# block 1

**Block 1: routed metal, one color a layer**

Only two layers are drawn.
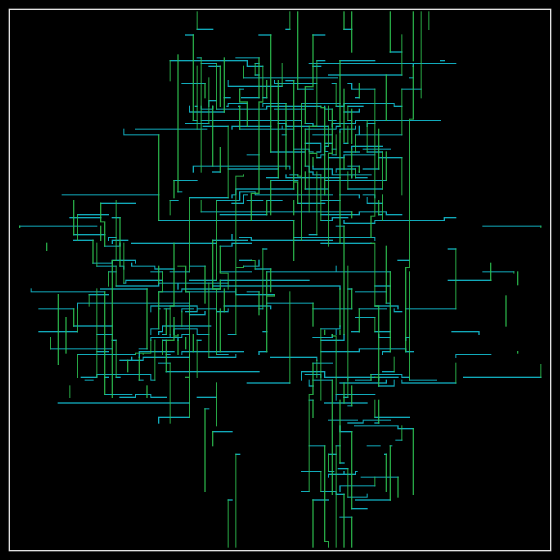
**Block 1: gate families picked out**

The bar under the picture is 20 microns long.
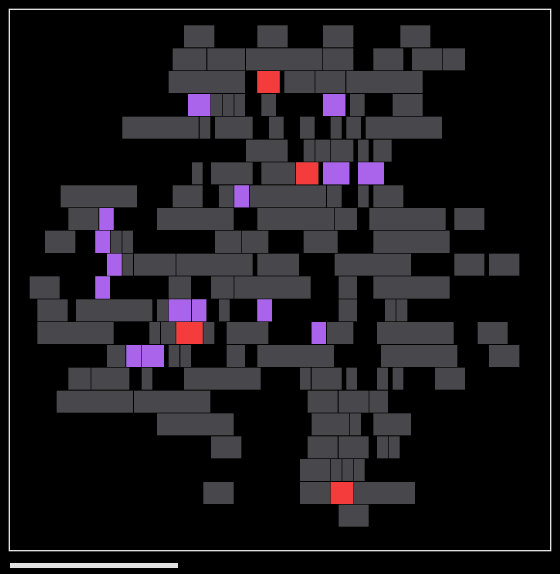
### src/rtl/maxnet_controller.sv
// Sequencing FSM for the Maxnet winner-take-all datapath: loads activations, iterates
// CLR/ACC/WAIT/UPDATE until at most one neuron is positive, a tie, or the iteration limit.
module maxnet_controller #(
  parameter int unsigned N        = 4,
  parameter int unsigned MAC_LAT  = 2,
  parameter int unsigned MAX_ITER = 100,
  parameter int unsigned ITER_W   = 8,
  localparam int unsigned IDX_W   = $clog2(N)
) (
  input  logic              clk,
  input  logic              rst_n,
  input  logic              start,
  input  logic [N-1:0]      nz_mask,
  output logic              ld_x,
  output logic              mac_clr,
  output logic              mac_en,
  output logic [IDX_W-1:0]  sel,
  output logic              ld_en,
  output logic              busy,
  output logic              done,
  output logic              winner_valid,
  output logic [IDX_W-1:0]  winner_idx,
  output logic              timeout,
  output logic [ITER_W-1:0] iter_count
);

  localparam int unsigned WaitW = (MAC_LAT > 1) ? $clog2(MAC_LAT) : 1;

  typedef enum logic [2:0] {
    StIdle, StLoad, StCheck, StClr, StAcc, StWait, StUpdate, StDone
  } state_e;

  state_e            state_q;
  logic [WaitW-1:0]  wait_cnt_q;
  logic              ld_x_q, mac_clr_q, mac_en_q, ld_en_q, busy_q, done_q;
  logic              winner_valid_q, timeout_q;
  logic [IDX_W-1:0]  sel_q, winner_idx_q;
  logic [ITER_W-1:0] iter_q;

  // Population count and index of the highest set bit of nz_mask.
  logic [IDX_W:0]   pop;
  logic [IDX_W-1:0] set_idx;
  always_comb begin
    pop     = '0;
    set_idx = '0;
    for (int unsigned i = 0; i < N; i++) begin
      pop = pop + (IDX_W + 1)'(nz_mask[i]);
      if (nz_mask[i]) set_idx = IDX_W'(i);
    end
  end

  always_ff @(posedge clk or negedge rst_n) begin
    if (!rst_n) begin
      state_q        <= StIdle;
      wait_cnt_q     <= '0;
      ld_x_q         <= 1'b0;
      mac_clr_q      <= 1'b0;
      mac_en_q       <= 1'b0;
      ld_en_q        <= 1'b0;
      busy_q         <= 1'b0;
      done_q         <= 1'b0;
      winner_valid_q <= 1'b0;
      timeout_q      <= 1'b0;
      sel_q          <= '0;
      winner_idx_q   <= '0;
      iter_q         <= '0;
    end else begin
      // Strobes and sel are asserted only in the state that owns them.
      ld_x_q    <= 1'b0;
      mac_clr_q <= 1'b0;
      mac_en_q  <= 1'b0;
      ld_en_q   <= 1'b0;
      done_q    <= 1'b0;
      sel_q     <= '0;
      unique case (state_q)
        StIdle: begin
          if (start) begin
            state_q        <= StLoad;
            ld_x_q         <= 1'b1;
            busy_q         <= 1'b1;
            iter_q         <= '0;
            winner_valid_q <= 1'b0;
            winner_idx_q   <= '0;
            timeout_q      <= 1'b0;
          end
        end
        StLoad: state_q <= StCheck;
        StCheck: begin
          if (pop == (IDX_W + 1)'(1)) begin
            state_q        <= StDone;
            done_q         <= 1'b1;
            winner_valid_q <= 1'b1;
            winner_idx_q   <= set_idx;
          end else if (pop == '0) begin
            state_q <= StDone;
            done_q  <= 1'b1;
          end else if (iter_q == ITER_W'(MAX_ITER)) begin
            state_q   <= StDone;
            done_q    <= 1'b1;
            timeout_q <= 1'b1;
          end else begin
            state_q   <= StClr;
            mac_clr_q <= 1'b1;
          end
        end
        StClr: begin
          state_q  <= StAcc;
          mac_en_q <= 1'b1;
        end
        StAcc: begin
          if (sel_q != IDX_W'(N - 1)) begin
            mac_en_q <= 1'b1;
            sel_q    <= sel_q + 1'b1;
          end else if (MAC_LAT == 0) begin
            state_q <= StUpdate;
            ld_en_q <= 1'b1;
          end else begin
            state_q    <= StWait;
            wait_cnt_q <= '0;
          end
        end
        StWait: begin
          if (wait_cnt_q == WaitW'(MAC_LAT - 1)) begin
            state_q <= StUpdate;
            ld_en_q <= 1'b1;
          end else begin
            wait_cnt_q <= wait_cnt_q + 1'b1;
          end
        end
        StUpdate: begin
          state_q <= StCheck;
          iter_q  <= iter_q + 1'b1;
        end
        StDone: begin
          state_q <= StIdle;
          busy_q  <= 1'b0;
        end
        default: state_q <= StIdle;
      endcase
    end
  end

  assign ld_x         = ld_x_q;
  assign mac_clr      = mac_clr_q;
  assign mac_en       = mac_en_q;
  assign sel          = sel_q;
  assign ld_en        = ld_en_q;
  assign busy         = busy_q;
  assign done         = done_q;
  assign winner_valid = winner_valid_q;
  assign winner_idx   = winner_idx_q;
  assign timeout      = timeout_q;
  assign iter_count   = iter_q;

endmodule

### config.mk
export PLATFORM = sky130hd
export DESIGN_NAME = maxnet_controller
export DESIGN_NICKNAME = d
export VERILOG_FILES = /design/src/rtl/maxnet_controller.sv
export SDC_FILE = /design/constraint.sdc
export NUM_CORES = 1
export LEC_CHECK = 0
export CORE_UTILIZATION = 31
export CTS_BUF_LIST = sky130_fd_sc_hd__clkbuf_8
export DETAILED_ROUTE_END_ITERATION = 8
export PLACE_DENSITY = 0.66
export SLEW_MARGIN = 15
export SYNTH_ARGS = -nofsm -noshare
export SYNTH_HDL_FRONTEND = slang
export SYNTH_SLANG_ARGS = --single-unit
### constraint.sdc
create_clock -name clk -period 2.4 [get_ports clk]
set_input_delay 0.48 -clock clk [delete_from_list [all_inputs] [get_ports clk]]
set_output_delay 0.48 -clock clk [all_outputs]
set_load 0.01 [all_outputs]
==> job_summary.md <==
### Flow metrics

| Metric | Value |
|---|---|
| Status | `finished, final reports clean` |
| Worst R2R Path Depth | `3` |
| Max Cap Violations | `0` |
| Leakage power | `0.717 nW` |
| Worst setup path end | `winner_idx[1]` |
| Reg2Reg Capture Point | `iter_count[4]` |
| Placed Cells | `188` |
| Post-Place Setup Slack | `-263 ps` |
| R2R setup slack | `640 ps` |
| Yosys warning count | `0` |
| Final worst slack | `111 ps` |
| Count of library flops with an enable pin | `0` |
| TritonCTS clock tree | `done` |
| Final hold slack | `480 ps` |
| NetSw | `0.541 mW` |
| Tmin final | `2290 ps` |
Notes on 'routed metal, one color a layer' of block 1 above:
Green marks M2, wire length 1110 microns. Cyan marks M1, wire length 1090 microns.

Notes on 'gate families picked out' of block 1 above:
Purple marks aoi and oai cells, cells 15, most used o21ai_0. Red marks non-inverting ao/oa cells, cells 4, most used a21o_1.

-- power by group through the flow --
| stage | registers, mW | logic [mW] | clock network (mW) |
|---|---|---|---|
| final | 0.664 | 0.580 | 0.272 |
| after global routing | 0.698 | 0.648 | 0.301 |
| after CTS | 0.665 | 0.586 | 0.278 |
| after detailed placement | 0.672 | 0.584 | 0 |
| after global placement | 0.669 | 0.565 | 0 |
| after floorplan | 0.650 | 0.357 | 0 |
-- tightest hold or removal path, stage by stage, from the launching register on --
cell and delay (ps):
dfrtp_1 350, nand2_1 50, nand2_1 50

# block 2

## config.mk

```make
export PLATFORM = sky130hd
export DESIGN_NAME = bcd_serial_adder_ctrl
export DESIGN_NICKNAME = d
export VERILOG_FILES = /design/src/rtl/bcd_pkg.sv /design/src/rtl/one_digit_BCD_adder.sv /design/src/rtl/bcd_serial_adder_ctrl.sv
export SDC_FILE = /design/constraint.sdc
export NUM_CORES = 1
export LEC_CHECK = 0
export ABC_AREA = 1
export CAP_MARGIN = 20
export CORE_AREA = 2 2 76 78
export DETAILED_ROUTE_END_ITERATION = 8
export DIE_AREA = 0 0 78 80
export GPL_ROUTABILITY_DRIVEN = 0
export PLACE_DENSITY = 0.79
export SLEW_MARGIN = 20
export SYNTH_ARGS = -nofsm -noshare
export SYNTH_HDL_FRONTEND = slang
export SYNTH_SLANG_ARGS = --single-unit
```

## constraint.sdc

```tcl
create_clock -name clk -period 3.15 [get_ports clk]
set_input_delay 0.315 -clock clk [delete_from_list [all_inputs] [get_ports clk]]
set_output_delay 0.315 -clock clk [all_outputs]
set_load 0.05 [all_outputs]
```

## src/rtl/bcd_pkg.sv

```systemverilog
// Shared constants for the BCD serial adder slice: digit geometry and FSM encodings.
package bcd_pkg;

  localparam int unsigned DIGIT_W = 4;
  localparam logic [3:0]  BCD_MAX = 4'd9;

  // Legacy-compatible state encodings
  localparam logic [1:0] ST_IDLE = 2'd0;
  localparam logic [1:0] ST_ADD  = 2'd1;
  localparam logic [1:0] ST_DONE = 2'd2;

  // True when a 4-bit code is not a legal BCD digit
  function automatic logic digit_bad(input logic [3:0] d);
    return d > BCD_MAX;
  endfunction

endpackage

```

## src/rtl/one_digit_BCD_adder.sv

```systemverilog
// Single-digit BCD adder: S/C = A + B + Cin with decimal correction.
// Non-BCD inputs still produce a deterministic (but meaningless) result.
module one_digit_BCD_adder (
  input  logic [3:0] A,
  input  logic [3:0] B,
  input  logic       Cin,
  output logic [3:0] S,
  output logic       C
);

  logic [4:0] bin_sum;

  // Binary add, then add 6 when the result passes 9 to wrap into the next decade
  always_comb begin
    bin_sum = {1'b0, A} + {1'b0, B} + {4'b0000, Cin};
    if (bin_sum > 5'd9) begin
      S = bin_sum[3:0] + 4'd6;
      C = 1'b1;
    end else begin
      S = bin_sum[3:0];
      C = 1'b0;
    end
  end

endmodule

```

## src/rtl/bcd_serial_adder_ctrl.sv

```systemverilog
// Digit-serial BCD adder: one shared digit adder, LSD first, carry rippled through a register.
// valid/ready on both sides; no overlap between result hold and next operand accept.
module bcd_serial_adder_ctrl
  import bcd_pkg::*;
#(
  parameter int unsigned DIGITS = 4
) (
  input  logic                      clk,
  input  logic                      rst_n,
  input  logic                      in_valid,
  output logic                      in_ready,
  input  logic [DIGIT_W*DIGITS-1:0] a,
  input  logic [DIGIT_W*DIGITS-1:0] b,
  input  logic                      cin,
  output logic                      out_valid,
  input  logic                      out_ready,
  output logic [DIGIT_W*DIGITS-1:0] sum,
  output logic                      cout,
  output logic                      err,
  output logic                      busy
);

  localparam int unsigned W  = DIGIT_W * DIGITS;
  localparam int unsigned CW = (DIGITS > 1) ? $clog2(DIGITS) : 1;
  localparam logic [CW-1:0] CNT_LAST = CW'(DIGITS - 1);

  logic [1:0]    state;
  logic [CW-1:0] cnt;
  logic          carry;
  logic [W-1:0]  a_reg;
  logic [W-1:0]  b_reg;
  logic [W-1:0]  sum_reg;
  logic          err_reg;
  logic          in_bad;
  logic [3:0]    dig_a;
  logic [3:0]    dig_b;
  logic [3:0]    dig_s;
  logic          dig_c;

  // Flag any non-BCD digit on either incoming operand
  always_comb begin
    in_bad = 1'b0;
    for (int i = 0; i < int'(DIGITS); i++) begin
      if (digit_bad(a[i*DIGIT_W +: DIGIT_W]) || digit_bad(b[i*DIGIT_W +: DIGIT_W])) begin
        in_bad = 1'b1;
      end
    end
  end

  // Select the current digit pair for the shared adder
  always_comb begin
    dig_a = a_reg[DIGIT_W*int'(cnt) +: DIGIT_W];
    dig_b = b_reg[DIGIT_W*int'(cnt) +: DIGIT_W];
  end

  one_digit_BCD_adder u_digit (
    .A   (dig_a),
    .B   (dig_b),
    .Cin (carry),
    .S   (dig_s),
    .C   (dig_c)
  );

  // FSM, digit counter, carry ripple and digit-enabled sum registers
  always_ff @(posedge clk) begin
    if (!rst_n) begin
      state   <= ST_IDLE;
      cnt     <= '0;
      carry   <= 1'b0;
      a_reg   <= '0;
      b_reg   <= '0;
      sum_reg <= '0;
      err_reg <= 1'b0;
    end else begin
      case (state)
        ST_IDLE: begin
          if (in_valid) begin
            a_reg   <= a;
            b_reg   <= b;
            carry   <= cin;
            cnt     <= '0;
            err_reg <= in_bad;
            state   <= ST_ADD;
          end
        end
        ST_ADD: begin
          carry <= dig_c;
          for (int i = 0; i < int'(DIGITS); i++) begin
            if (cnt == CW'(i)) sum_reg[i*DIGIT_W +: DIGIT_W] <= dig_s;
          end
          if (cnt == CNT_LAST) begin
            state <= ST_DONE;
          end else begin
            cnt <= cnt + CW'(1);
          end
        end
        ST_DONE: begin
          if (out_ready) state <= ST_IDLE;
        end
        default: state <= ST_IDLE;
      endcase
    end
  end

  // Handshake and status outputs decoded from state
  always_comb begin
    in_ready  = (state == ST_IDLE);
    out_valid = (state == ST_DONE);
    busy      = (state == ST_ADD) || (state == ST_DONE);
    sum       = sum_reg;
    cout      = out_valid & carry;
    err       = err_reg;
  end

endmodule

```

**Block 2: I/O pins on the die edge**

Pins as bars across the die edge, other pins in gray.
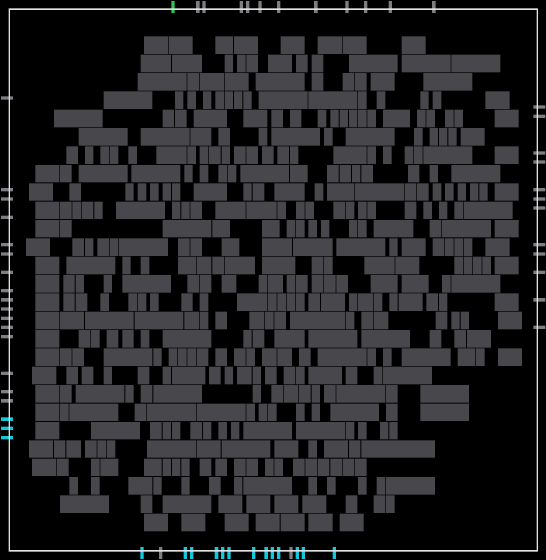
Cyan marks a, pins 16, direction input, edge 13 bottom, 3 left. Green marks busy, pins 1, direction output, edge top.
All pins by edge: 19 left, 15 bottom, 12 top, 12 right.

==> job_summary.md <==
### Flow metrics

| Metric | Value |
|---|---|
| Status | `finished, final reports clean` |
| Final hold viol count | `0` |
| Initial DRC Count | `126` |
| Log Warnings | `31` |
| Internal Power | `1.33 mW` |
| Final setup viols | `0` |
| Seq power | `0.792 mW` |
| Worst-path clk slew | `90 ps` |
| Layout area overhead | `28.3%` |
| Diode count | `0` |
| NetSw | `0.855 mW` |
| Clk ins delay skew pair | `310 ps` |
| Fill count | `526` |
| Synth top area share | `39.9%` |
| DRC errors left | `0` |
| Buf+Inv Stages, Crit Path | `4` |
| Drt wl/cell | `12.5 microns` |
| Reg2Reg Capture Point | `sum[7]` |
| Syn avg cell area | `7.13 sq um` |
| Tot Pwr | `2.19 mW` |
| Stages on worst setup path | `16` |
| TritonCTS clock tree | `done` |
| Clkbuf count | `6` |
| HP Start | `b_reg[11]` |
| Final hold slack | `475 ps` |
| R2r startpoint | `cnt[0]` |
**Block 2: gate families picked out**

The bar under the picture is 20 microns long.
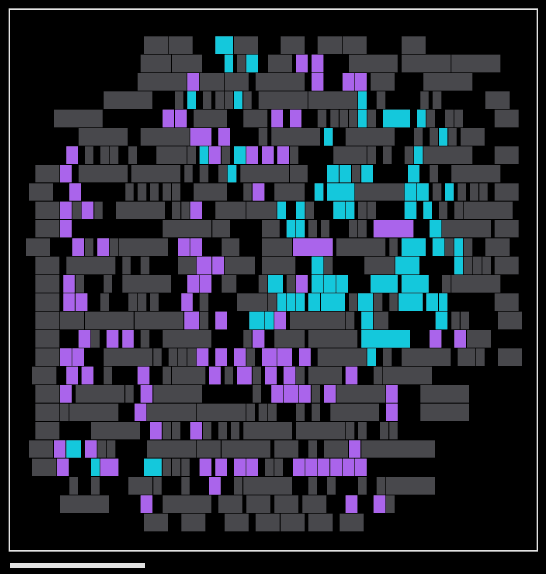
Purple marks aoi and oai cells, cells 94, most used o21ai_0. Cyan marks nand cells, cells 63, most used nand2_1.

-- logic make-up (layout without fill, tap and decap cells) --
family | Yosys count | count (layout) | share of synthesized area (%)
AND-OR/OR-AND | 94 | 94 | 18.7
flip-flops | 54 | 54 | 39.9
adder cells (fa/ha/maj) | 13 | 13 | 6.56
AND/OR/NAND/NOR | 162 | 162 | 26.7
buffers and inverters | 57 | 113 | 8.13
-- layer usage --
layer / global-route usage, % / up-vias / part of all wire [%]
met4: 5.96 / 0 / 1.2
met2: 38.6 / 51 / 49
met1: 27.3 / 1183 / 46
li1: - / 1338 / -
met5: 0 / - / 0
met3: 4.30 / 7 / 3.9

# block 3

`config.mk`:
```
export PLATFORM = sky130hd
export DESIGN_NAME = fir_filter_param
export DESIGN_NICKNAME = d
export VERILOG_FILES = /design/src/rtl/fir_filter_param.sv
export SDC_FILE = /design/constraint.sdc
export NUM_CORES = 2
export LEC_CHECK = 0
export CAP_MARGIN = 20
export CORE_AREA = 2 2 447 316
export DETAILED_ROUTE_END_ITERATION = 16
export DIE_AREA = 0 0 449 318
export PLACE_DENSITY_LB_ADDON = 0.08
export SYNTH_ARGS = -nofsm -noshare
export SYNTH_HDL_FRONTEND = slang
export SYNTH_SLANG_ARGS = --single-unit
```
`constraint.sdc`:
```
create_clock -name clk -period 10.73 [get_ports clk]
set_clock_uncertainty 0.1 [all_clocks]
set_input_delay 2.6825 -clock clk [delete_from_list [all_inputs] [get_ports clk]]
set_output_delay 2.6825 -clock clk [all_outputs]
set_load 0.01 [all_outputs]
```
`src/rtl/fir_filter_param.sv`:
```
// Parametrised streaming direct-form FIR with loadable coefficients and warm-up suppression.
// Two-stage pipeline: registered products, then sum/round/shift/saturate into the outputs.
module fir_filter_param #(
    parameter int NTAPS = 4,
    parameter int DW    = 32,
    parameter int CW    = 8,
    parameter int OW    = 32,
    parameter int SHIFT = 0,
    parameter int AW    = $clog2(NTAPS)
) (
    input  logic          clk,
    input  logic          reset_n,
    input  logic          clear,
    input  logic          in_valid,
    input  logic [DW-1:0] in_data,
    input  logic          coef_we,
    input  logic [AW-1:0] coef_addr,
    input  logic [CW-1:0] coef_data,
    output logic          out_valid,
    output logic [OW-1:0] out_data,
    output logic          out_sat
);
    localparam int PW   = DW + CW;
    localparam int ACCW = PW + $clog2(NTAPS);
    localparam int RW   = ACCW + 1;
    localparam int CNTW = $clog2(NTAPS + 1);
    localparam logic [RW-1:0] RND = (SHIFT > 0) ? (RW'(1) << ((SHIFT > 0) ? SHIFT - 1 : 0)) : '0;

    logic [DW-1:0]   taps [NTAPS];
    logic [CW-1:0]   coef [NTAPS];
    logic [PW-1:0]   prod [NTAPS];
    logic            wr_pend;
    logic [AW-1:0]   wr_addr;
    logic [CW-1:0]   wr_data;
    logic [CNTW-1:0] fill;
    logic            win_valid;
    logic            s1_valid;
    logic [ACCW-1:0] acc;
    logic [RW-1:0]   rnd;
    logic [RW-1:0]   y;
    logic            sat_hit;
    logic [OW-1:0]   y_out;

    always_ff @(posedge clk or negedge reset_n) begin
        if (!reset_n) begin
            for (int k = 0; k < NTAPS; k++) taps[k] <= '0;
        end else if (clear) begin
            for (int k = 0; k < NTAPS; k++) taps[k] <= '0;
        end else if (in_valid) begin
            taps[0] <= in_data;
            for (int k = 1; k < NTAPS; k++) taps[k] <= taps[k-1];
        end
    end

    // win_valid marks a just-accepted sample whose window is full of real samples.
    always_ff @(posedge clk or negedge reset_n) begin
        if (!reset_n) begin
            fill      <= '0;
            win_valid <= 1'b0;
        end else if (clear) begin
            fill      <= '0;
            win_valid <= 1'b0;
        end else begin
            win_valid <= in_valid && (fill >= CNTW'(NTAPS - 1));
            if (in_valid && (fill != CNTW'(NTAPS))) fill <= fill + CNTW'(1);
        end
    end

    // Writes land one edge late so a sample accepted alongside a write still
    // multiplies by the old coefficient when its products are formed.
    always_ff @(posedge clk or negedge reset_n) begin
        if (!reset_n) begin
            wr_pend <= 1'b0;
            wr_addr <= '0;
            wr_data <= '0;
            for (int k = 0; k < NTAPS; k++) coef[k] <= '0;
        end else begin
            wr_pend <= coef_we;
            wr_addr <= coef_addr;
            wr_data <= coef_data;
            if (wr_pend) begin
                for (int k = 0; k < NTAPS; k++) begin
                    if (wr_addr == AW'(k)) coef[k] <= wr_data;
                end
            end
        end
    end

    always_ff @(posedge clk or negedge reset_n) begin
        if (!reset_n) begin
            s1_valid <= 1'b0;
            for (int k = 0; k < NTAPS; k++) prod[k] <= '0;
        end else begin
            s1_valid <= win_valid && !clear;
            for (int k = 0; k < NTAPS; k++) prod[k] <= PW'(taps[k]) * PW'(coef[k]);
        end
    end

    always_comb begin
        acc = '0;
        for (int k = 0; k < NTAPS; k++) acc = acc + ACCW'(prod[k]);
    end

    assign rnd = {1'b0, acc} + RND;
    assign y   = rnd >> SHIFT;

    generate
        if (OW < RW) begin : g_sat
            assign sat_hit = |y[RW-1:OW];
            assign y_out   = sat_hit ? {OW{1'b1}} : y[OW-1:0];
        end else begin : g_nosat
            assign sat_hit = 1'b0;
            assign y_out   = OW'(y);
        end
    endgenerate

    // out_data/out_sat only move on a pulse; clear kills the pulse but keeps them.
    always_ff @(posedge clk or negedge reset_n) begin
        if (!reset_n) begin
            out_valid <= 1'b0;
            out_data  <= '0;
            out_sat   <= 1'b0;
        end else begin
            out_valid <= s1_valid && !clear;
            if (s1_valid && !clear) begin
                out_data <= y_out;
                out_sat  <= sat_hit;
            end
        end
    end

endmodule

```
**Block 3: the clock network**

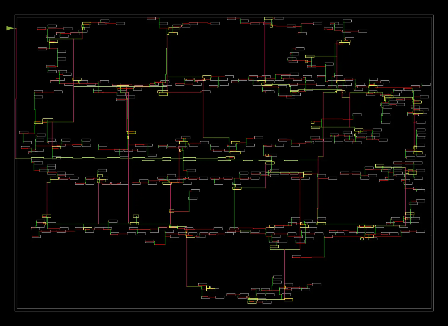
P_clk: 1.80 mW
CTS Buf Count: 47

==> job_summary.md <==
### Flow metrics

| Metric | Value |
|---|---|
| Status | `finished, final reports clean` |
| Root Buffer | `clkbuf_16` |
| CP endpoint kind | `flop` |
| Crit-path max cell delay | `710 ps` |
| M3 GR Usage | `2.65%` |
| Synth top area share | `33.3%` |
| Vias in the first global route | `35000` |
| Most instantiated logic cells after routing | `859 x inv_1, 815 x and2_1, 800 x fa_1` |
| Final setup viols | `0` |
| Worst-path clk slew | `60 ps` |
| I/O pin count | `81` |
| Layout cell share with drive strength beyond 1 | `4.26%` |
| Worst-margin pin slew | `1050 ps` |
| Period utilization | `59.6%` |
| Final hold slack | `364 ps` |
| Combinational Area | `0.0348 sq mm` |
| Largest net degree at the start of global routing | `81` |
| Synthesized flop and latch total | `370` |
| GR peak layer | `met1` |
| NetSw | `2.96 mW` |
| Slew HR | `28.3%` |
| Initial DRC Count | `1885` |
| Setup Total Neg Slack | `0 ps` |
| Syn Nets | `6123` |
| Fill count | `14200` |
| Largest power group | `combinational logic` |
| Total global-route track usage | `19.8%` |
| Synth top cells by count | `859 x inv_1, 815 x and2_1, 800 x fa_1, 370 x dfrtp_1, 305 x nand2_1` |
| Highest Signal Layer | `met4` |
| Yosys stat cell total | `4992` |
| CTS max path bufs | `3` |
| Drt wl/cell | `19.9 microns` |
| Gr ovfl total | `0` |
| Top cell excl fill/tap | `inv_1` |
| Leakage power | `27.3 nW` |
| Final worst slack | `4340 ps` |
| TritonCTS clock tree | `done` |
| Finished Core Util | `37.9%` |
| Hold path depth | `1` |
| Synth top area cells | `fa_1 33%, dfrtp_1 19%, and2_1 11%` |
| CP Launch Point | `coef[30]` |
| Port bufs | `80` |
| Seq power | `1.79 mW` |
| Worst path cell trace | `buf_4, and2_1, fa_1, fa_1, fa_1, inv_1, fa_1, inv_1, ha_1, a211o_1, a211oi_1, o211ai_1, a21oi_2, o21bai_1, a41oi_1, o311ai_1, a21oi_1, xnor2_1` |
| Grt met1 use | `30.5%` |
| Vias | `33000` |
| RSZ-0062 raised after global routing | `no` |
| NonClk Buf Share | `2.44%` |
| Tmin final | `6390 ps` |
| Clk ins delay skew pair | `670 ps` |
| Placed inst area | `0.0508 sq mm` |
| Post-Place Setup Slack | `4440 ps` |
| Nets | `6098` |
| Chip area | `0.143 sq mm` |
| Hold-fix buffers, CTS | `0` |
| Yosys top cell by instances | `inv_1` |
**Block 3: I/O pins on the die edge**

Pins as bars across the die edge, other pins in gray.
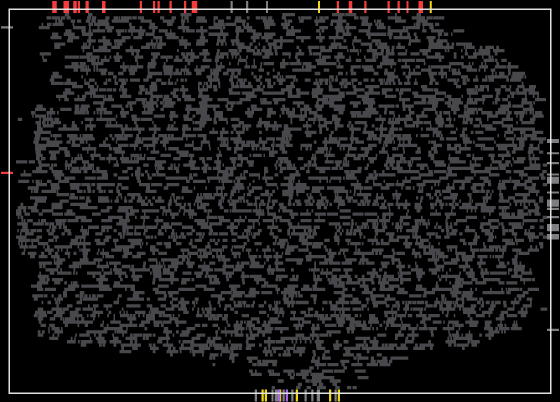
Yellow marks coef_data, pins 8, direction input, edge 6 bottom, 2 top. Red marks in_data, pins 32, direction input, edge 31 top, 1 left. Purple marks coef_addr, pins 2, direction input, edge bottom.

## flip-flops by register name (all words and copies together), names as in the netlist
register,cells
wr_addr,2
coef,32
wr_data,8
out_valid,1
prod,160
out_sat,1
s1_valid,1
win_valid,1
fill,3
wr_pend,1
taps,128
out_data,32
## logic make-up after synthesis
kind of cell | share of synthesized area (%)
mux | 3.51
simple gates | 17.2
xor+xnor | 2.66
flops | 19.2
compound gates | 8.33
fa+ha+maj | 40.7
buf+inv | 8.43

# block 4

$ cat src/rtl/ppu_pkg.sv
// Shared DMG pixel-pipeline definitions: sprite row width, per-line sprite
// limit, the row type and the X-flip helper used by both sprite shifters.
package ppu_pkg;

    localparam int unsigned SPR_ROW_W        = 8;
    localparam int unsigned SPR_MAX_PER_LINE = 10;

    typedef logic [SPR_ROW_W-1:0] spr_row_t;

    // Mirror a tile row when flip is set (bit i takes bit 7-i).
    function automatic spr_row_t spr_row_flip(spr_row_t row, logic flip);
        spr_row_t res;
        for (int i = 0; i < SPR_ROW_W; i++) begin
            res[i] = flip ? row[SPR_ROW_W-1-i] : row[i];
        end
        return res;
    endfunction

endpackage

$ cat src/rtl/spr_plane_reg.sv
// One sprite bit-plane: shift toward slot 7, masked merge, synchronous clear.
module spr_plane_reg
    import ppu_pkg::*;
(
    input  logic     clk,
    input  logic     reset,
    input  logic     clear,
    input  logic     shift,
    input  spr_row_t mask,
    input  spr_row_t row,
    output spr_row_t q
);

    spr_row_t shifted;
    spr_row_t q_d;

    // Shift first, then merge the row only into masked slots; clear wins.
    always_comb begin
        shifted = shift ? {q[SPR_ROW_W-2:0], 1'b0} : q;
        q_d     = (shifted & ~mask) | (row & mask);
        if (clear) begin
            q_d = '0;
        end
    end

    // Plane state register.
    always_ff @(posedge clk or posedge reset) begin
        if (reset) begin
            q <= '0;
        end else begin
            q <= q_d;
        end
    end

endmodule

$ cat src/rtl/sprite_pattern_shifter.sv
// Sprite bit-plane shift stage. Merges fetched sprite rows into transparent
// slots only, so earlier sprites keep priority, and shifts one pixel per
// pix_en. Optional load counter / overflow flag: define SPR_LOAD_COUNT_EN.
module sprite_pattern_shifter
    import ppu_pkg::*;
(
    input  logic       clk,
    input  logic       reset,
    input  logic       line_start,
    input  logic       pix_en,
    input  logic       load,
    input  logic [7:0] tile_lo,
    input  logic [7:0] tile_hi,
    input  logic       xflip,
    output logic [7:0] spr_pix_a,
    output logic [7:0] spr_pix_b,
    output logic [7:0] load_mask,
    output logic [1:0] spr_pix
`ifdef SPR_LOAD_COUNT_EN
    ,
    output logic [3:0] spr_count,
    output logic       spr_overflow
`endif
);

    spr_row_t row_lo;
    spr_row_t row_hi;
    spr_row_t post_a;
    spr_row_t post_b;

    // Align the row and mask against post-shift slot occupancy.
    always_comb begin
        row_lo    = spr_row_flip(tile_lo, xflip);
        row_hi    = spr_row_flip(tile_hi, xflip);
        post_a    = pix_en ? {spr_pix_a[SPR_ROW_W-2:0], 1'b0} : spr_pix_a;
        post_b    = pix_en ? {spr_pix_b[SPR_ROW_W-2:0], 1'b0} : spr_pix_b;
        load_mask = {SPR_ROW_W{load}} & ~(post_a | post_b);
    end

    spr_plane_reg u_plane_a (
        .clk   (clk),
        .reset (reset),
        .clear (line_start),
        .shift (pix_en),
        .mask  (load_mask),
        .row   (row_lo),
        .q     (spr_pix_a)
    );

    spr_plane_reg u_plane_b (
        .clk   (clk),
        .reset (reset),
        .clear (line_start),
        .shift (pix_en),
        .mask  (load_mask),
        .row   (row_hi),
        .q     (spr_pix_b)
    );

    assign spr_pix = {spr_pix_b[SPR_ROW_W-1], spr_pix_a[SPR_ROW_W-1]};

`ifdef SPR_LOAD_COUNT_EN
    localparam logic [3:0] CountMax = 4'(SPR_MAX_PER_LINE);

    logic [3:0] count_q;
    logic       overflow_q;

    // Per-line load counter, saturating; overflow is sticky until line_start.
    always_ff @(posedge clk or posedge reset) begin
        if (reset) begin
            count_q    <= '0;
            overflow_q <= 1'b0;
        end else if (line_start) begin
            count_q    <= '0;
            overflow_q <= 1'b0;
        end else if (load) begin
            if (count_q == CountMax) begin
                overflow_q <= 1'b1;
            end else begin
                count_q <= count_q + 4'd1;
            end
        end
    end

    assign spr_count    = count_q;
    assign spr_overflow = overflow_q;
`endif

endmodule
$ cat config.mk
export PLATFORM = sky130hd
export DESIGN_NAME = sprite_pattern_shifter
export DESIGN_NICKNAME = d
export VERILOG_FILES = /design/src/rtl/ppu_pkg.sv /design/src/rtl/spr_plane_reg.sv /design/src/rtl/sprite_pattern_shifter.sv
export SDC_FILE = /design/constraint.sdc
export NUM_CORES = 1
export LEC_CHECK = 0
export CAP_MARGIN = 20
export CELL_PAD_IN_SITES_DETAIL_PLACEMENT = 0
export CELL_PAD_IN_SITES_GLOBAL_PLACEMENT = 1
export CORE_AREA = 5 5 66 68
export CTS_CLUSTER_SIZE = 14
export DETAILED_ROUTE_END_ITERATION = 12
export DIE_AREA = 0 0 71 73
export GPL_ROUTABILITY_DRIVEN = 0
export GPL_TIMING_DRIVEN = 0
export PLACE_DENSITY = 0.89
export SKIP_CTS_REPAIR_TIMING = 1
export SYNTH_ARGS = -nofsm -noshare
export SYNTH_HDL_FRONTEND = slang
export SYNTH_HIERARCHICAL = 1
export SYNTH_SLANG_ARGS = --single-unit
export TNS_END_PERCENT = 50
$ cat constraint.sdc
create_clock -name clk -period 2.1 [get_ports clk]
set_input_delay 0.315 -clock clk [delete_from_list [all_inputs] [get_ports clk]]
set_output_delay 0.315 -clock clk [all_outputs]
set_load 0.01 [all_outputs]
==> job_summary.md <==
### Flow metrics

| Metric | Value |
|---|---|
| Status | `complete, but fails checks` |
| Failing checks | `negative setup slack` |
| Site Rows | `23` |
| Final hold slack | `336 ps` |
| Buf+Inv Stages, Crit Path | `1` |
| RSZ-0062 raised after global routing | `yes` |
| Max VDD drop | `0.234 mV` |
| Worst R2R Path Depth | `4` |
| CP Launch Point | `u_plane_a/q[2]` |
| Clkbuf count | `4` |
| Mapped cell area | `0.00123 sq mm` |
| Clk pwr share | `23.6%` |
| Post-Layout Cell Count | `221` |
| CTS Buf Count | `3` |
| Worst-path clk slew | `60 ps` |
| Final worst slack | `-92.3 ps` |
| Clock tree cell share of total cell area | `2.83%` |
| Log Warnings | `27` |
| Finished Core Util | `51.3%` |
| Reg2Reg Capture Point | `u_plane_a/q[3]` |
| Worst setup path end | `load_mask[3]` |
| Final setup viols | `1` |
| Setup crit start kind | `flop` |
| Synth Instances | `120` |
| Sequential fraction of design power | `34.4%` |
| Layout cell share with drive strength beyond 1 | `24.6%` |
| Seq/total area | `20.6%` |
| DRC errors left | `0` |
==> metal layers <==
layer / vias to the layer above / GRT usage [%]
met3: 6 / 2.62
met5: - / 0
met2: 29 / 24.5
li1: 528 / -
met4: 0 / 6.47
met1: 567 / 14.6
==> Yosys cell counts (all sizes together) <==
cell type,number
a211oi,14
buf,8
o32ai,4
dfrtp,16
mux2,16
nor2b,14
o22ai,3
nand2b,1
inv,16
o21a,1
nand2,3
mux2i,14
or3b,2
or2,5
a21oi,2
nor2,1
==> sequential cells by signal (all words and copies together) (netlist names) <==
register and cells:
u_plane_a/q 8, u_plane_b/q 8
**Block 4: routed metal, one color a layer**

Only two layers are drawn.
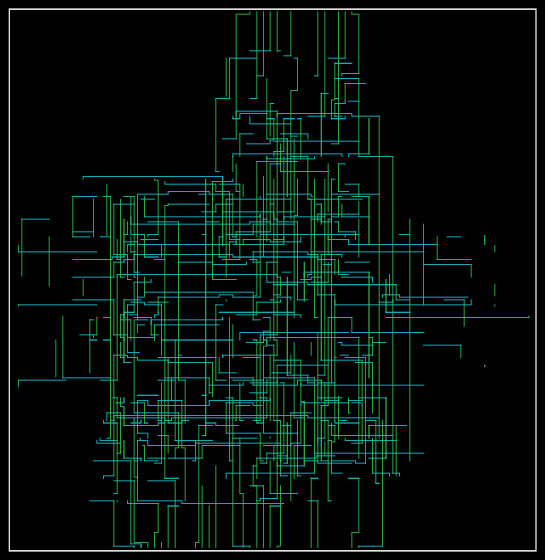
Cyan marks M1, wire length 1450 microns. Green marks M2, wire length 1930 microns.

**Block 4: I/O pins on the die edge**

Pins as bars across the die edge, other pins in gray.
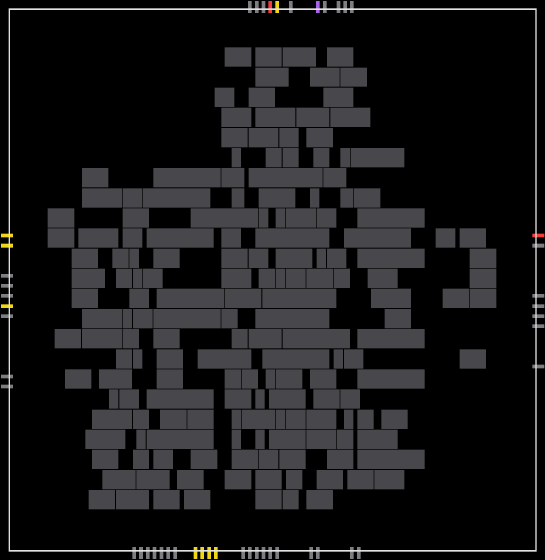
Purple marks xflip, pins 1, direction input, edge top. Yellow marks spr_pix_b, pins 8, direction output, edge 4 bottom, 3 left, 1 top. Red marks spr_pix, pins 2, direction output, edge 1 right, 1 top.
All pins by edge: 21 bottom, 11 top, 9 left, 7 right.


# block 5

**Block 5: I/O pins on the die edge**

Pins as bars across the die edge, other pins in gray.
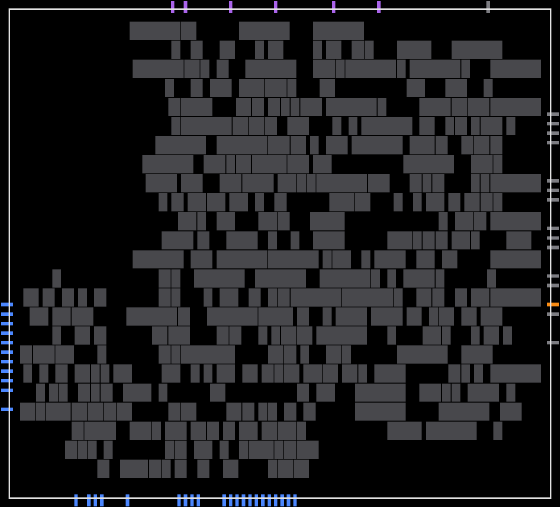
**Block 5: the clock network**

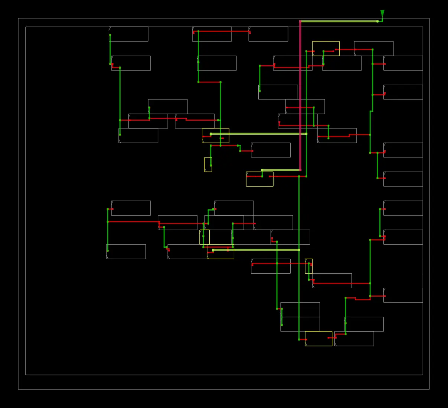
**src/rtl/tdc_pkg.sv**
```systemverilog
// Shared types and default sizing for the TDC receive back end.
// No logic, so no latency or backpressure.
// The state enum, default widths and bubble counter width live here.
package tdc_pkg;

    typedef enum logic [1:0] {
        IDLE  = 2'd0,
        ACCUM = 2'd1,
        DIV   = 2'd2,
        HOLD  = 2'd3
    } tdc_state_t;

    localparam int TDC_THERM_W  = 32;
    localparam int TDC_CNT_W    = 6;
    localparam int TDC_AVG_LOG2 = 3;
    localparam int BUBBLE_CNT_W = 8;

endpackage

```
**src/rtl/tdc_therm2bin.sv**
```systemverilog
// Thermometer-to-binary decode: counts leading ones from bit0, flags bubbles and the all-ones code.
// Latency: purely combinational; the caller registers the outputs.
// Backpressure: none (no handshake).
module tdc_therm2bin #(
    parameter int THERM_W = 32,
    parameter int CNT_W   = 6
) (
    input  logic [THERM_W-1:0] therm,
    output logic [CNT_W-1:0]   value,
    output logic               bubble,
    output logic               all_ones
);

    logic found_zero;

    // Once the first 0 is seen the count freezes; any later 1 is a bubble.
    always_comb begin
        value      = '0;
        bubble     = 1'b0;
        found_zero = 1'b0;
        for (int i = 0; i < THERM_W; i++) begin
            if (!therm[i]) begin
                found_zero = 1'b1;
            end else if (found_zero) begin
                bubble = 1'b1;
            end else begin
                value = CNT_W'(i + 1);
            end
        end
    end

    assign all_ones = &therm;

endmodule

```
**src/rtl/tdc_code_averager.sv**
```systemverilog
// Decodes TDC thermometer codes and returns the rounded average of 2^AVG_LOG2 samples per run.
// Latency: last accepted sample at t -> result_valid_o at t+3. Optional min/max: TDC_MINMAX_EN.
// Backpressure: result held in HOLD until result_ready_i; samples beyond the run count are dropped.
module tdc_code_averager
    import tdc_pkg::*;
#(
    parameter int THERM_W  = TDC_THERM_W,
    parameter int CNT_W    = TDC_CNT_W,
    parameter int AVG_LOG2 = TDC_AVG_LOG2
) (
    input  logic                    clk,
    input  logic                    rst,
    input  logic                    start_i,
    input  logic                    sample_valid_i,
    input  logic [THERM_W-1:0]      therm_i,
    output logic                    result_valid_o,
    input  logic                    result_ready_i,
    output logic [CNT_W-1:0]        result_o,
    output logic                    busy_o,
    output logic [BUBBLE_CNT_W-1:0] bubble_cnt_o,
`ifdef TDC_MINMAX_EN
    output logic [CNT_W-1:0]        min_o,
    output logic [CNT_W-1:0]        max_o,
`endif
    output logic                    sat_o
);

    localparam int NSAMP  = 1 << AVG_LOG2;
    localparam int ACC_W  = CNT_W + AVG_LOG2;
    localparam int TAKE_W = AVG_LOG2 + 1;
    localparam int RND_W  = ACC_W + 1;
    localparam int HALF   = NSAMP >> 1;

    tdc_state_t state, state_nxt;

    logic [TAKE_W-1:0] take_cnt;
    logic              accept;
    logic              last_add;

    logic [CNT_W-1:0]  t2b_val;
    logic              t2b_bub;
    logic              t2b_sat;

    logic              dec_vld;
    logic [CNT_W-1:0]  dec_val;
    logic              dec_bub;
    logic              dec_sat;

    logic [ACC_W-1:0]  acc;
    logic [RND_W-1:0]  rounded;
    logic [CNT_W-1:0]  result_nxt;

    tdc_therm2bin #(
        .THERM_W (THERM_W),
        .CNT_W   (CNT_W)
    ) u_therm2bin (
        .therm    (therm_i),
        .value    (t2b_val),
        .bubble   (t2b_bub),
        .all_ones (t2b_sat)
    );

    assign accept   = (state == ACCUM) && sample_valid_i && (take_cnt != TAKE_W'(NSAMP));
    // Decode is one cycle behind acceptance, so the first decoded value seen
    // with the take count full is the last one of the run.
    assign last_add = dec_vld && (take_cnt == TAKE_W'(NSAMP));

    assign rounded    = ({1'b0, acc} + RND_W'(HALF)) >> AVG_LOG2;
    assign result_nxt = (rounded > RND_W'(THERM_W)) ? CNT_W'(THERM_W) : rounded[CNT_W-1:0];

    assign busy_o         = (state != IDLE);
    assign result_valid_o = (state == HOLD);

    always_comb begin
        state_nxt = state;
        case (state)
            IDLE:    if (start_i)        state_nxt = ACCUM;
            ACCUM:   if (last_add)       state_nxt = DIV;
            DIV:                         state_nxt = HOLD;
            HOLD:    if (result_ready_i) state_nxt = IDLE;
            default:                     state_nxt = IDLE;
        endcase
    end

    always_ff @(posedge clk) begin
        if (rst) begin
            state        <= IDLE;
            take_cnt     <= '0;
            dec_vld      <= 1'b0;
            dec_val      <= '0;
            dec_bub      <= 1'b0;
            dec_sat      <= 1'b0;
            acc          <= '0;
            result_o     <= '0;
            bubble_cnt_o <= '0;
            sat_o        <= 1'b0;
        end else begin
            state   <= state_nxt;
            dec_vld <= accept;
            if (accept) begin
                dec_val  <= t2b_val;
                dec_bub  <= t2b_bub;
                dec_sat  <= t2b_sat;
                take_cnt <= take_cnt + TAKE_W'(1);
            end
            case (state)
                IDLE: begin
                    if (start_i) begin
                        acc          <= '0;
                        take_cnt     <= '0;
                        bubble_cnt_o <= '0;
                        sat_o        <= 1'b0;
                    end
                end
                ACCUM: begin
                    if (dec_vld) begin
                        acc <= acc + ACC_W'(dec_val);
                        if (dec_bub && (bubble_cnt_o != '1)) begin
                            bubble_cnt_o <= bubble_cnt_o + 1'b1;
                        end
                        if (dec_sat) begin
                            sat_o <= 1'b1;
                        end
                    end
                end
                DIV:     result_o <= result_nxt;
                default: ;
            endcase
        end
    end

`ifdef TDC_MINMAX_EN
    always_ff @(posedge clk) begin
        if (rst) begin
            min_o <= '0;
            max_o <= '0;
        end else if ((state == IDLE) && start_i) begin
            min_o <= CNT_W'(THERM_W);
            max_o <= '0;
        end else if ((state == ACCUM) && dec_vld) begin
            if (dec_val < min_o) min_o <= dec_val;
            if (dec_val > max_o) max_o <= dec_val;
        end
    end
`endif

endmodule

```
**config.mk**
```make
export PLATFORM = sky130hd
export DESIGN_NAME = tdc_code_averager
export DESIGN_NICKNAME = d
export VERILOG_FILES = /design/src/rtl/tdc_pkg.sv /design/src/rtl/tdc_therm2bin.sv /design/src/rtl/tdc_code_averager.sv
export SDC_FILE = /design/constraint.sdc
export NUM_CORES = 1
export LEC_CHECK = 0
export ABC_AREA = 0
export ABC_CLOCK_PERIOD_IN_PS = 3550
export CORE_ASPECT_RATIO = 0.9
export CORE_UTILIZATION = 50
export CTS_CLUSTER_SIZE = 8
export DETAILED_ROUTE_END_ITERATION = 16
export DONT_BUFFER_PORTS = 1
export PLACE_DENSITY = 0.75
export SETUP_SLACK_MARGIN = 0.2
export SKIP_CTS_REPAIR_TIMING = 1
export SLEW_MARGIN = 20
export SYNTH_ARGS = -nofsm -noshare
export SYNTH_HDL_FRONTEND = slang
export SYNTH_SLANG_ARGS = --single-unit
```
**constraint.sdc**
```tcl
create_clock -name clk -period 3.55 [get_ports clk]
set_input_delay 0.355 -clock clk [delete_from_list [all_inputs] [get_ports clk]]
set_output_delay 0.355 -clock clk [all_outputs]
set_load 0.02 [all_outputs]
```
==> job_summary.md <==
### Flow metrics

| Metric | Value |
|---|---|
| Status | `finished, final reports clean` |
| Critical Path RT | `3710 ps` |
| Clock tree cell share of total cell area | `3.07%` |
| Worst path cell trace | `inv_1, ha_1, nand2b_1, o211ai_1, a21o_1, nor4_1, xnor2_1, nor2_1` |
| Syn Nets | `381` |
| Arrival time at the worst endpoint | `2440 ps` |
| First-pass GRT wire length | `9.35 mm` |
| DR pass1 iterations | `4` |
| Placed inst area | `0.00257 sq mm` |
| Crit-path leading delay family | `AND-OR/OR-AND gates` |
| Clkbuf count | `7` |
| Reg with most FFs | `acc` |
| Post-Route M1 WL | `2.55 mm` |
| Kind of critical path | `reg2reg` |
| Largest registers | `acc: 9 flops, bubble_cnt_o: 8 flops` |
| Fin area | `0.00265 sq mm` |
| Max Cap Violations | `0` |
| Synthesized flop and latch total | `39` |
| Routed wl met2 | `2.53 mm` |
| Area-dominant class | `logic gates` |
| Internal Power | `0.700 mW` |
| Sequential cell count | `39` |
| Syn avg cell area | `7.72 sq um` |
| GR peak layer | `met2` |
| Largest power group | `registers` |
| Count of library flops with an enable pin | `0` |
| Final setup viols | `0` |
| Sequential fraction of design power | `45.2%` |
| Register area | `781 sq um` |
| Tapcell count | `65` |
| Crit-path max cell delay | `380 ps` |
| Vias per cell | `5.96` |
| Largest register FFs | `9` |
| Slowest-stage cell, CP | `dfxtp_1` |
| Total global-route track usage | `21.3%` |
| Final hold slack | `124 ps` |
| Diode count | `0` |
| Post-Layout Cell Count | `394` |
| Seq power | `0.495 mW` |
| RSZ-0062 raised after global routing | `no` |
| Chip area | `0.00537 sq mm` |
| Yosys top cell by instances | `nor2_1` |
| Finished Core Util | `54.5%` |
| GPL Wtd Cong | `0.812` |
| M2 GR Usage | `34.0%` |
| Bufs w/o clock | `0` |
| NonClk Buf Share | `0%` |
| Period utilization | `64.3%` |
| Layout cell share with drive strength beyond 1 | `3.95%` |
| Slew HR | `42.4%` |
| Hold Path Class | `in2reg` |
| Layout area overhead | `4.38%` |
| Max Slew Vio Count | `0` |
| Gr ovfl total | `0` |
| Gate power share | `28.8%` |
| Synth cell types | `52` |
| Synth top cells by count | `50 x nor2_1, 39 x dfxtp_1, 28 x nand2_1, 20 x a21oi_1, 20 x nand3_1` |
| Grt met1 use | `27.1%` |
| I/O pin count | `54` |
| Leakage power | `1.00 nW` |
| Sequential fraction of the synthesis area | `30.7%` |
| Die width | `77.1 microns` |
| Area leader, netlist | `dfxtp_1` |
## Picture notes: 'I/O pins on the die edge' of block 5
Purple marks result_o, pins 6, direction output, edge top. Blue marks therm_i, pins 32, direction input, edge 21 bottom, 11 left. Orange marks result_valid_o, pins 1, direction output, edge right.

## Picture notes: 'the clock network' of block 5
clk ins delay skew pair: 290 ps
Clock Sinks: 39

worst paths after layout:
kind,from,endpoint,slack [ps],cells past startpoint
hold reg to reg,dec_val[2],dec_val[2],450,2
setup / recovery,state[1],bubble_cnt_o[7],1270,8
hold / removal,rst,bubble_cnt_o[4],120,1
setup reg to reg,state[1],bubble_cnt_o[7],1270,8
logic make-up after synthesis:
logic type | after synthesis | share of synthesized area [%]
mux | 4 | 1.58
buf+inv | 26 | 4.68
flops | 39 | 30.7
xor+xnor | 16 | 5.52
fa+ha+maj | 15 | 7.68
simple gates | 154 | 30.6
compound gates | 75 | 19.2

# block 6

**Block 6: routed metal, one color a layer**

Only two layers are drawn.
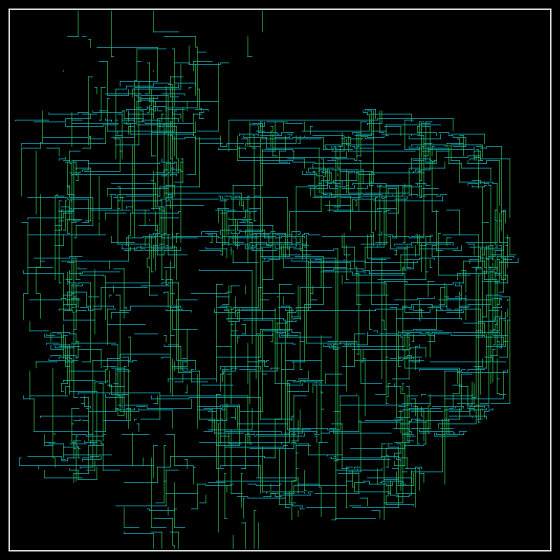
## config.mk

```make
export PLATFORM = sky130hd
export DESIGN_NAME = keypad_scanner
export DESIGN_NICKNAME = d
export VERILOG_FILES = /design/src/rtl/keypad_scanner.sv
export SDC_FILE = /design/constraint.sdc
export NUM_CORES = 1
export LEC_CHECK = 0
export ABC_AREA = 0
export CAP_MARGIN = 20
export CORE_MARGIN = 2
export CORE_UTILIZATION = 36
export CTS_CLUSTER_DIAMETER = 30
export CTS_CLUSTER_SIZE = 40
export DETAILED_ROUTE_END_ITERATION = 16
export PLACE_DENSITY = 0.51
export SYNTH_ARGS = -nofsm -noshare
export SYNTH_HDL_FRONTEND = slang
export SYNTH_SLANG_ARGS = --single-unit
```

## constraint.sdc

```tcl
create_clock -name mclk -period 26.2 [get_ports mclk]
set_input_delay 2.62 -clock mclk [delete_from_list [all_inputs] [get_ports mclk]]
set_output_delay 2.62 -clock mclk [all_outputs]
set_load 0.005 [all_outputs]
```

## src/rtl/keypad_scanner.sv

```systemverilog
// rtl/keypad_scanner.sv - 4x4 matrix keypad scanner with debounce and hex key output
module keypad_scanner #(
    parameter int SCAN_DIV       = 100000,
    parameter int DEBOUNCE_SCANS = 4
) (
    input  logic       mclk,
    input  logic       reset,
    input  logic [3:0] row,
    output logic [3:0] col,
    output logic [3:0] key,
    output logic       key_valid,
    output logic       key_down
);

    localparam int DIV_W = $clog2(SCAN_DIV);
    localparam int CNT_W = $clog2(DEBOUNCE_SCANS + 1);
    localparam logic [DIV_W-1:0] DIV_LAST = DIV_W'(SCAN_DIV - 1);
    localparam logic [CNT_W-1:0] CNT_MAX  = CNT_W'(DEBOUNCE_SCANS);
    // Candidate encoding: bit 4 set means a single valid key, all-zero means NONE.
    localparam logic [4:0] CAND_NONE = 5'b0_0000;

    typedef enum logic [2:0] {
        S_COL0,
        S_COL1,
        S_COL2,
        S_COL3,
        S_EVAL
    } state_t;

    state_t           state_q, state_d;
    logic [DIV_W-1:0] div_q, div_d;
    logic [3:0]       row_meta_q, row_sync_q;
    logic [15:0]      map_q, map_d;
    logic [4:0]       prev_q, prev_d;
    logic [4:0]       acc_q, acc_d;
    logic [CNT_W-1:0] cnt_q, cnt_d;
    logic [3:0]       key_q, key_d;
    logic             key_valid_q, key_valid_d;
    logic             key_down_q, key_down_d;

    logic [1:0]       col_idx;
    logic             slot_end;
    logic [4:0]       n_pressed;
    logic [3:0]       hit_idx;
    logic [4:0]       cand;
    logic [CNT_W-1:0] cnt_next;

    function automatic logic [3:0] code_of(input logic [3:0] idx);
        // idx = {column, row}
        logic [3:0] code;
        case ({idx[1:0], idx[3:2]})
            4'b00_00: code = 4'h1;
            4'b00_01: code = 4'h2;
            4'b00_10: code = 4'h3;
            4'b00_11: code = 4'hA;
            4'b01_00: code = 4'h4;
            4'b01_01: code = 4'h5;
            4'b01_10: code = 4'h6;
            4'b01_11: code = 4'hB;
            4'b10_00: code = 4'h7;
            4'b10_01: code = 4'h8;
            4'b10_10: code = 4'h9;
            4'b10_11: code = 4'hC;
            4'b11_00: code = 4'h0;
            4'b11_01: code = 4'hF;
            4'b11_10: code = 4'hE;
            default:  code = 4'hD;
        endcase
        return code;
    endfunction

    always_ff @(posedge mclk or posedge reset) begin
        if (reset) begin
            row_meta_q <= 4'b1111;
            row_sync_q <= 4'b1111;
        end else begin
            row_meta_q <= row;
            row_sync_q <= row_meta_q;
        end
    end

    // EVAL is also the first cycle of the column-0 slot, so it drives column 0.
    always_comb begin
        col_idx = 2'd0;
        case (state_q)
            S_COL1:  col_idx = 2'd1;
            S_COL2:  col_idx = 2'd2;
            S_COL3:  col_idx = 2'd3;
            default: col_idx = 2'd0;
        endcase
    end

    always_comb begin
        col = 4'b1110;
        case (col_idx)
            2'd1:    col = 4'b1101;
            2'd2:    col = 4'b1011;
            2'd3:    col = 4'b0111;
            default: col = 4'b1110;
        endcase
    end

    assign slot_end = (div_q == DIV_LAST);

    always_comb begin
        n_pressed = 5'd0;
        hit_idx   = 4'd0;
        for (int i = 0; i < 16; i++) begin
            if (map_q[i]) begin
                n_pressed = n_pressed + 5'd1;
                hit_idx   = 4'(i);
            end
        end
        cand = (n_pressed == 5'd1) ? {1'b1, code_of(hit_idx)} : CAND_NONE;
    end

    always_comb begin
        state_d     = state_q;
        div_d       = slot_end ? '0 : div_q + 1'b1;
        map_d       = map_q;
        prev_d      = prev_q;
        acc_d       = acc_q;
        cnt_d       = cnt_q;
        key_d       = key_q;
        key_valid_d = 1'b0;
        key_down_d  = key_down_q;
        cnt_next    = cnt_q;

        if (slot_end) begin
            map_d[{col_idx, 2'b00} +: 4] = ~row_sync_q;
        end

        case (state_q)
            S_COL0:  if (slot_end) state_d = S_COL1;
            S_COL1:  if (slot_end) state_d = S_COL2;
            S_COL2:  if (slot_end) state_d = S_COL3;
            S_COL3:  if (slot_end) state_d = S_EVAL;
            default: state_d = S_COL0;
        endcase

        if (state_q == S_EVAL) begin
            if (cand == prev_q) begin
                cnt_next = (cnt_q == CNT_MAX) ? CNT_MAX : cnt_q + 1'b1;
            end else begin
                cnt_next = CNT_W'(1);
            end
            cnt_d  = cnt_next;
            prev_d = cand;
            if (cnt_next >= CNT_MAX && cand != acc_q) begin
                acc_d = cand;
                if (cand[4]) begin
                    key_d       = cand[3:0];
                    key_down_d  = 1'b1;
                    key_valid_d = 1'b1;
                end else begin
                    key_down_d  = 1'b0;
                end
            end
        end
    end

    always_ff @(posedge mclk or posedge reset) begin
        if (reset) begin
            state_q     <= S_COL0;
            div_q       <= '0;
            map_q       <= '0;
            prev_q      <= CAND_NONE;
            acc_q       <= CAND_NONE;
            cnt_q       <= '0;
            key_q       <= 4'h0;
            key_valid_q <= 1'b0;
            key_down_q  <= 1'b0;
        end else begin
            state_q     <= state_d;
            div_q       <= div_d;
            map_q       <= map_d;
            prev_q      <= prev_d;
            acc_q       <= acc_d;
            cnt_q       <= cnt_d;
            key_q       <= key_d;
            key_valid_q <= key_valid_d;
            key_down_q  <= key_down_d;
        end
    end

    assign key       = key_q;
    assign key_valid = key_valid_q;
    assign key_down  = key_down_q;

endmodule

```

==> job_summary.md <==
### Flow metrics

| Metric | Value |
|---|---|
| Grt met1 use | `19.6%` |
| Hold path endpoint | `row_sync_q[0]` |
| Kind of critical path | `reg2reg` |
| GPL Wtd Cong | `0.764` |
| Pre-Place Util | `37.1%` |
| Yosys warning count | `0` |
| Clk ins delay skew pair | `330 ps` |
| CP Launch Point | `map_q[1]` |
| Synth Flop Type | `dfrtp_1` |
| Sw Ratio | `19.8%` |
| CP max FO | `9` |
| Vias in the first global route | `3554` |
| Most instantiated logic cells after routing | `75 x nand2_1, 54 x dfrtp_1, 46 x nor2_1` |
| Final worst slack | `15540 ps` |
| Gr ovfl total | `0` |
| XORs/XNORs by Area | `14.4%` |
| R2r startpoint | `map_q[1]` |
| Worst setup path end | `acc_q[3]` |
| GR peak layer | `met2` |
| Area leader, netlist | `dfrtp_1` |
| Layout area overhead | `12.2%` |
| Finished Core Util | `41.7%` |
| NetSw | `0.0429 mW` |
| Fin area | `0.00530 sq mm` |
| Log Warnings | `35` |
| Die Y | `119 microns` |
| Std-Cell Core Area | `0.0127 sq mm` |
| Arrival time at the worst endpoint | `10880 ps` |
| Final hold viol count | `0` |
| WL met3 | `177 microns` |
| Reg2Reg Capture Point | `acc_q[3]` |
| R2R setup slack | `15540 ps` |
| Synth top area share | `28.6%` |
| Critical Path RT | `26420 ps` |
| Status | `finished, final reports clean` |
| Vias | `3680` |
| Count of library flops with an enable pin | `0` |
| M3 GR Usage | `2.85%` |
| Tot Pwr | `0.216 mW` |
| Routed wl met2 | `4.52 mm` |
| Final hold slack | `352 ps` |
| Clock skew | `9.00 ps` |
| Root Buffer | `clkbuf_16` |
| Clock Sinks | `62` |
| Final setup viols | `0` |
| Clk pwr share | `53.7%` |
| First-pass GRT wire length | `17.0 mm` |
| Nets | `575` |
| Post-Route M1 WL | `4.75 mm` |
| Site Rows | `41` |
| Placed inst area | `0.00501 sq mm` |
| Post-synthesis compound-gate area fraction | `17.2%` |
| Synth top cells by count | `75 x nand2_1, 54 x dfrtp_1, 46 x nor2_1, 34 x xnor2_1, 32 x inv_1` |
| TritonCTS clock tree | `done` |
| M2 GR Usage | `23.6%` |
## Picture notes: 'routed metal, one color a layer' of block 6
Cyan marks M1, wire length 4750 microns. Green marks M2, wire length 4520 microns.

==> registers in the layout, summed over array words and instances (netlist names) <==
register    count
acc_q           5
cnt_q           3
div_q          17
key             4
key_valid       1
map_q          16
prev_q          5
row_meta_q      4
row_sync_q      4
state_q         3
==> layout make-up <==
cell class | count | area, sq um
clock inverters | 4 | 47.5
repair buffers | 16 | 158
flip-flops and latches | 62 | 1560
inverters | 33 | 126
fillers | 1289 | 7420
multi-input cells | 420 | 2950
clock buffers | 12 | 246
well taps | 172 | 215

# block 7

**Block 7: I/O pins on the die edge**

Pins as bars across the die edge, other pins in gray.
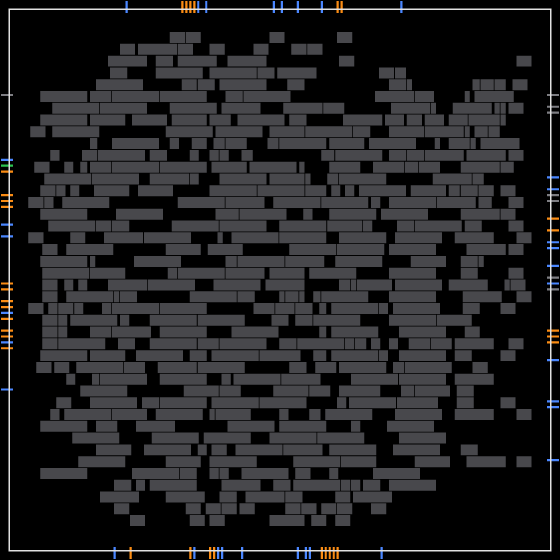
**Block 7: gate families picked out**

The bar under the picture is 20 microns long.
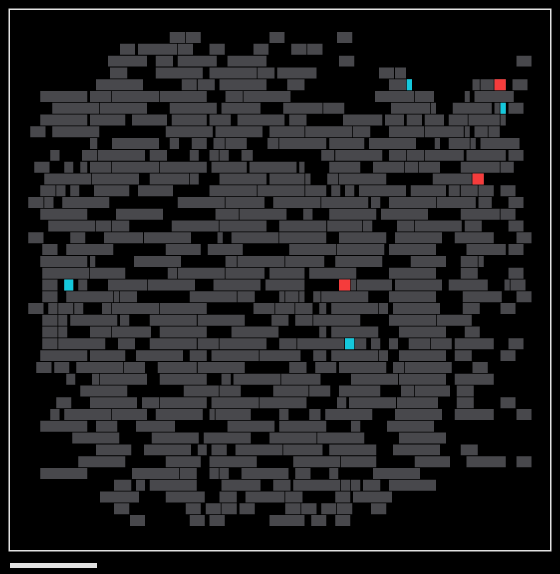
===== config.mk =====
export PLATFORM = sky130hd
export DESIGN_NAME = b_feedback_tx_flat
export DESIGN_NICKNAME = d
export VERILOG_FILES = /design/src/rtl/b_feedback_pkg.sv /design/src/rtl/b_feedback_tx_if.sv /design/src/rtl/b_feedback_fifo.sv /design/src/rtl/b_feedback_tx.sv /design/src/flat_wrapper.sv
export SDC_FILE = /design/constraint.sdc
export NUM_CORES = 1
export LEC_CHECK = 0
export ABC_CLOCK_PERIOD_IN_PS = 5200
export CAP_MARGIN = 20
export CORE_MARGIN = 4
export CORE_UTILIZATION = 50
export CTS_BUF_LIST = sky130_fd_sc_hd__clkbuf_8
export CTS_CLUSTER_DIAMETER = 150
export DETAILED_ROUTE_END_ITERATION = 8
export GPL_TIMING_DRIVEN = 0
export PLACE_DENSITY_LB_ADDON = 0.3
export RECOVER_POWER = 25
export SLEW_MARGIN = 20
export SYNTH_ARGS = -nofsm -noshare
export SYNTH_HDL_FRONTEND = slang
export SYNTH_SLANG_ARGS = --single-unit

===== constraint.sdc =====
create_clock -name clk -period 5.2 [get_ports clk]
set_clock_uncertainty 0.15 [all_clocks]
set_input_delay 1.04 -clock clk [delete_from_list [all_inputs] [get_ports clk]]
set_output_delay 1.04 -clock clk [all_outputs]
set_load 0.01 [all_outputs]

===== src/rtl/b_feedback_pkg.sv =====
// b_feedback_pkg: shared token width, encodings, FSM states and token builder
package b_feedback_pkg;
  localparam int TOKEN_W = 33;
  localparam logic [TOKEN_W-1:0] TOKEN_COMMIT = '0;
  typedef enum logic {IDLE, WAIT} state_t;
  // A redirect to PC 0 forces bit 32 so it never collides with the commit token
  function automatic logic [TOKEN_W-1:0] make_token(input logic mispredict, input logic taken, input logic [31:0] pc);
    return mispredict ? {taken | ~|pc, pc} : TOKEN_COMMIT;
  endfunction
endpackage


===== src/rtl/b_feedback_tx_if.sv =====
// b_feedback_tx_if: execute-side input and 2-phase feedback handshake signals
interface b_feedback_tx_if;
  import b_feedback_pkg::*;
  logic valid;
  logic mispredict;
  logic taken;
  logic [31:0] correct_pc;
  logic ready;
  logic drive_back;
  logic [TOKEN_W-1:0] data_back;
  logic free_back;
  logic overflow;
  modport master(input valid, mispredict, taken, correct_pc, free_back, output ready, drive_back, data_back, overflow);
  modport slave(output valid, mispredict, taken, correct_pc, free_back, input ready, drive_back, data_back, overflow);
endinterface


===== src/rtl/b_feedback_fifo.sv =====
// b_feedback_fifo: power-of-two synchronous FIFO with head view and occupancy count
module b_feedback_fifo #(
  parameter int DEPTH = 4,
  parameter int W = 33
) (
  input  logic clk,
  input  logic rst,
  input  logic push,
  input  logic pop,
  input  logic [W-1:0] din,
  output logic [W-1:0] head,
  output logic [$clog2(DEPTH):0] count
);
  localparam int AW = $clog2(DEPTH);
  logic [W-1:0] mem [DEPTH];
  logic [AW-1:0] rd, wr;
  assign head = mem[rd];
  // storage needs no reset; only pointers and count define validity
  always_ff @(posedge clk) if (push) mem[wr] <= din;
  // pointers wrap naturally at DEPTH; push+pop together leaves count unchanged
  always_ff @(posedge clk or posedge rst) begin
    if (rst) begin
      rd <= '0;
      wr <= '0;
      count <= '0;
    end else begin
      rd <= rd + AW'(pop);
      wr <= wr + AW'(push);
      count <= count + (AW+1)'(push) - (AW+1)'(pop);
    end
  end
endmodule


===== src/rtl/b_feedback_tx.sv =====
// b_feedback_tx: queues resolved-branch tokens and sends them over a 2-phase drive/free handshake
module b_feedback_tx
  import b_feedback_pkg::*;
#(
  parameter int DEPTH = 4,
  parameter int SYNC_STAGES = 2
) (
  input logic clk,
  input logic rst,
  b_feedback_tx_if.master bus
);
  localparam int AW = $clog2(DEPTH);
  state_t state, state_n;
  logic [AW:0] count;
  logic [TOKEN_W-1:0] head;
  logic [SYNC_STAGES-1:0] sync_q;
  logic free_sync, push, pop;
  assign bus.ready = count != (AW+1)'(DEPTH);
  assign push = bus.valid & bus.ready;
  assign pop = state == IDLE && count != '0;
  assign free_sync = sync_q[SYNC_STAGES-1];
  b_feedback_fifo #(.DEPTH(DEPTH), .W(TOKEN_W)) fifo (
    .clk(clk),
    .rst(rst),
    .push(push),
    .pop(pop),
    .din(make_token(bus.mispredict, bus.taken, bus.correct_pc)),
    .head(head),
    .count(count)
  );
  // bring the receiver's free toggle into this clock domain
  always_ff @(posedge clk or posedge rst) begin
    if (rst) sync_q <= '0;
    else begin
      sync_q[0] <= bus.free_back;
      for (int i = 1; i < SYNC_STAGES; i++) sync_q[i] <= sync_q[i-1];
    end
  end
  // dropped pushes are remembered until reset
  always_ff @(posedge clk or posedge rst) begin
    if (rst) bus.overflow <= 1'b0;
    else if (bus.valid & ~bus.ready) bus.overflow <= 1'b1;
  end
  // one token outstanding: wait until the acknowledge phase catches up with drive
  always_comb state_n = state == IDLE ? (pop ? WAIT : IDLE) : (free_sync == bus.drive_back ? IDLE : WAIT);
  // launching a token loads data, flips drive and pops the FIFO on the same edge
  always_ff @(posedge clk or posedge rst) begin
    if (rst) begin
      state <= IDLE;
      bus.drive_back <= 1'b0;
      bus.data_back <= TOKEN_COMMIT;
    end else begin
      state <= state_n;
      if (pop) begin
        bus.drive_back <= ~bus.drive_back;
        bus.data_back <= head;
      end
    end
  end
endmodule


===== src/flat_wrapper.sv =====
// flat-port wrapper written by rule: the top's interface ports become plain ports
module b_feedback_tx_flat import b_feedback_pkg::*;
#(
  parameter int DEPTH = 4,
  parameter int SYNC_STAGES = 2
)
  (clk, rst, bus_valid, bus_mispredict, bus_taken, bus_correct_pc, bus_free_back, bus_ready, bus_drive_back, bus_data_back, bus_overflow);
  b_feedback_tx_if bus_i ();
  input logic clk;
  input logic rst;
  input wire logic [$bits(bus_i.valid)-1:0] bus_valid;
  input wire logic [$bits(bus_i.mispredict)-1:0] bus_mispredict;
  input wire logic [$bits(bus_i.taken)-1:0] bus_taken;
  input wire logic [$bits(bus_i.correct_pc)-1:0] bus_correct_pc;
  input wire logic [$bits(bus_i.free_back)-1:0] bus_free_back;
  output wire logic [$bits(bus_i.ready)-1:0] bus_ready;
  output wire logic [$bits(bus_i.drive_back)-1:0] bus_drive_back;
  output wire logic [$bits(bus_i.data_back)-1:0] bus_data_back;
  output wire logic [$bits(bus_i.overflow)-1:0] bus_overflow;
  assign bus_i.valid = bus_valid;
  assign bus_i.mispredict = bus_mispredict;
  assign bus_i.taken = bus_taken;
  assign bus_i.correct_pc = bus_correct_pc;
  assign bus_i.free_back = bus_free_back;
  assign bus_ready = bus_i.ready;
  assign bus_drive_back = bus_i.drive_back;
  assign bus_data_back = bus_i.data_back;
  assign bus_overflow = bus_i.overflow;
  b_feedback_tx #(.DEPTH(DEPTH), .SYNC_STAGES(SYNC_STAGES)) u_core (.clk(clk), .rst(rst), .bus(bus_i));
endmodule

==> job_summary.md <==
### Flow metrics

| Metric | Value |
|---|---|
| Worst R2R Path Depth | `10` |
| Worst path cell trace | `nor3_1, nor2_1, clkbuf_1, ha_1, inv_1, ha_1, inv_1, fa_1, xnor2_1, xnor2_1` |
| R2r startpoint | `u_core.fifo.count[1]` |
| Clk ins delay skew pair | `450 ps` |
| Hold Path Class | `reg2reg` |
| Hold path depth | `0` |
| Chip area | `0.0155 sq mm` |
| Simple Share, Synth | `4.63%` |
| HP Start | `u_core.sync_q[0]` |
| Crit-path max cell delay | `700 ps` |
| M2 GR Usage | `28.0%` |
| Setup Total Neg Slack | `0 ps` |
| Slew HR | `5.11%` |
| Placed Cells | `590` |
| TritonCTS clock tree | `done` |
| I/O pin count | `74` |
| Sequential fraction of design power | `44.6%` |
| Status | `finished, final reports clean` |
| P per Cell Area | `565 mW/mm^2` |
| M3 GR Usage | `5.66%` |
| Drt wl/cell | `20.3 microns` |
| CTS max path bufs | `2` |
| CP endpoint kind | `flop` |
| Most instantiated logic cells after routing | `132 x edfxtp_1, 69 x clkdlybuf4s50_1, 45 x dfrtp_1` |
| Fill count | `943` |
| Period utilization | `64.5%` |
About 'I/O pins on the die edge' of block 7:
Blue marks bus_data_back, pins 33, direction output, edge 10 right, 9 bottom, 8 top, 6 left. Orange marks bus_correct_pc, pins 32, direction input, edge 12 left, 9 bottom, 6 top, 5 right. Green marks bus_mispredict, pins 1, direction input, edge left.

About 'gate families picked out' of block 7:
Red marks non-inverting ao/oa cells, cells 3, most used a21o_1. Cyan marks nand cells, cells 4.

-- worst max-delay path, delay by kind of cell, from the launching register on --
| kind | cells | cell delay (ps) |
|---|---|---|
| and+or+nand+nor | 2 | 770 |
| adders and majority gates | 3 | 860 |
| xor gates and xnor gates | 2 | 350 |
| buffers and inverters | 3 | 700 |
| DFF | 1 | 440 |
-- area by class of cell --
class                   count  area, sq um  area share [%]
repair buffers             84          842            10.1
well taps                 176          220            2.65
multi-input cells         132         1610            19.3
plain buffers              14         86.3            1.04
clock inverters            14          188            2.26
inverters                   7         26.3           0.316
flip-flops and latches    177         5090            61.3
clock buffers              18          248            2.98

# block 8

**Block 8: where the registers sit**

The bar under the picture is 10 microns long.
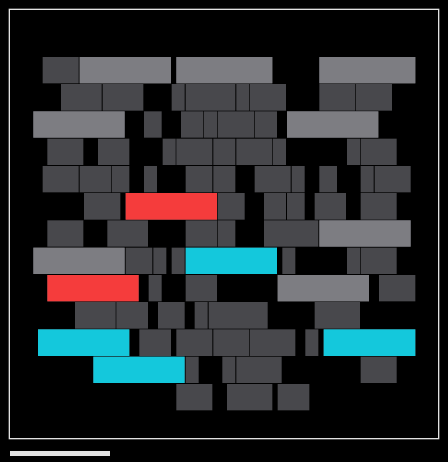
**Block 8: routed metal, one color a layer**

Only two layers are drawn.
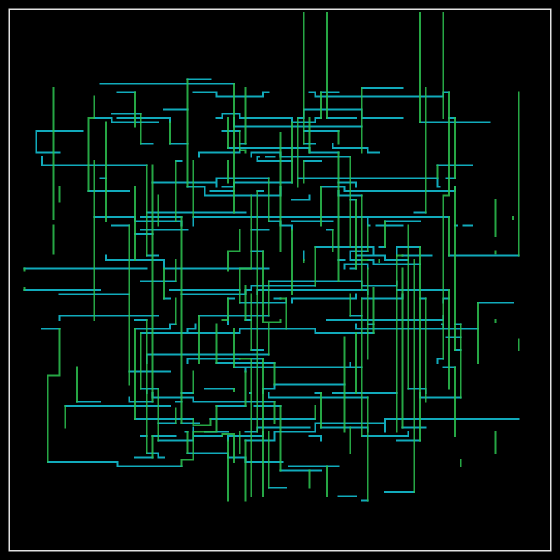
### config.mk
export PLATFORM = sky130hd
export DESIGN_NAME = tgmux_sel_gen
export DESIGN_NICKNAME = d
export VERILOG_FILES = /design/src/rtl/tgmux_sel_gen.sv
export SDC_FILE = /design/constraint.sdc
export NUM_CORES = 1
export LEC_CHECK = 0
export CAP_MARGIN = 5
export CORE_MARGIN = 2
export CORE_UTILIZATION = 52
export DETAILED_ROUTE_END_ITERATION = 10
export PLACE_DENSITY = 0.79
export RECOVER_POWER = 50
export SLEW_MARGIN = 30
export SYNTH_ARGS = -nofsm -noshare
export SYNTH_HDL_FRONTEND = slang
export SYNTH_SLANG_ARGS = --single-unit
export TNS_END_PERCENT = 30
### constraint.sdc
create_clock -name CLK -period 2.7 [get_ports CLK]
set_clock_uncertainty 0.1 [all_clocks]
set_input_delay 0.405 -clock CLK [delete_from_list [all_inputs] [get_ports CLK]]
set_output_delay 0.405 -clock CLK [all_outputs]
set_load 0.02 [all_outputs]
### src/rtl/tgmux_sel_gen.sv
// -----------------------------------------------------------------------------
// tgmux_sel_gen
// Break-before-make select sequencer for a 4:1 transmission-gate mux.
// One path conducts while idle (HOLD). A request for a different path first
// turns every gate off for DEAD_CYC cycles (DEAD) and only then turns the new
// path on, so two paths never conduct in the same cycle. Every output comes
// straight from a flop (CKP through a single inverter on the CKN flops), so
// nothing on the input side can glitch the gate controls.
// -----------------------------------------------------------------------------
module tgmux_sel_gen #(
  parameter int unsigned DEAD_CYC = 2,  // all-off cycles between paths, 1..15
  parameter int unsigned INIT_SEL = 0   // path connected out of reset, 0..3
) (
  input  logic       CLK,
  input  logic       RSTN,
  input  logic       SEL_VLD,
  input  logic [1:0] SEL_IN,
  output logic       SEL_RDY,
  output logic [3:0] CKN,
  output logic [3:0] CKP,
  output logic [1:0] ACT_SEL
);

  // ---------------------------------------------------------------------------
  // Parameter legality: a bad value stops elaboration instead of building
  // a mux with a zero-length or wrapped dead time.
  // ---------------------------------------------------------------------------
  if (DEAD_CYC < 1 || DEAD_CYC > 15) begin : g_bad_dead_cyc
    $error("tgmux_sel_gen: DEAD_CYC=%0d outside 1..15", DEAD_CYC);
  end

  if (INIT_SEL > 3) begin : g_bad_init_sel
    $error("tgmux_sel_gen: INIT_SEL=%0d outside 0..3", INIT_SEL);
  end

  // ---------------------------------------------------------------------------
  // Constants
  // ---------------------------------------------------------------------------
  localparam logic [1:0] INIT_IDX  = INIT_SEL[1:0];
  localparam logic [3:0] INIT_CKN  = 4'b0001 << INIT_IDX;
  // Counter is loaded with DEAD_CYC-1 so the path turns on exactly DEAD_CYC
  // edges after acceptance (the load edge itself is the first all-off edge).
  localparam logic [3:0] DEAD_LOAD = 4'(DEAD_CYC - 1);

  typedef enum logic {
    S_HOLD = 1'b0,  // one path on, accepting requests
    S_DEAD = 1'b1   // all paths off, waiting out the dead time
  } state_t;

  function automatic logic [3:0] onehot(input logic [1:0] idx);
    onehot = 4'b0001 << idx;
  endfunction

  // ---------------------------------------------------------------------------
  // State
  // ---------------------------------------------------------------------------
  state_t     state_q, state_d;
  logic [3:0] ckn_q,   ckn_d;
  logic [1:0] act_q,   act_d;
  logic       rdy_q,   rdy_d;
  logic [3:0] cnt_q,   cnt_d;
  logic [1:0] tgt_q,   tgt_d;

  logic       accept;

  // Handshake: SEL_RDY is a flop, so acceptance never depends on the same
  // cycle's inputs feeding back into the ready signal.
  assign accept = SEL_VLD & rdy_q;

  // Next-state and next-output computation for the two-state sequencer.
  always_comb begin
    // NOTE: every signal gets a default before any branch; a path that left
    // one unassigned would make synthesis infer a latch to hold it.
    state_d = state_q;
    ckn_d   = ckn_q;
    act_d   = act_q;
    rdy_d   = rdy_q;
    cnt_d   = cnt_q;
    tgt_d   = tgt_q;

    unique case (state_q)
      S_HOLD: begin
        if (accept) begin
          tgt_d = SEL_IN;
          if (SEL_IN != act_q) begin
            // Break first: gates off now, ACT_SEL keeps naming the old path
            // until the new one is actually connected.
            state_d = S_DEAD;
            ckn_d   = 4'b0000;
            rdy_d   = 1'b0;
            cnt_d   = DEAD_LOAD;
          end
        end
      end

      S_DEAD: begin
        // Requests are dropped here: rdy_q is low, so accept cannot fire.
        if (cnt_q != 4'd0) begin
          cnt_d = cnt_q - 4'd1;
        end else begin
          // Make: connect the latched target and reopen the handshake.
          state_d = S_HOLD;
          ckn_d   = onehot(tgt_q);
          act_d   = tgt_q;
          rdy_d   = 1'b1;
        end
      end

      default: begin
        state_d = S_HOLD;
        ckn_d   = onehot(act_q);
        rdy_d   = 1'b1;
        cnt_d   = 4'd0;
      end
    endcase
  end

  // Register all state and outputs; reset forces the INIT_SEL path on at once.
  always_ff @(posedge CLK or negedge RSTN) begin
    if (!RSTN) begin
      state_q <= S_HOLD;
      ckn_q   <= INIT_CKN;
      act_q   <= INIT_IDX;
      rdy_q   <= 1'b1;
      cnt_q   <= 4'd0;
      tgt_q   <= INIT_IDX;
    end else begin
      // NOTE: non-blocking updates so every flop samples the pre-edge values;
      // blocking here would let later lines see already-updated state.
      state_q <= state_d;
      ckn_q   <= ckn_d;
      act_q   <= act_d;
      rdy_q   <= rdy_d;
      cnt_q   <= cnt_d;
      tgt_q   <= tgt_d;
    end
  end

  // ---------------------------------------------------------------------------
  // Outputs
  // ---------------------------------------------------------------------------
  // CKP is derived from the CKN flops rather than a separate register, so the
  // pair is complementary by construction, including while RSTN is low.
  assign CKN     = ckn_q;
  assign CKP     = ~ckn_q;
  assign SEL_RDY = rdy_q;
  assign ACT_SEL = act_q;

  // ---------------------------------------------------------------------------
  // Internal consistency properties
  // ---------------------------------------------------------------------------
  // At most one gate on at any sampled edge.
  a_onehot0 : assert property (@(posedge CLK) disable iff (!RSTN)
    $countones(ckn_q) <= 1);

  // Ready is high exactly in HOLD, and HOLD always has its path connected.
  a_rdy_state : assert property (@(posedge CLK) disable iff (!RSTN)
    rdy_q == (state_q == S_HOLD));

  a_hold_conn : assert property (@(posedge CLK) disable iff (!RSTN)
    (state_q == S_HOLD) |-> (ckn_q == onehot(act_q)));

  // DEAD always has every gate off.
  a_dead_off : assert property (@(posedge CLK) disable iff (!RSTN)
    (state_q == S_DEAD) |-> (ckn_q == 4'b0000));

endmodule
==> job_summary.md <==
### Flow metrics

| Metric | Value |
|---|---|
| Status | `finished, final reports clean` |
| CTS HTree Levels | `1` |
| Vias per cell | `5.61` |
| Leakage power | `0.390 nW` |
| Seq power | `0.437 mW` |
| Nets | `94` |
| Asr flop ratio synth | `100%` |
| Fin area | `946 sq um` |
| Bufs w/o clock | `15` |
| Crit-path max cell delay | `610 ps` |
| M3 GR Usage | `5.11%` |
| Setup Total Neg Slack | `0 ps` |
| Post-Place Setup Slack | `775 ps` |
| Seq/total area | `37.3%` |
| Clock Sinks | `14` |
| Chip area | `0.00182 sq mm` |
| Period utilization | `73.3%` |
| Finished Core Util | `70.1%` |
| Kind of critical path | `reg2out` |
| Drt wl/cell | `14.2 microns` |
| RSZ-0062 raised after global routing | `no` |
| Hold Path Class | `reg2reg` |
| Sequential cell count | `14` |
| NetSw | `0.485 mW` |
| Synth top area share | `38.5%` |
| Vias | `567` |
| Area-dominant class | `logic gates` |
| Root Buffer | `clkbuf_4` |
| Tmin final | `1980 ps` |
| CTS Buf Count | `3` |
| Gate power share | `51.1%` |
| Sequential fraction of design power | `36.3%` |
| CP endpoint kind | `primary output` |
| Synthesized flop and latch total | `14` |
| Slowest-stage cell, CP | `clkdlybuf4s50_1` |
| Hold path endpoint | `CKN[0]` |
| Yosys warning count | `0` |
| P_clk | `0.153 mW` |
| Die Y | `42.7 microns` |
| Worst path cell trace | `clkdlybuf4s50_1` |
| Clock tree cell share of total cell area | `3.84%` |
| Arrival time at the worst endpoint | `1470 ps` |
| Layout cell share with drive strength beyond 1 | `18.6%` |
| Gr ovfl total | `0` |
| Layout area overhead | `21.3%` |
| Non-CTS inverters | `8` |
| Syn avg cell area | `11.1 sq um` |
| Post-Route M1 WL | `667 microns` |
| WL met3 | `72 microns` |
| I/O pin count | `16` |
| TritonCTS clock tree | `done` |
| Simple Share, Synth | `14.1%` |
| CTS max path bufs | `2` |
| Initial antenna violation count | `0` |
| Final worst slack | `722 ps` |
| Diode count | `0` |
| Worst R2R Path Depth | `5` |
| Synth Area in Adders | `3.21%` |
## Picture notes: 'where the registers sit' of block 8
Red marks ACT_SEL, sequential cells 2. Cyan marks cnt_q, sequential cells 4.

## Picture notes: 'routed metal, one color a layer' of block 8
Cyan marks M1, wire length 667 microns. Green marks M2, wire length 686 microns.

==> worst max path at each step <==
stage                   from       to  slack (ps)  depth (start not counted)
floorplan           cnt_q[0]   CKN[3]        1140                          6
global placement    cnt_q[0]   CKN[2]         800                          5
detailed placement  cnt_q[0]   CKN[3]         770                          5
CTS                  SEL_RDY  SEL_RDY         720                          1
global route        cnt_q[0]   CKN[1]         630                          5
finish               SEL_RDY  SEL_RDY         720                          1
==> state kept, by name (all words and copies together), names as in the netlist <==
name / flops
tgt_q: 2
CKN: 4
state_q: 1
cnt_q: 4
SEL_RDY: 1
ACT_SEL: 2

# block 9

### src/rtl/rt_pkg.sv
// Shared types and constants for the JTAG debug transport module (TAP + DTM).
// Latency: n/a (declarations only).
// Backpressure: n/a.
package rt_pkg;

  localparam logic [31:0] DbgIdCode = 32'h2495_11C2;

  localparam logic [1:0] DmiOpNop   = 2'd0;
  localparam logic [1:0] DmiOpRead  = 2'd1;
  localparam logic [1:0] DmiOpWrite = 2'd2;

  localparam logic [1:0] DmiStatOk   = 2'd0;
  localparam logic [1:0] DmiStatFail = 2'd2;
  localparam logic [1:0] DmiStatBusy = 2'd3;

  localparam int unsigned DtmcsDmiReset  = 16;
  localparam int unsigned DtmcsHardReset = 17;

  typedef enum logic [4:0] {
    IR_IDCODE    = 5'h01,
    IR_DTMCS     = 5'h10,
    IR_DMIACCESS = 5'h11,
    IR_BYPASS    = 5'h1F
  } jtag_ir_e;

  typedef enum logic [3:0] {
    TAP_TLR, TAP_RTI,
    TAP_SEL_DR, TAP_CAP_DR, TAP_SH_DR, TAP_EX1_DR, TAP_PAUSE_DR, TAP_EX2_DR, TAP_UPD_DR,
    TAP_SEL_IR, TAP_CAP_IR, TAP_SH_IR, TAP_EX1_IR, TAP_PAUSE_IR, TAP_EX2_IR, TAP_UPD_IR
  } tap_state_e;

  typedef enum logic [1:0] {
    DMI_IDLE, DMI_REQ, DMI_WAIT
  } dmi_state_e;

  typedef struct packed {
    logic [13:0] zero1;
    logic        dmihardreset;
    logic        dmireset;
    logic        zero0;
    logic [2:0]  idle;
    logic [1:0]  dmistat;
    logic [5:0]  abits;
    logic [3:0]  version;
  } dtmcs_t;

  // Low 34 bits of the DMI scan register; the address sits above it.
  typedef struct packed {
    logic [31:0] data;
    logic [1:0]  op;
  } dmi_scan_t;

  // Unknown IR codes behave as BYPASS.
  function automatic jtag_ir_e ir_decode(input logic [4:0] ir);
    case (ir)
      5'h01:   return IR_IDCODE;
      5'h10:   return IR_DTMCS;
      5'h11:   return IR_DMIACCESS;
      default: return IR_BYPASS;
    endcase
  endfunction

endpackage

### src/rtl/rt_jtag_tap_fsm.sv
// IEEE 1149.1 TAP controller, stepped by a tck_rise strobe in the clk_i domain.
// Latency: state and decode flags change one clk after the tck_rise strobe.
// Backpressure: none; trst_n low forces TEST_LOGIC_RESET.
// Ports: clk_i/rst_ni, trst_n (synchronised), tck_rise, tms (synchronised) in;
//        one-hot decodes of the current state out (all registered).
module rt_jtag_tap_fsm
  import rt_pkg::*;
(
  input  logic clk_i,
  input  logic rst_ni,
  input  logic trst_n,
  input  logic tck_rise,
  input  logic tms,
  output logic test_logic_reset,
  output logic capture_dr,
  output logic shift_dr,
  output logic update_dr,
  output logic capture_ir,
  output logic shift_ir,
  output logic update_ir
);

  tap_state_e state, state_nxt;

  always_comb begin
    state_nxt = state;
    if (!trst_n) begin
      state_nxt = TAP_TLR;
    end else if (tck_rise) begin
      unique case (state)
        TAP_TLR:      state_nxt = tms ? TAP_TLR    : TAP_RTI;
        TAP_RTI:      state_nxt = tms ? TAP_SEL_DR : TAP_RTI;
        TAP_SEL_DR:   state_nxt = tms ? TAP_SEL_IR : TAP_CAP_DR;
        TAP_CAP_DR:   state_nxt = tms ? TAP_EX1_DR : TAP_SH_DR;
        TAP_SH_DR:    state_nxt = tms ? TAP_EX1_DR : TAP_SH_DR;
        TAP_EX1_DR:   state_nxt = tms ? TAP_UPD_DR : TAP_PAUSE_DR;
        TAP_PAUSE_DR: state_nxt = tms ? TAP_EX2_DR : TAP_PAUSE_DR;
        TAP_EX2_DR:   state_nxt = tms ? TAP_UPD_DR : TAP_SH_DR;
        TAP_UPD_DR:   state_nxt = tms ? TAP_SEL_DR : TAP_RTI;
        TAP_SEL_IR:   state_nxt = tms ? TAP_TLR    : TAP_CAP_IR;
        TAP_CAP_IR:   state_nxt = tms ? TAP_EX1_IR : TAP_SH_IR;
        TAP_SH_IR:    state_nxt = tms ? TAP_EX1_IR : TAP_SH_IR;
        TAP_EX1_IR:   state_nxt = tms ? TAP_UPD_IR : TAP_PAUSE_IR;
        TAP_PAUSE_IR: state_nxt = tms ? TAP_EX2_IR : TAP_PAUSE_IR;
        TAP_EX2_IR:   state_nxt = tms ? TAP_UPD_IR : TAP_SH_IR;
        TAP_UPD_IR:   state_nxt = tms ? TAP_SEL_DR : TAP_RTI;
        default:      state_nxt = TAP_TLR;
      endcase
    end
  end

  // Decodes are registered from the next state so they always describe
  // the state currently held; the action for a state fires on its tck_rise.
  always_ff @(posedge clk_i or negedge rst_ni) begin
    if (!rst_ni) begin
      state            <= TAP_TLR;
      test_logic_reset <= 1'b1;
      capture_dr       <= 1'b0;
      shift_dr         <= 1'b0;
      update_dr        <= 1'b0;
      capture_ir       <= 1'b0;
      shift_ir         <= 1'b0;
      update_ir        <= 1'b0;
    end else begin
      state            <= state_nxt;
      test_logic_reset <= (state_nxt == TAP_TLR);
      capture_dr       <= (state_nxt == TAP_CAP_DR);
      shift_dr         <= (state_nxt == TAP_SH_DR);
      update_dr        <= (state_nxt == TAP_UPD_DR);
      capture_ir       <= (state_nxt == TAP_CAP_IR);
      shift_ir         <= (state_nxt == TAP_SH_IR);
      update_ir        <= (state_nxt == TAP_UPD_IR);
    end
  end

endmodule

### src/rtl/rt_jtag_dmi_tap.sv
// JTAG TAP + RISC-V DTM with oversampled pins; issues DMI requests to the debug module.
// Latency: JTAG pins see SyncStages+1 clk delay; dmi_req_valid_o rises the clk after UPDATE_DR.
// Backpressure: request held stable until dmi_req_ready_i; accesses while busy report sticky busy (3).
// Ports: clk_i/rst_ni; jtag_tck_i/tms_i/trst_ni/tdi_i in, jtag_tdo_o/tdo_oe_o out;
//        dmi_req_* (valid/ready/addr/op/data), dmi_resp_* (valid/ready/data/err), dmi_rst_no.
module rt_jtag_dmi_tap
  import rt_pkg::*;
#(
  parameter logic [31:0] IdCode     = DbgIdCode,
  parameter int unsigned AbitsW     = 7,
  parameter int unsigned SyncStages = 2
) (
  input  logic              clk_i,
  input  logic              rst_ni,
  input  logic              jtag_tck_i,
  input  logic              jtag_tms_i,
  input  logic              jtag_trst_ni,
  input  logic              jtag_tdi_i,
  output logic              jtag_tdo_o,
  output logic              jtag_tdo_oe_o,
  output logic              dmi_req_valid_o,
  input  logic              dmi_req_ready_i,
  output logic [AbitsW-1:0] dmi_req_addr_o,
  output logic [1:0]        dmi_req_op_o,
  output logic [31:0]       dmi_req_data_o,
  input  logic              dmi_resp_valid_i,
  output logic              dmi_resp_ready_o,
  input  logic [31:0]       dmi_resp_data_i,
  input  logic              dmi_resp_err_i,
  output logic              dmi_rst_no
);

  localparam int unsigned DrW = AbitsW + 34;

  // Pin synchronisers and tck edge detection
  logic [SyncStages-1:0] tck_sync, tms_sync, tdi_sync, trst_sync;
  logic tck_q, tck, tms, tdi, trst_n, tck_rise, tck_fall;

  always_ff @(posedge clk_i or negedge rst_ni) begin
    if (!rst_ni) begin
      tck_sync  <= '0;
      tms_sync  <= '0;
      tdi_sync  <= '0;
      trst_sync <= '0;
      tck_q     <= 1'b0;
    end else begin
      tck_sync  <= {tck_sync[SyncStages-2:0], jtag_tck_i};
      tms_sync  <= {tms_sync[SyncStages-2:0], jtag_tms_i};
      tdi_sync  <= {tdi_sync[SyncStages-2:0], jtag_tdi_i};
      trst_sync <= {trst_sync[SyncStages-2:0], jtag_trst_ni};
      tck_q     <= tck_sync[SyncStages-1];
    end
  end

  assign tck      = tck_sync[SyncStages-1];
  assign tms      = tms_sync[SyncStages-1];
  assign tdi      = tdi_sync[SyncStages-1];
  assign trst_n   = trst_sync[SyncStages-1];
  assign tck_rise = tck & ~tck_q;
  assign tck_fall = ~tck & tck_q;

  logic tlr, capture_dr, shift_dr, update_dr, capture_ir, shift_ir, update_ir;

  rt_jtag_tap_fsm u_tap_fsm (
    .clk_i            (clk_i),
    .rst_ni           (rst_ni),
    .trst_n           (trst_n),
    .tck_rise         (tck_rise),
    .tms              (tms),
    .test_logic_reset (tlr),
    .capture_dr       (capture_dr),
    .shift_dr         (shift_dr),
    .update_dr        (update_dr),
    .capture_ir       (capture_ir),
    .shift_ir         (shift_ir),
    .update_ir        (update_ir)
  );

  logic [4:0]        ir, ir_shift;
  jtag_ir_e          ir_sel;
  logic [DrW-1:0]    dr, dr_capture, dr_shifted;
  logic              tdo, tdo_oe;
  dmi_state_e        dmi_state;
  logic              req_valid, dmi_rst_n;
  logic [AbitsW-1:0] req_addr;
  logic [1:0]        req_op, dmistat, cap_op;
  logic [31:0]       req_data, rdata;
  dtmcs_t            dtmcs;
  dmi_scan_t         cap_scan, upd_scan;

  assign ir_sel   = ir_decode(ir);
  assign upd_scan = dr[33:0];

  always_comb begin
    dtmcs         = '0;
    dtmcs.idle    = 3'd1;
    dtmcs.dmistat = dmistat;
    dtmcs.abits   = 6'(AbitsW);
    dtmcs.version = 4'd1;
    // Sticky status wins; otherwise an outstanding request reads as busy.
    cap_op = DmiOpNop;
    if (dmistat != DmiStatOk) cap_op = dmistat;
    else if (dmi_state != DMI_IDLE) cap_op = DmiStatBusy;
    cap_scan.data = rdata;
    cap_scan.op   = cap_op;
    unique case (ir_sel)
      IR_IDCODE:    dr_capture = DrW'({IdCode[31:1], 1'b1});
      IR_DTMCS:     dr_capture = DrW'(dtmcs);
      IR_DMIACCESS: dr_capture = {req_addr, cap_scan};
      default:      dr_capture = '0;
    endcase
  end

  // TDI enters at the top bit of whichever register is selected.
  always_comb begin
    dr_shifted = dr >> 1;
    unique case (ir_sel)
      IR_DMIACCESS: dr_shifted[DrW-1] = tdi;
      IR_BYPASS:    dr_shifted[0]     = tdi;
      default:      dr_shifted[31]    = tdi;
    endcase
  end

  always_ff @(posedge clk_i or negedge rst_ni) begin
    if (!rst_ni) begin
      ir       <= IR_IDCODE;
      ir_shift <= '0;
      dr       <= '0;
      tdo      <= 1'b0;
      tdo_oe   <= 1'b0;
    end else begin
      tdo_oe <= shift_ir | shift_dr;
      if (!trst_n || tlr) begin
        ir <= IR_IDCODE;
      end else if (tck_rise) begin
        if (capture_ir) ir_shift <= 5'b00001;
        if (shift_ir)   ir_shift <= {tdi, ir_shift[4:1]};
        if (update_ir)  ir       <= ir_shift;
        if (capture_dr) dr       <= dr_capture;
        if (shift_dr)   dr       <= dr_shifted;
      end
      if (tck_fall) tdo <= shift_ir ? ir_shift[0] : dr[0];
    end
  end

  // DMI side: request/response handshake plus sticky status bookkeeping.
  always_ff @(posedge clk_i or negedge rst_ni) begin
    if (!rst_ni) begin
      dmi_state <= DMI_IDLE;
      req_valid <= 1'b0;
      req_addr  <= '0;
      req_op    <= '0;
      req_data  <= '0;
      rdata     <= '0;
      dmistat   <= DmiStatOk;
      dmi_rst_n <= 1'b1;
    end else begin
      dmi_rst_n <= 1'b1;
      unique case (dmi_state)
        DMI_REQ: if (dmi_req_ready_i) begin
          req_valid <= 1'b0;
          if (dmi_resp_valid_i) begin
            dmi_state <= DMI_IDLE;
            rdata     <= dmi_resp_data_i;
            if (dmi_resp_err_i) dmistat <= DmiStatFail;
          end else begin
            dmi_state <= DMI_WAIT;
          end
        end
        DMI_WAIT: if (dmi_resp_valid_i) begin
          dmi_state <= DMI_IDLE;
          rdata     <= dmi_resp_data_i;
          if (dmi_resp_err_i) dmistat <= DmiStatFail;
        end
        default: ;
      endcase

      if (tck_rise && capture_dr && ir_sel == IR_DMIACCESS &&
          dmistat == DmiStatOk && dmi_state != DMI_IDLE)
        dmistat <= DmiStatBusy;

      if (tck_rise && update_dr && ir_sel == IR_DMIACCESS) begin
        if (dmi_state != DMI_IDLE) begin
          if (dmistat == DmiStatOk) dmistat <= DmiStatBusy;
        end else if (dmistat == DmiStatOk &&
                     (upd_scan.op == DmiOpRead || upd_scan.op == DmiOpWrite)) begin
          req_addr  <= dr[DrW-1:34];
          req_op    <= upd_scan.op;
          req_data  <= upd_scan.data;
          req_valid <= 1'b1;
          dmi_state <= DMI_REQ;
        end
      end

      if (tck_rise && update_dr && ir_sel == IR_DTMCS) begin
        if (dr[DtmcsDmiReset]) dmistat <= DmiStatOk;
        if (dr[DtmcsHardReset]) begin
          dmistat   <= DmiStatOk;
          dmi_state <= DMI_IDLE;
          req_valid <= 1'b0;
          dmi_rst_n <= 1'b0;
        end
      end

      // JTAG reset clears status only; an in-flight transaction runs to completion.
      if (!trst_n) dmistat <= DmiStatOk;
    end
  end

  assign jtag_tdo_o       = tdo;
  assign jtag_tdo_oe_o    = tdo_oe;
  assign dmi_req_valid_o  = req_valid;
  assign dmi_req_addr_o   = req_addr;
  assign dmi_req_op_o     = req_op;
  assign dmi_req_data_o   = req_data;
  assign dmi_resp_ready_o = 1'b1;
  assign dmi_rst_no       = dmi_rst_n;

endmodule
### config.mk
export PLATFORM = sky130hd
export DESIGN_NAME = rt_jtag_dmi_tap
export DESIGN_NICKNAME = d
export VERILOG_FILES = /design/src/rtl/rt_pkg.sv /design/src/rtl/rt_jtag_tap_fsm.sv /design/src/rtl/rt_jtag_dmi_tap.sv
export SDC_FILE = /design/constraint.sdc
export NUM_CORES = 1
export LEC_CHECK = 0
export CORE_ASPECT_RATIO = 1.1
export CORE_MARGIN = 3
export CORE_UTILIZATION = 35
export CTS_CLUSTER_DIAMETER = 40
export DETAILED_ROUTE_END_ITERATION = 8
export PLACE_DENSITY = 0.55
export SYNTH_ARGS = -nofsm -noshare
export SYNTH_HDL_FRONTEND = slang
export SYNTH_SLANG_ARGS = --single-unit
### constraint.sdc
create_clock -name clk_i -period 2.21 [get_ports clk_i]
set_clock_uncertainty 0.2 [all_clocks]
set_input_delay 0.3315 -clock clk_i [delete_from_list [all_inputs] [get_ports clk_i]]
set_output_delay 0.3315 -clock clk_i [all_outputs]
set_load 0.03 [all_outputs]
**Block 9: where the registers sit**

The bar under the picture is 50 microns long.
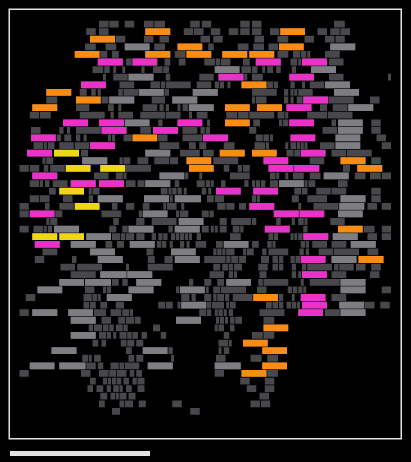
Orange marks rdata, sequential cells 32, where widely spread. Yellow marks dmi_req_addr_o, sequential cells 7, where left middle. Magenta marks dr, sequential cells 41.

==> job_summary.md <==
### Flow metrics

| Metric | Value |
|---|---|
| Status | `complete, but fails checks` |
| Gate power share | `12.3%` |
| Finished Core Util | `47.0%` |
| M3 GR Usage | `4.04%` |
| Yosys top cell by instances | `dfrtp_1` |
| NetSw | `1.70 mW` |
| Final setup viols | `41` |
| Clk pwr share | `39.3%` |
| Syn avg cell area | `11.5 sq um` |
| Final hold viol count | `0` |
| Synth cell types | `59` |
| P per Cell Area | `768 mW/mm^2` |
| Reg2Reg Capture Point | `dmi_req_data_o[30]` |
| Post-CTS Setup Inserts | `2` |
| Mapped cell area | `0.00690 sq mm` |
| Hold path depth | `1` |
| CTS HTree Levels | `4` |
| RSZ-0062 raised after global routing | `yes` |
| Hold path endpoint | `tck_sync[0]` |
| Post-Layout Cell Count | `984` |
| Asr flop ratio synth | `100%` |
| Tot Pwr | `6.94 mW` |
| Setup Total Neg Slack | `-3570 ps` |
| Post-synthesis compound-gate area fraction | `10.7%` |
| Drt wl/cell | `16.8 microns` |
| Failing checks | `negative setup slack` |
| PostCTS Resize Cnt | `0` |
| Vias | `4968` |
| Syn Nets | `643` |
| Final wirelength | `16.6 mm` |
| Worst-margin pin slew | `951 ps` |
| Diode count | `0` |
| Largest net degree at the start of global routing | `50` |
| Layout area overhead | `31.1%` |
| Final worst slack | `-119 ps` |
| Vias per cell | `5.05` |
| Routed wl met2 | `8.28 mm` |
| CTS Buf Count | `17` |
| Buf+Inv Stages, Crit Path | `2` |
| R2R setup slack | `-120 ps` |
| Internal Power | `5.25 mW` |
power groups by stage:
stage | registers [mW] | logic, mW | clock network, mW
global placement | 3.40 | 0.795 | 0
detailed placement | 3.41 | 0.824 | 0
CTS | 3.36 | 0.828 | 2.79
floorplan | 3.32 | 0.529 | 0
global route | 3.40 | 0.953 | 2.93
finish | 3.36 | 0.857 | 2.73
final cells by class:
type	instances	share of cell area, %
sequential	152	42.1
multi-input combinational	398	31.6
timing repair buffer	141	16.1
clock buffer	20	5.05
tap	247	3.42
clock inverter	12	1.12
inverter	14	0.581

# block 10

===== src/rtl/reaction_session_ctrl.sv =====
// rtl/reaction_session_ctrl.sv - reaction-timer session sequencer
// Runs TRIALS reaction trials and tracks last, best and average response times.
module reaction_session_ctrl #(
  parameter int TRIALS      = 4,
  parameter int MIN_WAIT_MS = 1000,
  parameter int RAND_BITS   = 11,
  parameter int TIMEOUT_MS  = 1000,
  parameter int GAP_MS      = 500
) (
  input  logic                       clk,
  input  logic                       rst,
  input  logic                       ms_tick,
  input  logic                       start,
  input  logic                       react,
  input  logic                       abort,
  output logic                       led_on,
  output logic [2:0]                 state_o,
  output logic [$clog2(TRIALS)-1:0]  trial_idx,
  output logic [9:0]                 cur_ms,
  output logic [9:0]                 last_ms,
  output logic [9:0]                 best_ms,
  output logic [9:0]                 avg_ms,
  output logic                       done,
  output logic                       cheat,
  output logic                       timeout
);

  localparam int LOG2T   = $clog2(TRIALS);
  localparam int TIW     = LOG2T;
  localparam int SUM_W   = 10 + LOG2T;
  localparam int ARM_MAX = MIN_WAIT_MS + (1 << RAND_BITS) - 1;
  localparam int CNT_MAX = (ARM_MAX > GAP_MS) ? ARM_MAX : GAP_MS;
  localparam int CNT_W   = $clog2(CNT_MAX + 1);

  typedef enum logic [2:0] {
    S_IDLE   = 3'd0,
    S_ARM    = 3'd1,
    S_REACT  = 3'd2,
    S_RECORD = 3'd3,
    S_GAP    = 3'd4,
    S_DONE   = 3'd5,
    S_CHEAT  = 3'd6
  } state_t;

  state_t             state_q, state_d;
  logic [15:0]        lfsr_q, lfsr_d;
  logic [TIW-1:0]     trial_q, trial_d;
  logic [9:0]         cur_q, cur_d;
  logic [9:0]         last_q, last_d;
  logic [9:0]         best_q, best_d;
  logic [9:0]         avg_q, avg_d;
  logic [9:0]         rec_q, rec_d;
  logic [SUM_W-1:0]   sum_q, sum_d;
  logic [CNT_W-1:0]   cnt_q, cnt_d;
  logic [CNT_W-1:0]   wait_target_q, wait_target_d;
  logic               done_q, done_d;
  logic               cheat_q, cheat_d;
  logic               timeout_q, timeout_d;
  logic               new_session;
  logic [CNT_W-1:0]   cnt_inc;

  assign cnt_inc = cnt_q + CNT_W'(1);

  always_comb begin
    state_d       = state_q;
    lfsr_d        = {lfsr_q[14:0], lfsr_q[15] ^ lfsr_q[13] ^ lfsr_q[12] ^ lfsr_q[10]};
    trial_d       = trial_q;
    cur_d         = cur_q;
    last_d        = last_q;
    best_d        = best_q;
    avg_d         = avg_q;
    rec_d         = rec_q;
    sum_d         = sum_q;
    cnt_d         = cnt_q;
    wait_target_d = wait_target_q;
    done_d        = done_q;
    cheat_d       = cheat_q;
    timeout_d     = timeout_q;
    new_session   = 1'b0;

    if (abort) begin
      state_d = S_IDLE;
      cur_d   = '0;
      done_d  = 1'b0;
      cheat_d = 1'b0;
    end else begin
      case (state_q)
        S_IDLE, S_DONE, S_CHEAT: begin
          if (start) begin
            state_d     = S_ARM;
            new_session = 1'b1;
          end
        end
        S_ARM: begin
          if (react) begin
            state_d = S_CHEAT;
            cheat_d = 1'b1;
          end else if (ms_tick) begin
            cnt_d = cnt_inc;
            if (cnt_inc == wait_target_q) begin
              state_d = S_REACT;
              cur_d   = '0;
            end
          end
        end
        S_REACT: begin
          // A press on a tick edge records the count before that tick.
          if (react) begin
            rec_d   = cur_q;
            state_d = S_RECORD;
          end else if (ms_tick) begin
            cur_d = cur_q + 10'd1;
            if (cur_q == 10'(TIMEOUT_MS - 1)) begin
              rec_d     = 10'(TIMEOUT_MS);
              timeout_d = 1'b1;
              state_d   = S_RECORD;
            end
          end
        end
        S_RECORD: begin
          last_d = rec_q;
          sum_d  = sum_q + SUM_W'(rec_q);
          if (rec_q < best_q) best_d = rec_q;
          if (trial_q == TIW'(TRIALS - 1)) begin
            state_d = S_DONE;
            done_d  = 1'b1;
            avg_d   = 10'(sum_d >> LOG2T);
          end else begin
            trial_d = trial_q + TIW'(1);
            cnt_d   = '0;
            state_d = S_GAP;
          end
        end
        S_GAP: begin
          if (ms_tick) begin
            cnt_d = cnt_inc;
            if (cnt_inc == CNT_W'(GAP_MS)) state_d = S_ARM;
          end
        end
        default: state_d = S_IDLE;
      endcase
    end

    if (new_session) begin
      trial_d   = '0;
      sum_d     = '0;
      done_d    = 1'b0;
      cheat_d   = 1'b0;
      timeout_d = 1'b0;
      best_d    = 10'd1023;
    end

    // Each ARM entry draws a fresh foreperiod from the free-running LFSR.
    if (state_d == S_ARM && state_q != S_ARM) begin
      wait_target_d = CNT_W'(MIN_WAIT_MS) + CNT_W'(lfsr_q[RAND_BITS-1:0]);
      cnt_d         = '0;
    end
  end

  always_ff @(posedge clk) begin
    if (rst) begin
      state_q       <= S_IDLE;
      lfsr_q        <= 16'hACE1;
      trial_q       <= '0;
      cur_q         <= '0;
      last_q        <= '0;
      best_q        <= 10'd1023;
      avg_q         <= '0;
      rec_q         <= '0;
      sum_q         <= '0;
      cnt_q         <= '0;
      wait_target_q <= '0;
      done_q        <= 1'b0;
      cheat_q       <= 1'b0;
      timeout_q     <= 1'b0;
    end else begin
      state_q       <= state_d;
      lfsr_q        <= lfsr_d;
      trial_q       <= trial_d;
      cur_q         <= cur_d;
      last_q        <= last_d;
      best_q        <= best_d;
      avg_q         <= avg_d;
      rec_q         <= rec_d;
      sum_q         <= sum_d;
      cnt_q         <= cnt_d;
      wait_target_q <= wait_target_d;
      done_q        <= done_d;
      cheat_q       <= cheat_d;
      timeout_q     <= timeout_d;
    end
  end

  assign led_on    = (state_q == S_REACT);
  assign state_o   = state_q;
  assign trial_idx = trial_q;
  assign cur_ms    = cur_q;
  assign last_ms   = last_q;
  assign best_ms   = best_q;
  assign avg_ms    = avg_q;
  assign done      = done_q;
  assign cheat     = cheat_q;
  assign timeout   = timeout_q;

endmodule


===== config.mk =====
export PLATFORM = sky130hd
export DESIGN_NAME = reaction_session_ctrl
export DESIGN_NICKNAME = d
export VERILOG_FILES = /design/src/rtl/reaction_session_ctrl.sv
export SDC_FILE = /design/constraint.sdc
export NUM_CORES = 1
export LEC_CHECK = 0
export ABC_AREA = 0
export CAP_MARGIN = 20
export CORE_MARGIN = 1.5
export CORE_UTILIZATION = 50
export CTS_CLUSTER_DIAMETER = 120
export CTS_CLUSTER_SIZE = 40
export DETAILED_ROUTE_END_ITERATION = 16
export PLACE_DENSITY = 0.71
export SYNTH_ARGS = -nofsm -noshare
export SYNTH_HDL_FRONTEND = slang
export SYNTH_SLANG_ARGS = --single-unit

===== constraint.sdc =====
create_clock -name clk -period 3.7 [get_ports clk]
set_clock_uncertainty 0.2 [all_clocks]
set_input_delay 0.74 -clock clk [delete_from_list [all_inputs] [get_ports clk]]
set_output_delay 0.74 -clock clk [all_outputs]
set_load 0.005 [all_outputs]

==> job_summary.md <==
### Flow metrics

| Metric | Value |
|---|---|
| Largest power group | `registers` |
| R2R setup slack | `370 ps` |
| RSZ-0062 raised after global routing | `no` |
| Pre-Place Util | `51.9%` |
| Mapped cell area | `0.00570 sq mm` |
| Synthesized flop and latch total | `110` |
| Asr flop ratio synth | `0%` |
| I/O pin count | `55` |
| CP Launch Point | `cnt_q[1]` |
| Synth Instances | `688` |
| Buf+Inv Stages, Crit Path | `0` |
| Area leader, netlist | `dfxtp_1` |
| Comb area leader | `simple AND/OR/NAND/NOR gates` |
| Most instantiated logic cells after routing | `110 x dfxtp_1, 105 x nand2_1, 63 x a21oi_1` |
| P_comb | `0.125 mW` |
| Max Cap Violations | `0` |
| First-pass GRT wire length | `22.6 mm` |
| Kind of critical path | `reg2reg` |
| Synth top area cells | `dfxtp_1 39%, nand2_1 6.9%, a21oi_1 5.5%` |
| Setup crit start kind | `flop` |
| Total global-route track usage | `24.1%` |
| Synth top cells by count | `110 x dfxtp_1, 105 x nand2_1, 63 x a21oi_1, 55 x nor2_1, 28 x o21ai_0` |
| Mux share | `4.21%` |
| Slew HR | `52.8%` |
| Highest Signal Layer | `met4` |
| Chip area | `0.0121 sq mm` |
| Placed inst area | `0.00632 sq mm` |
| Area-dominant class | `logic gates` |
| Simple Share, Synth | `25.8%` |
| Leakage power | `2.63 nW` |
| Arrival time at the worst endpoint | `3380 ps` |
| M3 GR Usage | `5.81%` |
| Worst R2R Path Depth | `9` |
| Non-CTS inverters | `23` |
| Std-Cell Core Area | `0.0110 sq mm` |
| Top achievable clock speed | `300 MHz` |
| Clk pwr share | `41.6%` |
| Yosys warning count | `0` |
| NetSw | `0.564 mW` |
| R2r startpoint | `cnt_q[1]` |
| Crit-path max cell delay | `570 ps` |
| Hold Path Class | `reg2reg` |
| Syn avg cell area | `8.29 sq um` |
| Initial antenna violation count | `0` |
| Tmin final | `3330 ps` |
| GR peak layer | `met2` |
| Drt wl/cell | `15.6 microns` |
| Synth cell types | `71` |
| Yosys stat cell total | `688` |
| Seq/total area | `33.3%` |
| WL met3 | `669 microns` |
| Synth Area in Adders | `5.40%` |
| Antenna viol nets, final | `0` |
| Status | `finished, final reports clean` |
| TritonCTS clock tree | `done` |
| Combinational Area | `0.00322 sq mm` |
| Final wirelength | `13.6 mm` |
| Site Rows | `38` |
| Slowest-stage cell, CP | `or4b_4` |
| Syn Nets | `718` |
| Max VDD drop | `0.376 mV` |
| Reg with most FFs | `lfsr_q` |
| Sequential fraction of the synthesis area | `38.6%` |
| Final setup viols | `0` |
| Mi-comb count | `519` |
| Top cell excl fill/tap | `dfxtp_1` |
| Crit-path leading delay family | `simple AND/OR/NAND/NOR gates` |
| Yosys top cell by instances | `dfxtp_1` |
| Root Buffer | `clkbuf_16` |
-- worst min-delay path by stage --
stage / depth (start not counted) / end / slack, ps
after global placement: 1 / lfsr_q[15] / 200
final: 1 / lfsr_q[15] / 210
after detailed placement: 1 / lfsr_q[15] / 200
after floorplan: 1 / lfsr_q[15] / 190
after global routing: 1 / lfsr_q[15] / 230
after CTS: 1 / lfsr_q[15] / 220
-- stage by stage --
stage	total power, mW	setup slack [ps]
finish	2.31	370
global route	2.39	183
CTS	2.33	400
detailed placement	1.38	259
global placement	1.37	318
floorplan	1.34	712
**Block 10: gate families picked out**

The bar under the picture is 20 microns long.
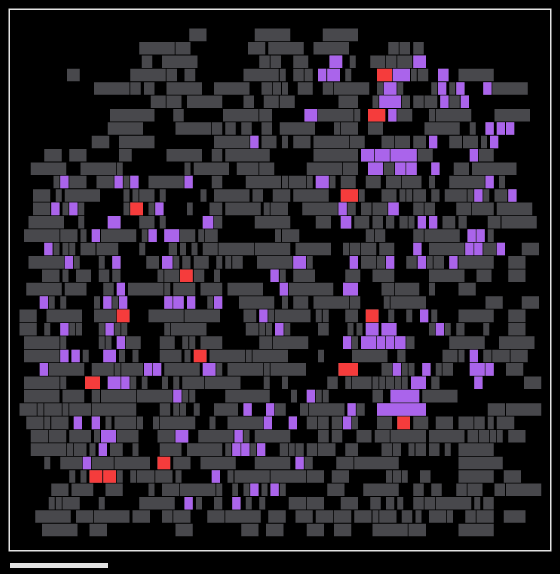
Red marks non-inverting ao/oa cells, cells 14, most used o21a_1. Purple marks aoi and oai cells, cells 132, most used a21oi_1.

**Block 10: I/O pins on the die edge**

Pins as bars across the die edge, other pins in gray.
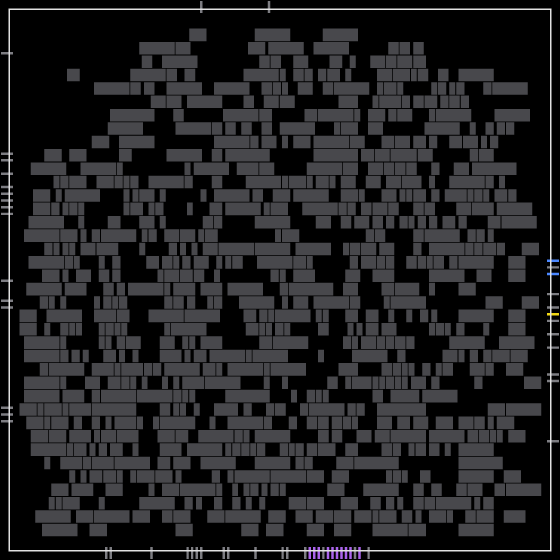
Blue marks trial_idx, pins 2, direction output, edge right. Purple marks cur_ms, pins 10, direction output, edge bottom. Yellow marks abort, pins 1, direction input, edge right.
All pins by edge: 26 bottom, 15 left, 12 right, 2 top.

**Block 10: the clock network**

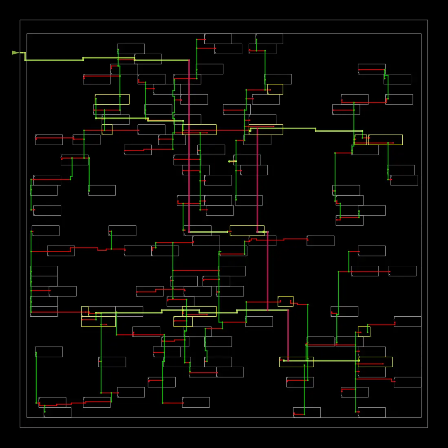
P_clk: 0.962 mW
sequential cell count: 110
clk ins delay skew pair: 350 ps
Clock Sinks: 110
clkbuf count: 10


# block 11

**Block 11: gate families picked out**

The bar under the picture is 20 microns long.
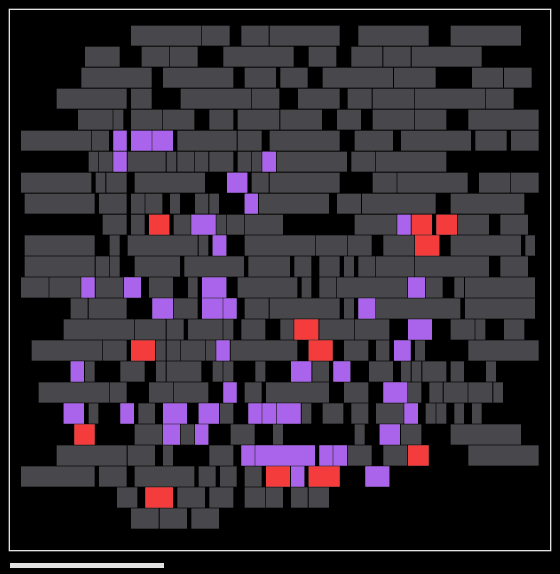
**Block 11: the clock network**

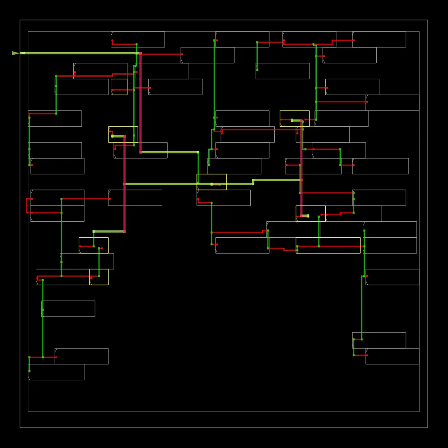
### config.mk
export PLATFORM = sky130hd
export DESIGN_NAME = uart_rx
export DESIGN_NICKNAME = d
export VERILOG_FILES = /design/src/rtl/uart_pkg.sv /design/src/rtl/uart_rx_sampler.sv /design/src/rtl/uart_rx.sv
export SDC_FILE = /design/constraint.sdc
export NUM_CORES = 1
export LEC_CHECK = 0
export ABC_CLOCK_PERIOD_IN_PS = 9400
export CORE_UTILIZATION = 60
export CTS_BUF_LIST = sky130_fd_sc_hd__clkbuf_4 sky130_fd_sc_hd__clkbuf_8
export DETAILED_ROUTE_END_ITERATION = 6
export HOLD_SLACK_MARGIN = 0.15
export MAX_ROUTING_LAYER = met4
export PLACE_DENSITY = 0.82
export SYNTH_ARGS = -nofsm -noshare
export SYNTH_HDL_FRONTEND = slang
export SYNTH_SLANG_ARGS = --single-unit
### constraint.sdc
create_clock -name CLK -period 9.4 [get_ports CLK]
set_input_delay 2.82 -clock CLK [delete_from_list [all_inputs] [get_ports CLK]]
set_output_delay 2.82 -clock CLK [all_outputs]
set_load 0.01 [all_outputs]
### src/rtl/uart_pkg.sv
// -----------------------------------------------------------------------------
// uart_pkg
// Shared definitions for the UART receiver slice.
//   rx_state_e         : receiver FSM state encoding
//   DATA_WIDTH_DEF     : default number of data bits per frame
//   PRESCALE_8/16/32   : legal oversampling ratios (CLK cycles per bit)
//   sanitize_prescale  : maps an illegal ratio onto a legal one
// -----------------------------------------------------------------------------
package uart_pkg;

   typedef enum logic [2:0] {
      ST_IDLE,
      ST_START,
      ST_DATA,
      ST_PARITY,
      ST_STOP
   } rx_state_e;

   localparam int unsigned DATA_WIDTH_DEF = 8;

   localparam logic [5:0] PRESCALE_8  = 6'd8;
   localparam logic [5:0] PRESCALE_16 = 6'd16;
   localparam logic [5:0] PRESCALE_32 = 6'd32;

   // Illegal ratios are forced to 16 so the bit timing always has room for
   // the three mid-bit samples and the counters can never stall.
   function automatic logic [5:0] sanitize_prescale(input logic [5:0] p);
      if (p inside {PRESCALE_8, PRESCALE_16, PRESCALE_32}) begin
         return p;
      end
      return PRESCALE_16;
   endfunction

endpackage

### src/rtl/uart_rx_sampler.sv
// -----------------------------------------------------------------------------
// uart_rx_sampler
// Bit timing and sampling for the UART receiver.
//   clk_i       : oversampling clock
//   rst_i       : asynchronous active-high reset
//   run_i       : frame in progress (includes the start-detect cycle)
//   clr_i       : frame ends this cycle, bit counter returns to 0
//   rx_i        : serial line
//   prescale_i  : CLK cycles per bit (already legal)
//   wrap_o      : last edge count of the current bit
//   bit_cnt_o   : index of the current bit within the frame (start = 0)
//   bit_o       : majority of the three mid-bit samples
// -----------------------------------------------------------------------------
module uart_rx_sampler #(
   parameter int unsigned BIT_CNT_W = 4
) (
   input  logic                 clk_i,
   input  logic                 rst_i,
   input  logic                 run_i,
   input  logic                 clr_i,
   input  logic                 rx_i,
   input  logic [5:0]           prescale_i,
   output logic                 wrap_o,
   output logic [BIT_CNT_W-1:0] bit_cnt_o,
   output logic                 bit_o
);

   logic [5:0]           edge_cnt_q, edge_cnt_d;
   logic [BIT_CNT_W-1:0] bit_cnt_q, bit_cnt_d;
   logic [2:0]           smp_q, smp_d;
   logic [5:0]           half;
   logic                 sample_now;

   assign half       = prescale_i >> 1;
   assign wrap_o     = run_i && (edge_cnt_q == prescale_i - 6'd1);
   assign sample_now = run_i && ((edge_cnt_q == half - 6'd1) ||
                                 (edge_cnt_q == half) ||
                                 (edge_cnt_q == half + 6'd1));

   always_comb begin
      edge_cnt_d = edge_cnt_q;
      bit_cnt_d  = bit_cnt_q;
      smp_d      = smp_q;
      if (!run_i) begin
         edge_cnt_d = '0;
      end else if (wrap_o) begin
         edge_cnt_d = '0;
      end else begin
         edge_cnt_d = edge_cnt_q + 6'd1;
      end
      if (!run_i || clr_i) begin
         bit_cnt_d = '0;
      end else if (wrap_o) begin
         bit_cnt_d = bit_cnt_q + 1'b1;
      end
      if (sample_now) begin
         smp_d = {smp_q[1:0], rx_i};
      end
   end

   always_ff @(posedge clk_i or posedge rst_i) begin
      if (rst_i) begin
         edge_cnt_q <= '0;
         bit_cnt_q  <= '0;
         smp_q      <= '1;
      end else begin
         edge_cnt_q <= edge_cnt_d;
         bit_cnt_q  <= bit_cnt_d;
         smp_q      <= smp_d;
      end
   end

   assign bit_cnt_o = bit_cnt_q;
   assign bit_o     = (smp_q[0] & smp_q[1]) | (smp_q[0] & smp_q[2]) | (smp_q[1] & smp_q[2]);

endmodule

### src/rtl/uart_rx.sv
// -----------------------------------------------------------------------------
// uart_rx
// UART receiver: start, DATA_WIDTH data bits LSB first, optional parity, stop.
//   CLK        : oversampling clock
//   RST        : asynchronous active-high reset
//   RX_IN      : serial line, idle high, synchronous to CLK
//   PRESCALE   : CLK cycles per bit (8, 16 or 32), latched at frame start
//   PAR_EN     : frame carries a parity bit, latched at frame start
//   PAR_TYP    : 1 = even, 0 = odd parity, latched at frame start
//   P_DATA     : last correctly received word
//   DATA_VALID : one-cycle pulse when P_DATA is updated
//   PAR_ERR    : one-cycle pulse on parity mismatch
//   STP_ERR    : one-cycle pulse when the stop bit is sampled low
// -----------------------------------------------------------------------------
module uart_rx
   import uart_pkg::*;
#(
   parameter int unsigned DATA_WIDTH = DATA_WIDTH_DEF
) (
   input  logic                  CLK,
   input  logic                  RST,
   input  logic                  RX_IN,
   input  logic [5:0]            PRESCALE,
   input  logic                  PAR_EN,
   input  logic                  PAR_TYP,
   output logic [DATA_WIDTH-1:0] P_DATA,
   output logic                  DATA_VALID,
   output logic                  PAR_ERR,
   output logic                  STP_ERR
);

   localparam int unsigned BCW = $clog2(DATA_WIDTH + 3);
   localparam logic [BCW-1:0] LAST_DATA = BCW'(DATA_WIDTH);

   rx_state_e             state_q, state_d;
   logic [5:0]            presc_q, presc_d;
   logic                  par_en_q, par_en_d;
   logic                  par_typ_q, par_typ_d;
   logic                  par_bad_q, par_bad_d;
   logic [DATA_WIDTH-1:0] shift_q, shift_d;
   logic [DATA_WIDTH-1:0] p_data_q, p_data_d;
   logic                  dv_q, dv_d;
   logic                  pe_q, pe_d;
   logic                  se_q, se_d;

   logic                  start_det;
   logic                  run;
   logic                  frame_done;
   logic [5:0]            presc_eff;
   logic                  wrap;
   logic [BCW-1:0]        bit_cnt;
   logic                  bit_val;
   logic                  calc_par;
   logic [DATA_WIDTH:0]   shifted;

   // The start-detect cycle itself is edge count 0 of the start bit, so the
   // sampler runs in that cycle using the live PRESCALE value.
   assign start_det  = (state_q == ST_IDLE) && !RX_IN;
   assign run        = (state_q != ST_IDLE) || start_det;
   assign presc_eff  = (state_q == ST_IDLE) ? sanitize_prescale(PRESCALE) : presc_q;
   assign frame_done = (state_q != ST_IDLE) && (state_d == ST_IDLE);
   assign calc_par   = par_typ_q ? (^shift_q) : ~(^shift_q);
   assign shifted    = {bit_val, shift_q};

   uart_rx_sampler #(
      .BIT_CNT_W (BCW)
   ) u_sampler (
      .clk_i      (CLK),
      .rst_i      (RST),
      .run_i      (run),
      .clr_i      (frame_done),
      .rx_i       (RX_IN),
      .prescale_i (presc_eff),
      .wrap_o     (wrap),
      .bit_cnt_o  (bit_cnt),
      .bit_o      (bit_val)
   );

   always_comb begin
      state_d   = state_q;
      presc_d   = presc_q;
      par_en_d  = par_en_q;
      par_typ_d = par_typ_q;
      par_bad_d = par_bad_q;
      shift_d   = shift_q;
      p_data_d  = p_data_q;
      dv_d      = 1'b0;
      pe_d      = 1'b0;
      se_d      = 1'b0;
      case (state_q)
         ST_IDLE: begin
            if (start_det) begin
               state_d   = ST_START;
               presc_d   = sanitize_prescale(PRESCALE);
               par_en_d  = PAR_EN;
               par_typ_d = PAR_TYP;
               par_bad_d = 1'b0;
            end
         end
         ST_START: begin
            if (wrap) begin
               state_d = bit_val ? ST_IDLE : ST_DATA;
            end
         end
         ST_DATA: begin
            if (wrap) begin
               shift_d = shifted[DATA_WIDTH:1];
               if (bit_cnt == LAST_DATA) begin
                  state_d = par_en_q ? ST_PARITY : ST_STOP;
               end
            end
         end
         ST_PARITY: begin
            if (wrap) begin
               state_d = ST_STOP;
               if (bit_val != calc_par) begin
                  pe_d      = 1'b1;
                  par_bad_d = 1'b1;
               end
            end
         end
         ST_STOP: begin
            if (wrap) begin
               state_d = ST_IDLE;
               if (!bit_val) begin
                  se_d = 1'b1;
               end else if (!par_bad_q) begin
                  p_data_d = shift_q;
                  dv_d     = 1'b1;
               end
            end
         end
         default: state_d = ST_IDLE;
      endcase
   end

   always_ff @(posedge CLK or posedge RST) begin
      if (RST) begin
         state_q   <= ST_IDLE;
         presc_q   <= PRESCALE_16;
         par_en_q  <= 1'b0;
         par_typ_q <= 1'b0;
         par_bad_q <= 1'b0;
         shift_q   <= '0;
         p_data_q  <= '0;
         dv_q      <= 1'b0;
         pe_q      <= 1'b0;
         se_q      <= 1'b0;
      end else begin
         state_q   <= state_d;
         presc_q   <= presc_d;
         par_en_q  <= par_en_d;
         par_typ_q <= par_typ_d;
         par_bad_q <= par_bad_d;
         shift_q   <= shift_d;
         p_data_q  <= p_data_d;
         dv_q      <= dv_d;
         pe_q      <= pe_d;
         se_q      <= se_d;
      end
   end

   assign P_DATA     = p_data_q;
   assign DATA_VALID = dv_q;
   assign PAR_ERR    = pe_q;
   assign STP_ERR    = se_q;

endmodule

==> job_summary.md <==
### Flow metrics

| Metric | Value |
|---|---|
| P per Cell Area | `236 mW/mm^2` |
| Final wirelength | `5.69 mm` |
| Slew HR | `42.8%` |
| Drt wl/cell | `17.1 microns` |
| Period utilization | `63.0%` |
| Internal Power | `0.448 mW` |
| Fin area | `0.00311 sq mm` |
| NetSw | `0.284 mW` |
| Layout cell share with drive strength beyond 1 | `15.7%` |
| Top achievable clock speed | `169 MHz` |
| Tmin final | `5920 ps` |
| Synth Flop Type | `dfrtp_1` |
| Clock skew | `7.99 ps` |
| Yosys top cell by instances | `dfrtp_1` |
| Hold-fix buffers, CTS | `0` |
| Comb area leader | `simple AND/OR/NAND/NOR gates` |
| DR pass1 iterations | `4` |
| Die width | `70.0 microns` |
| Placed Cells | `325` |
| Synth top cells by count | `40 x dfrtp_1, 19 x xnor2_1, 16 x nor2_1, 14 x nand2_1, 13 x mux2_2` |
| DRC errors left | `0` |
| Vias in the first global route | `1995` |
| Max Slew Vio Count | `0` |
| Largest net degree at the start of global routing | `45` |
| Antenna viol nets, final | `0` |
| Final setup viols | `0` |
| Hold Path Class | `reg2reg` |
| Count of library flops with an enable pin | `0` |
| Register area | `0.00111 sq mm` |
| Std-Cell Core Area | `0.00438 sq mm` |
| Non-CTS inverters | `10` |
| Tapcell count | `52` |
| CTS HTree Levels | `2` |
| CP max FO | `19` |
| PostCTS Resize Cnt | `0` |
| Top cell excl fill/tap | `dfrtp_1` |
| WL met3 | `322 microns` |
| Critical Path RT | `9590 ps` |
| NonClk Buf Share | `7.01%` |
| CP endpoint kind | `flop` |
| Port bufs | `21` |
| Tot Pwr | `0.732 mW` |
| Chip area | `0.00490 sq mm` |
| Status | `finished, final reports clean` |
| Post-Route M1 WL | `2.73 mm` |
| Vias | `2107` |
| Synth cell types | `59` |
## Picture notes: 'gate families picked out' of block 11
Red marks non-inverting ao/oa cells, cells 12, most used a21o_1. Purple marks aoi and oai cells, cells 43, most used o21ai_0.

## Picture notes: 'the clock network' of block 11
P_clk: 0.147 mW
Clock Sinks: 44
clk ins delay skew pair: 300 ps

## worst max-delay path, delay by kind of cell
| family | cells | cell delay [ps] |
|---|---|---|
| buffers and inverters | 1 | 450 |
| AND/OR/NAND/NOR | 4 | 1750 |
| AND-OR/OR-AND | 1 | 240 |
| XOR/XNOR | 1 | 470 |
| multiplexers | 1 | 370 |
## per-layer routing
layer	track usage (%)	vias up
li1	-	997
met1	37.0	1037
met2	36.6	62
met3	4.62	11
met4	6.44	0
met5	-	-


==> notes/layouts.md <==
Pictures saved along the way, in no particular order.

The clock network.
Plate I
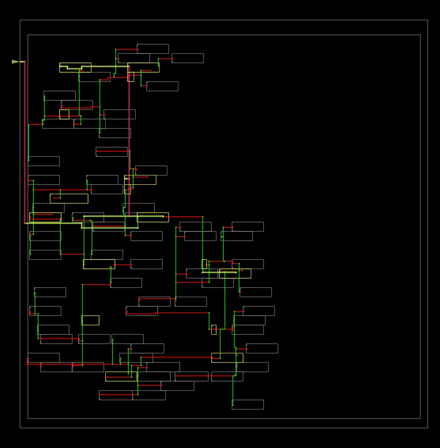
Plate II
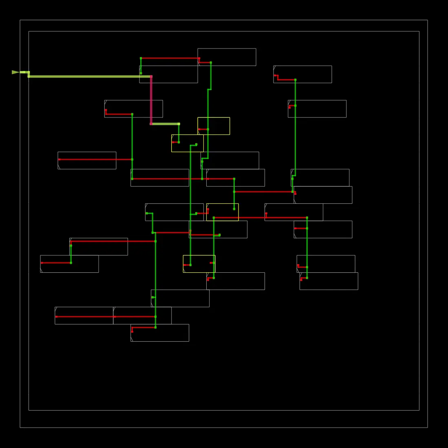
Plate III
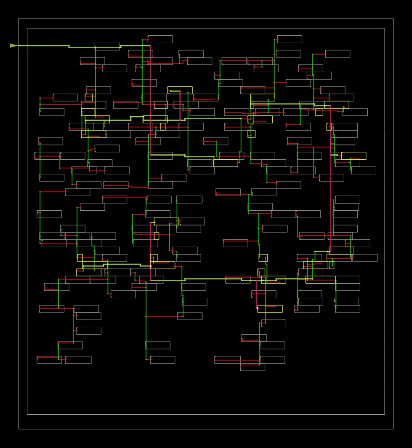
Plate IV
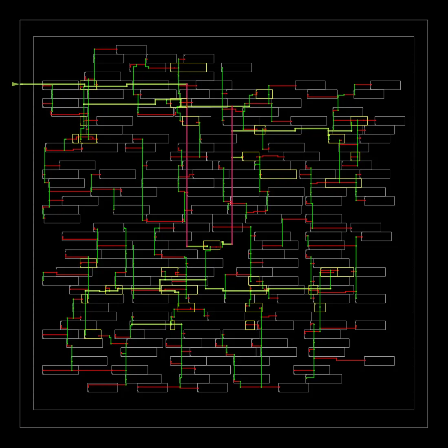
Plate V
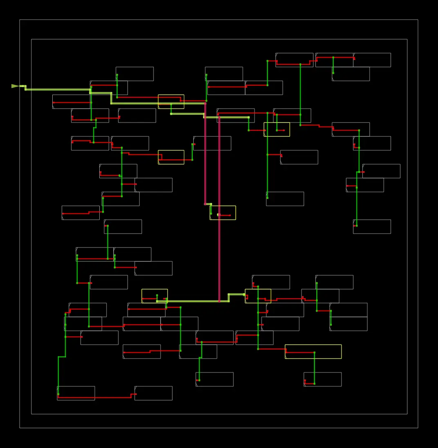
Plate VI
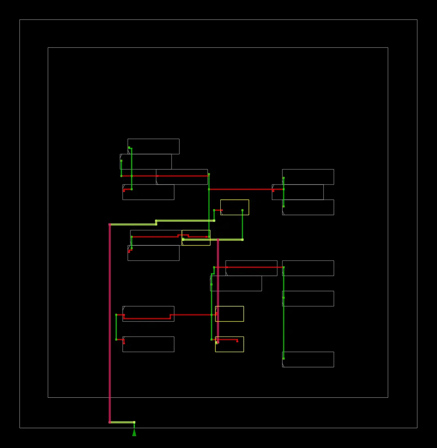
- fewest sequential cells: Plate VI
Plate II is block 1.
Plate VI is block 4.
Plate III is block 9.
Plate I is block 6.
Plate V is block 2.
Plate IV is block 7.


==> gallery <==
Gate families picked out.
picture 1
The bar under the picture is 50 microns long.
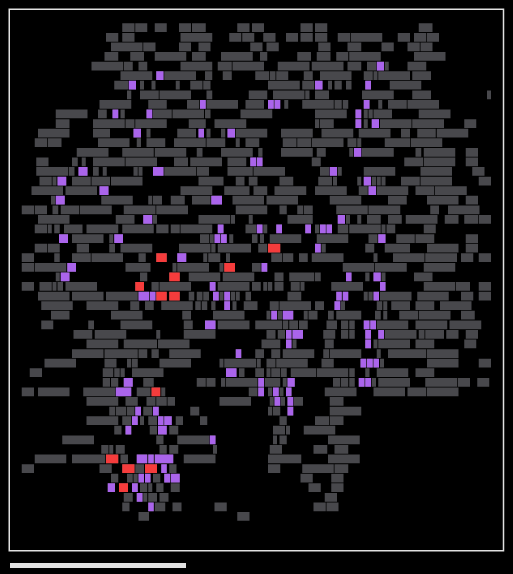
picture 2
The bar under the picture is 10 microns long.
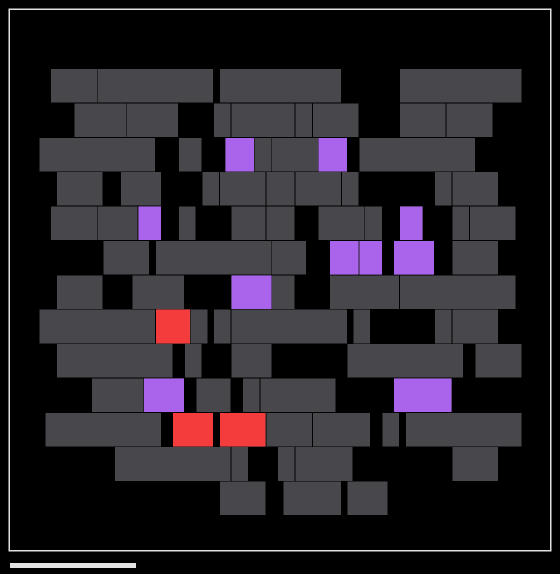
picture 3
The bar under the picture is 20 microns long.
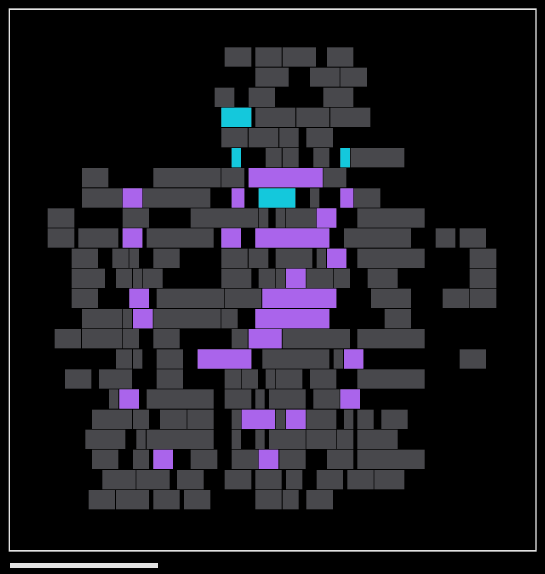
picture 4
The bar under the picture is 20 microns long.
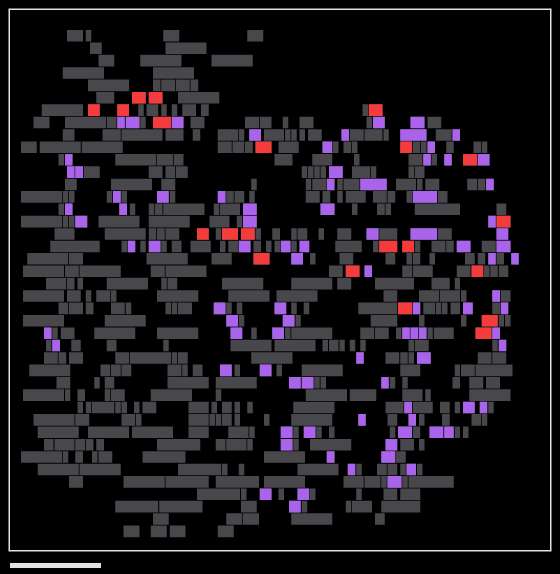
picture 5
The bar under the picture is 20 microns long.
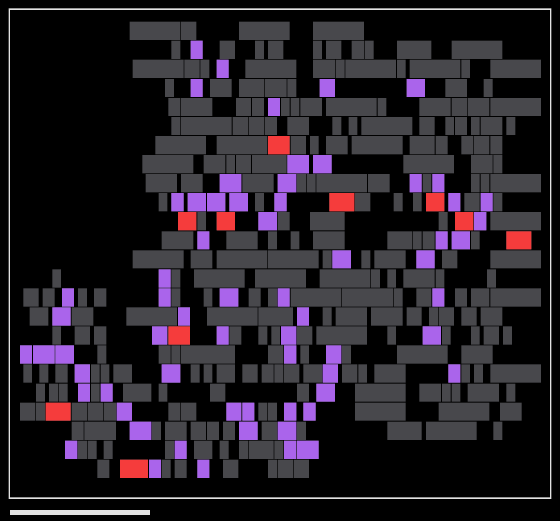
- most cells: picture 1
- smallest die: picture 2
block 9: picture 1
block 8: picture 2
block 5: picture 5
block 6: picture 4
block 4: picture 3

Power is estimated from default activity; no workload was simulated.
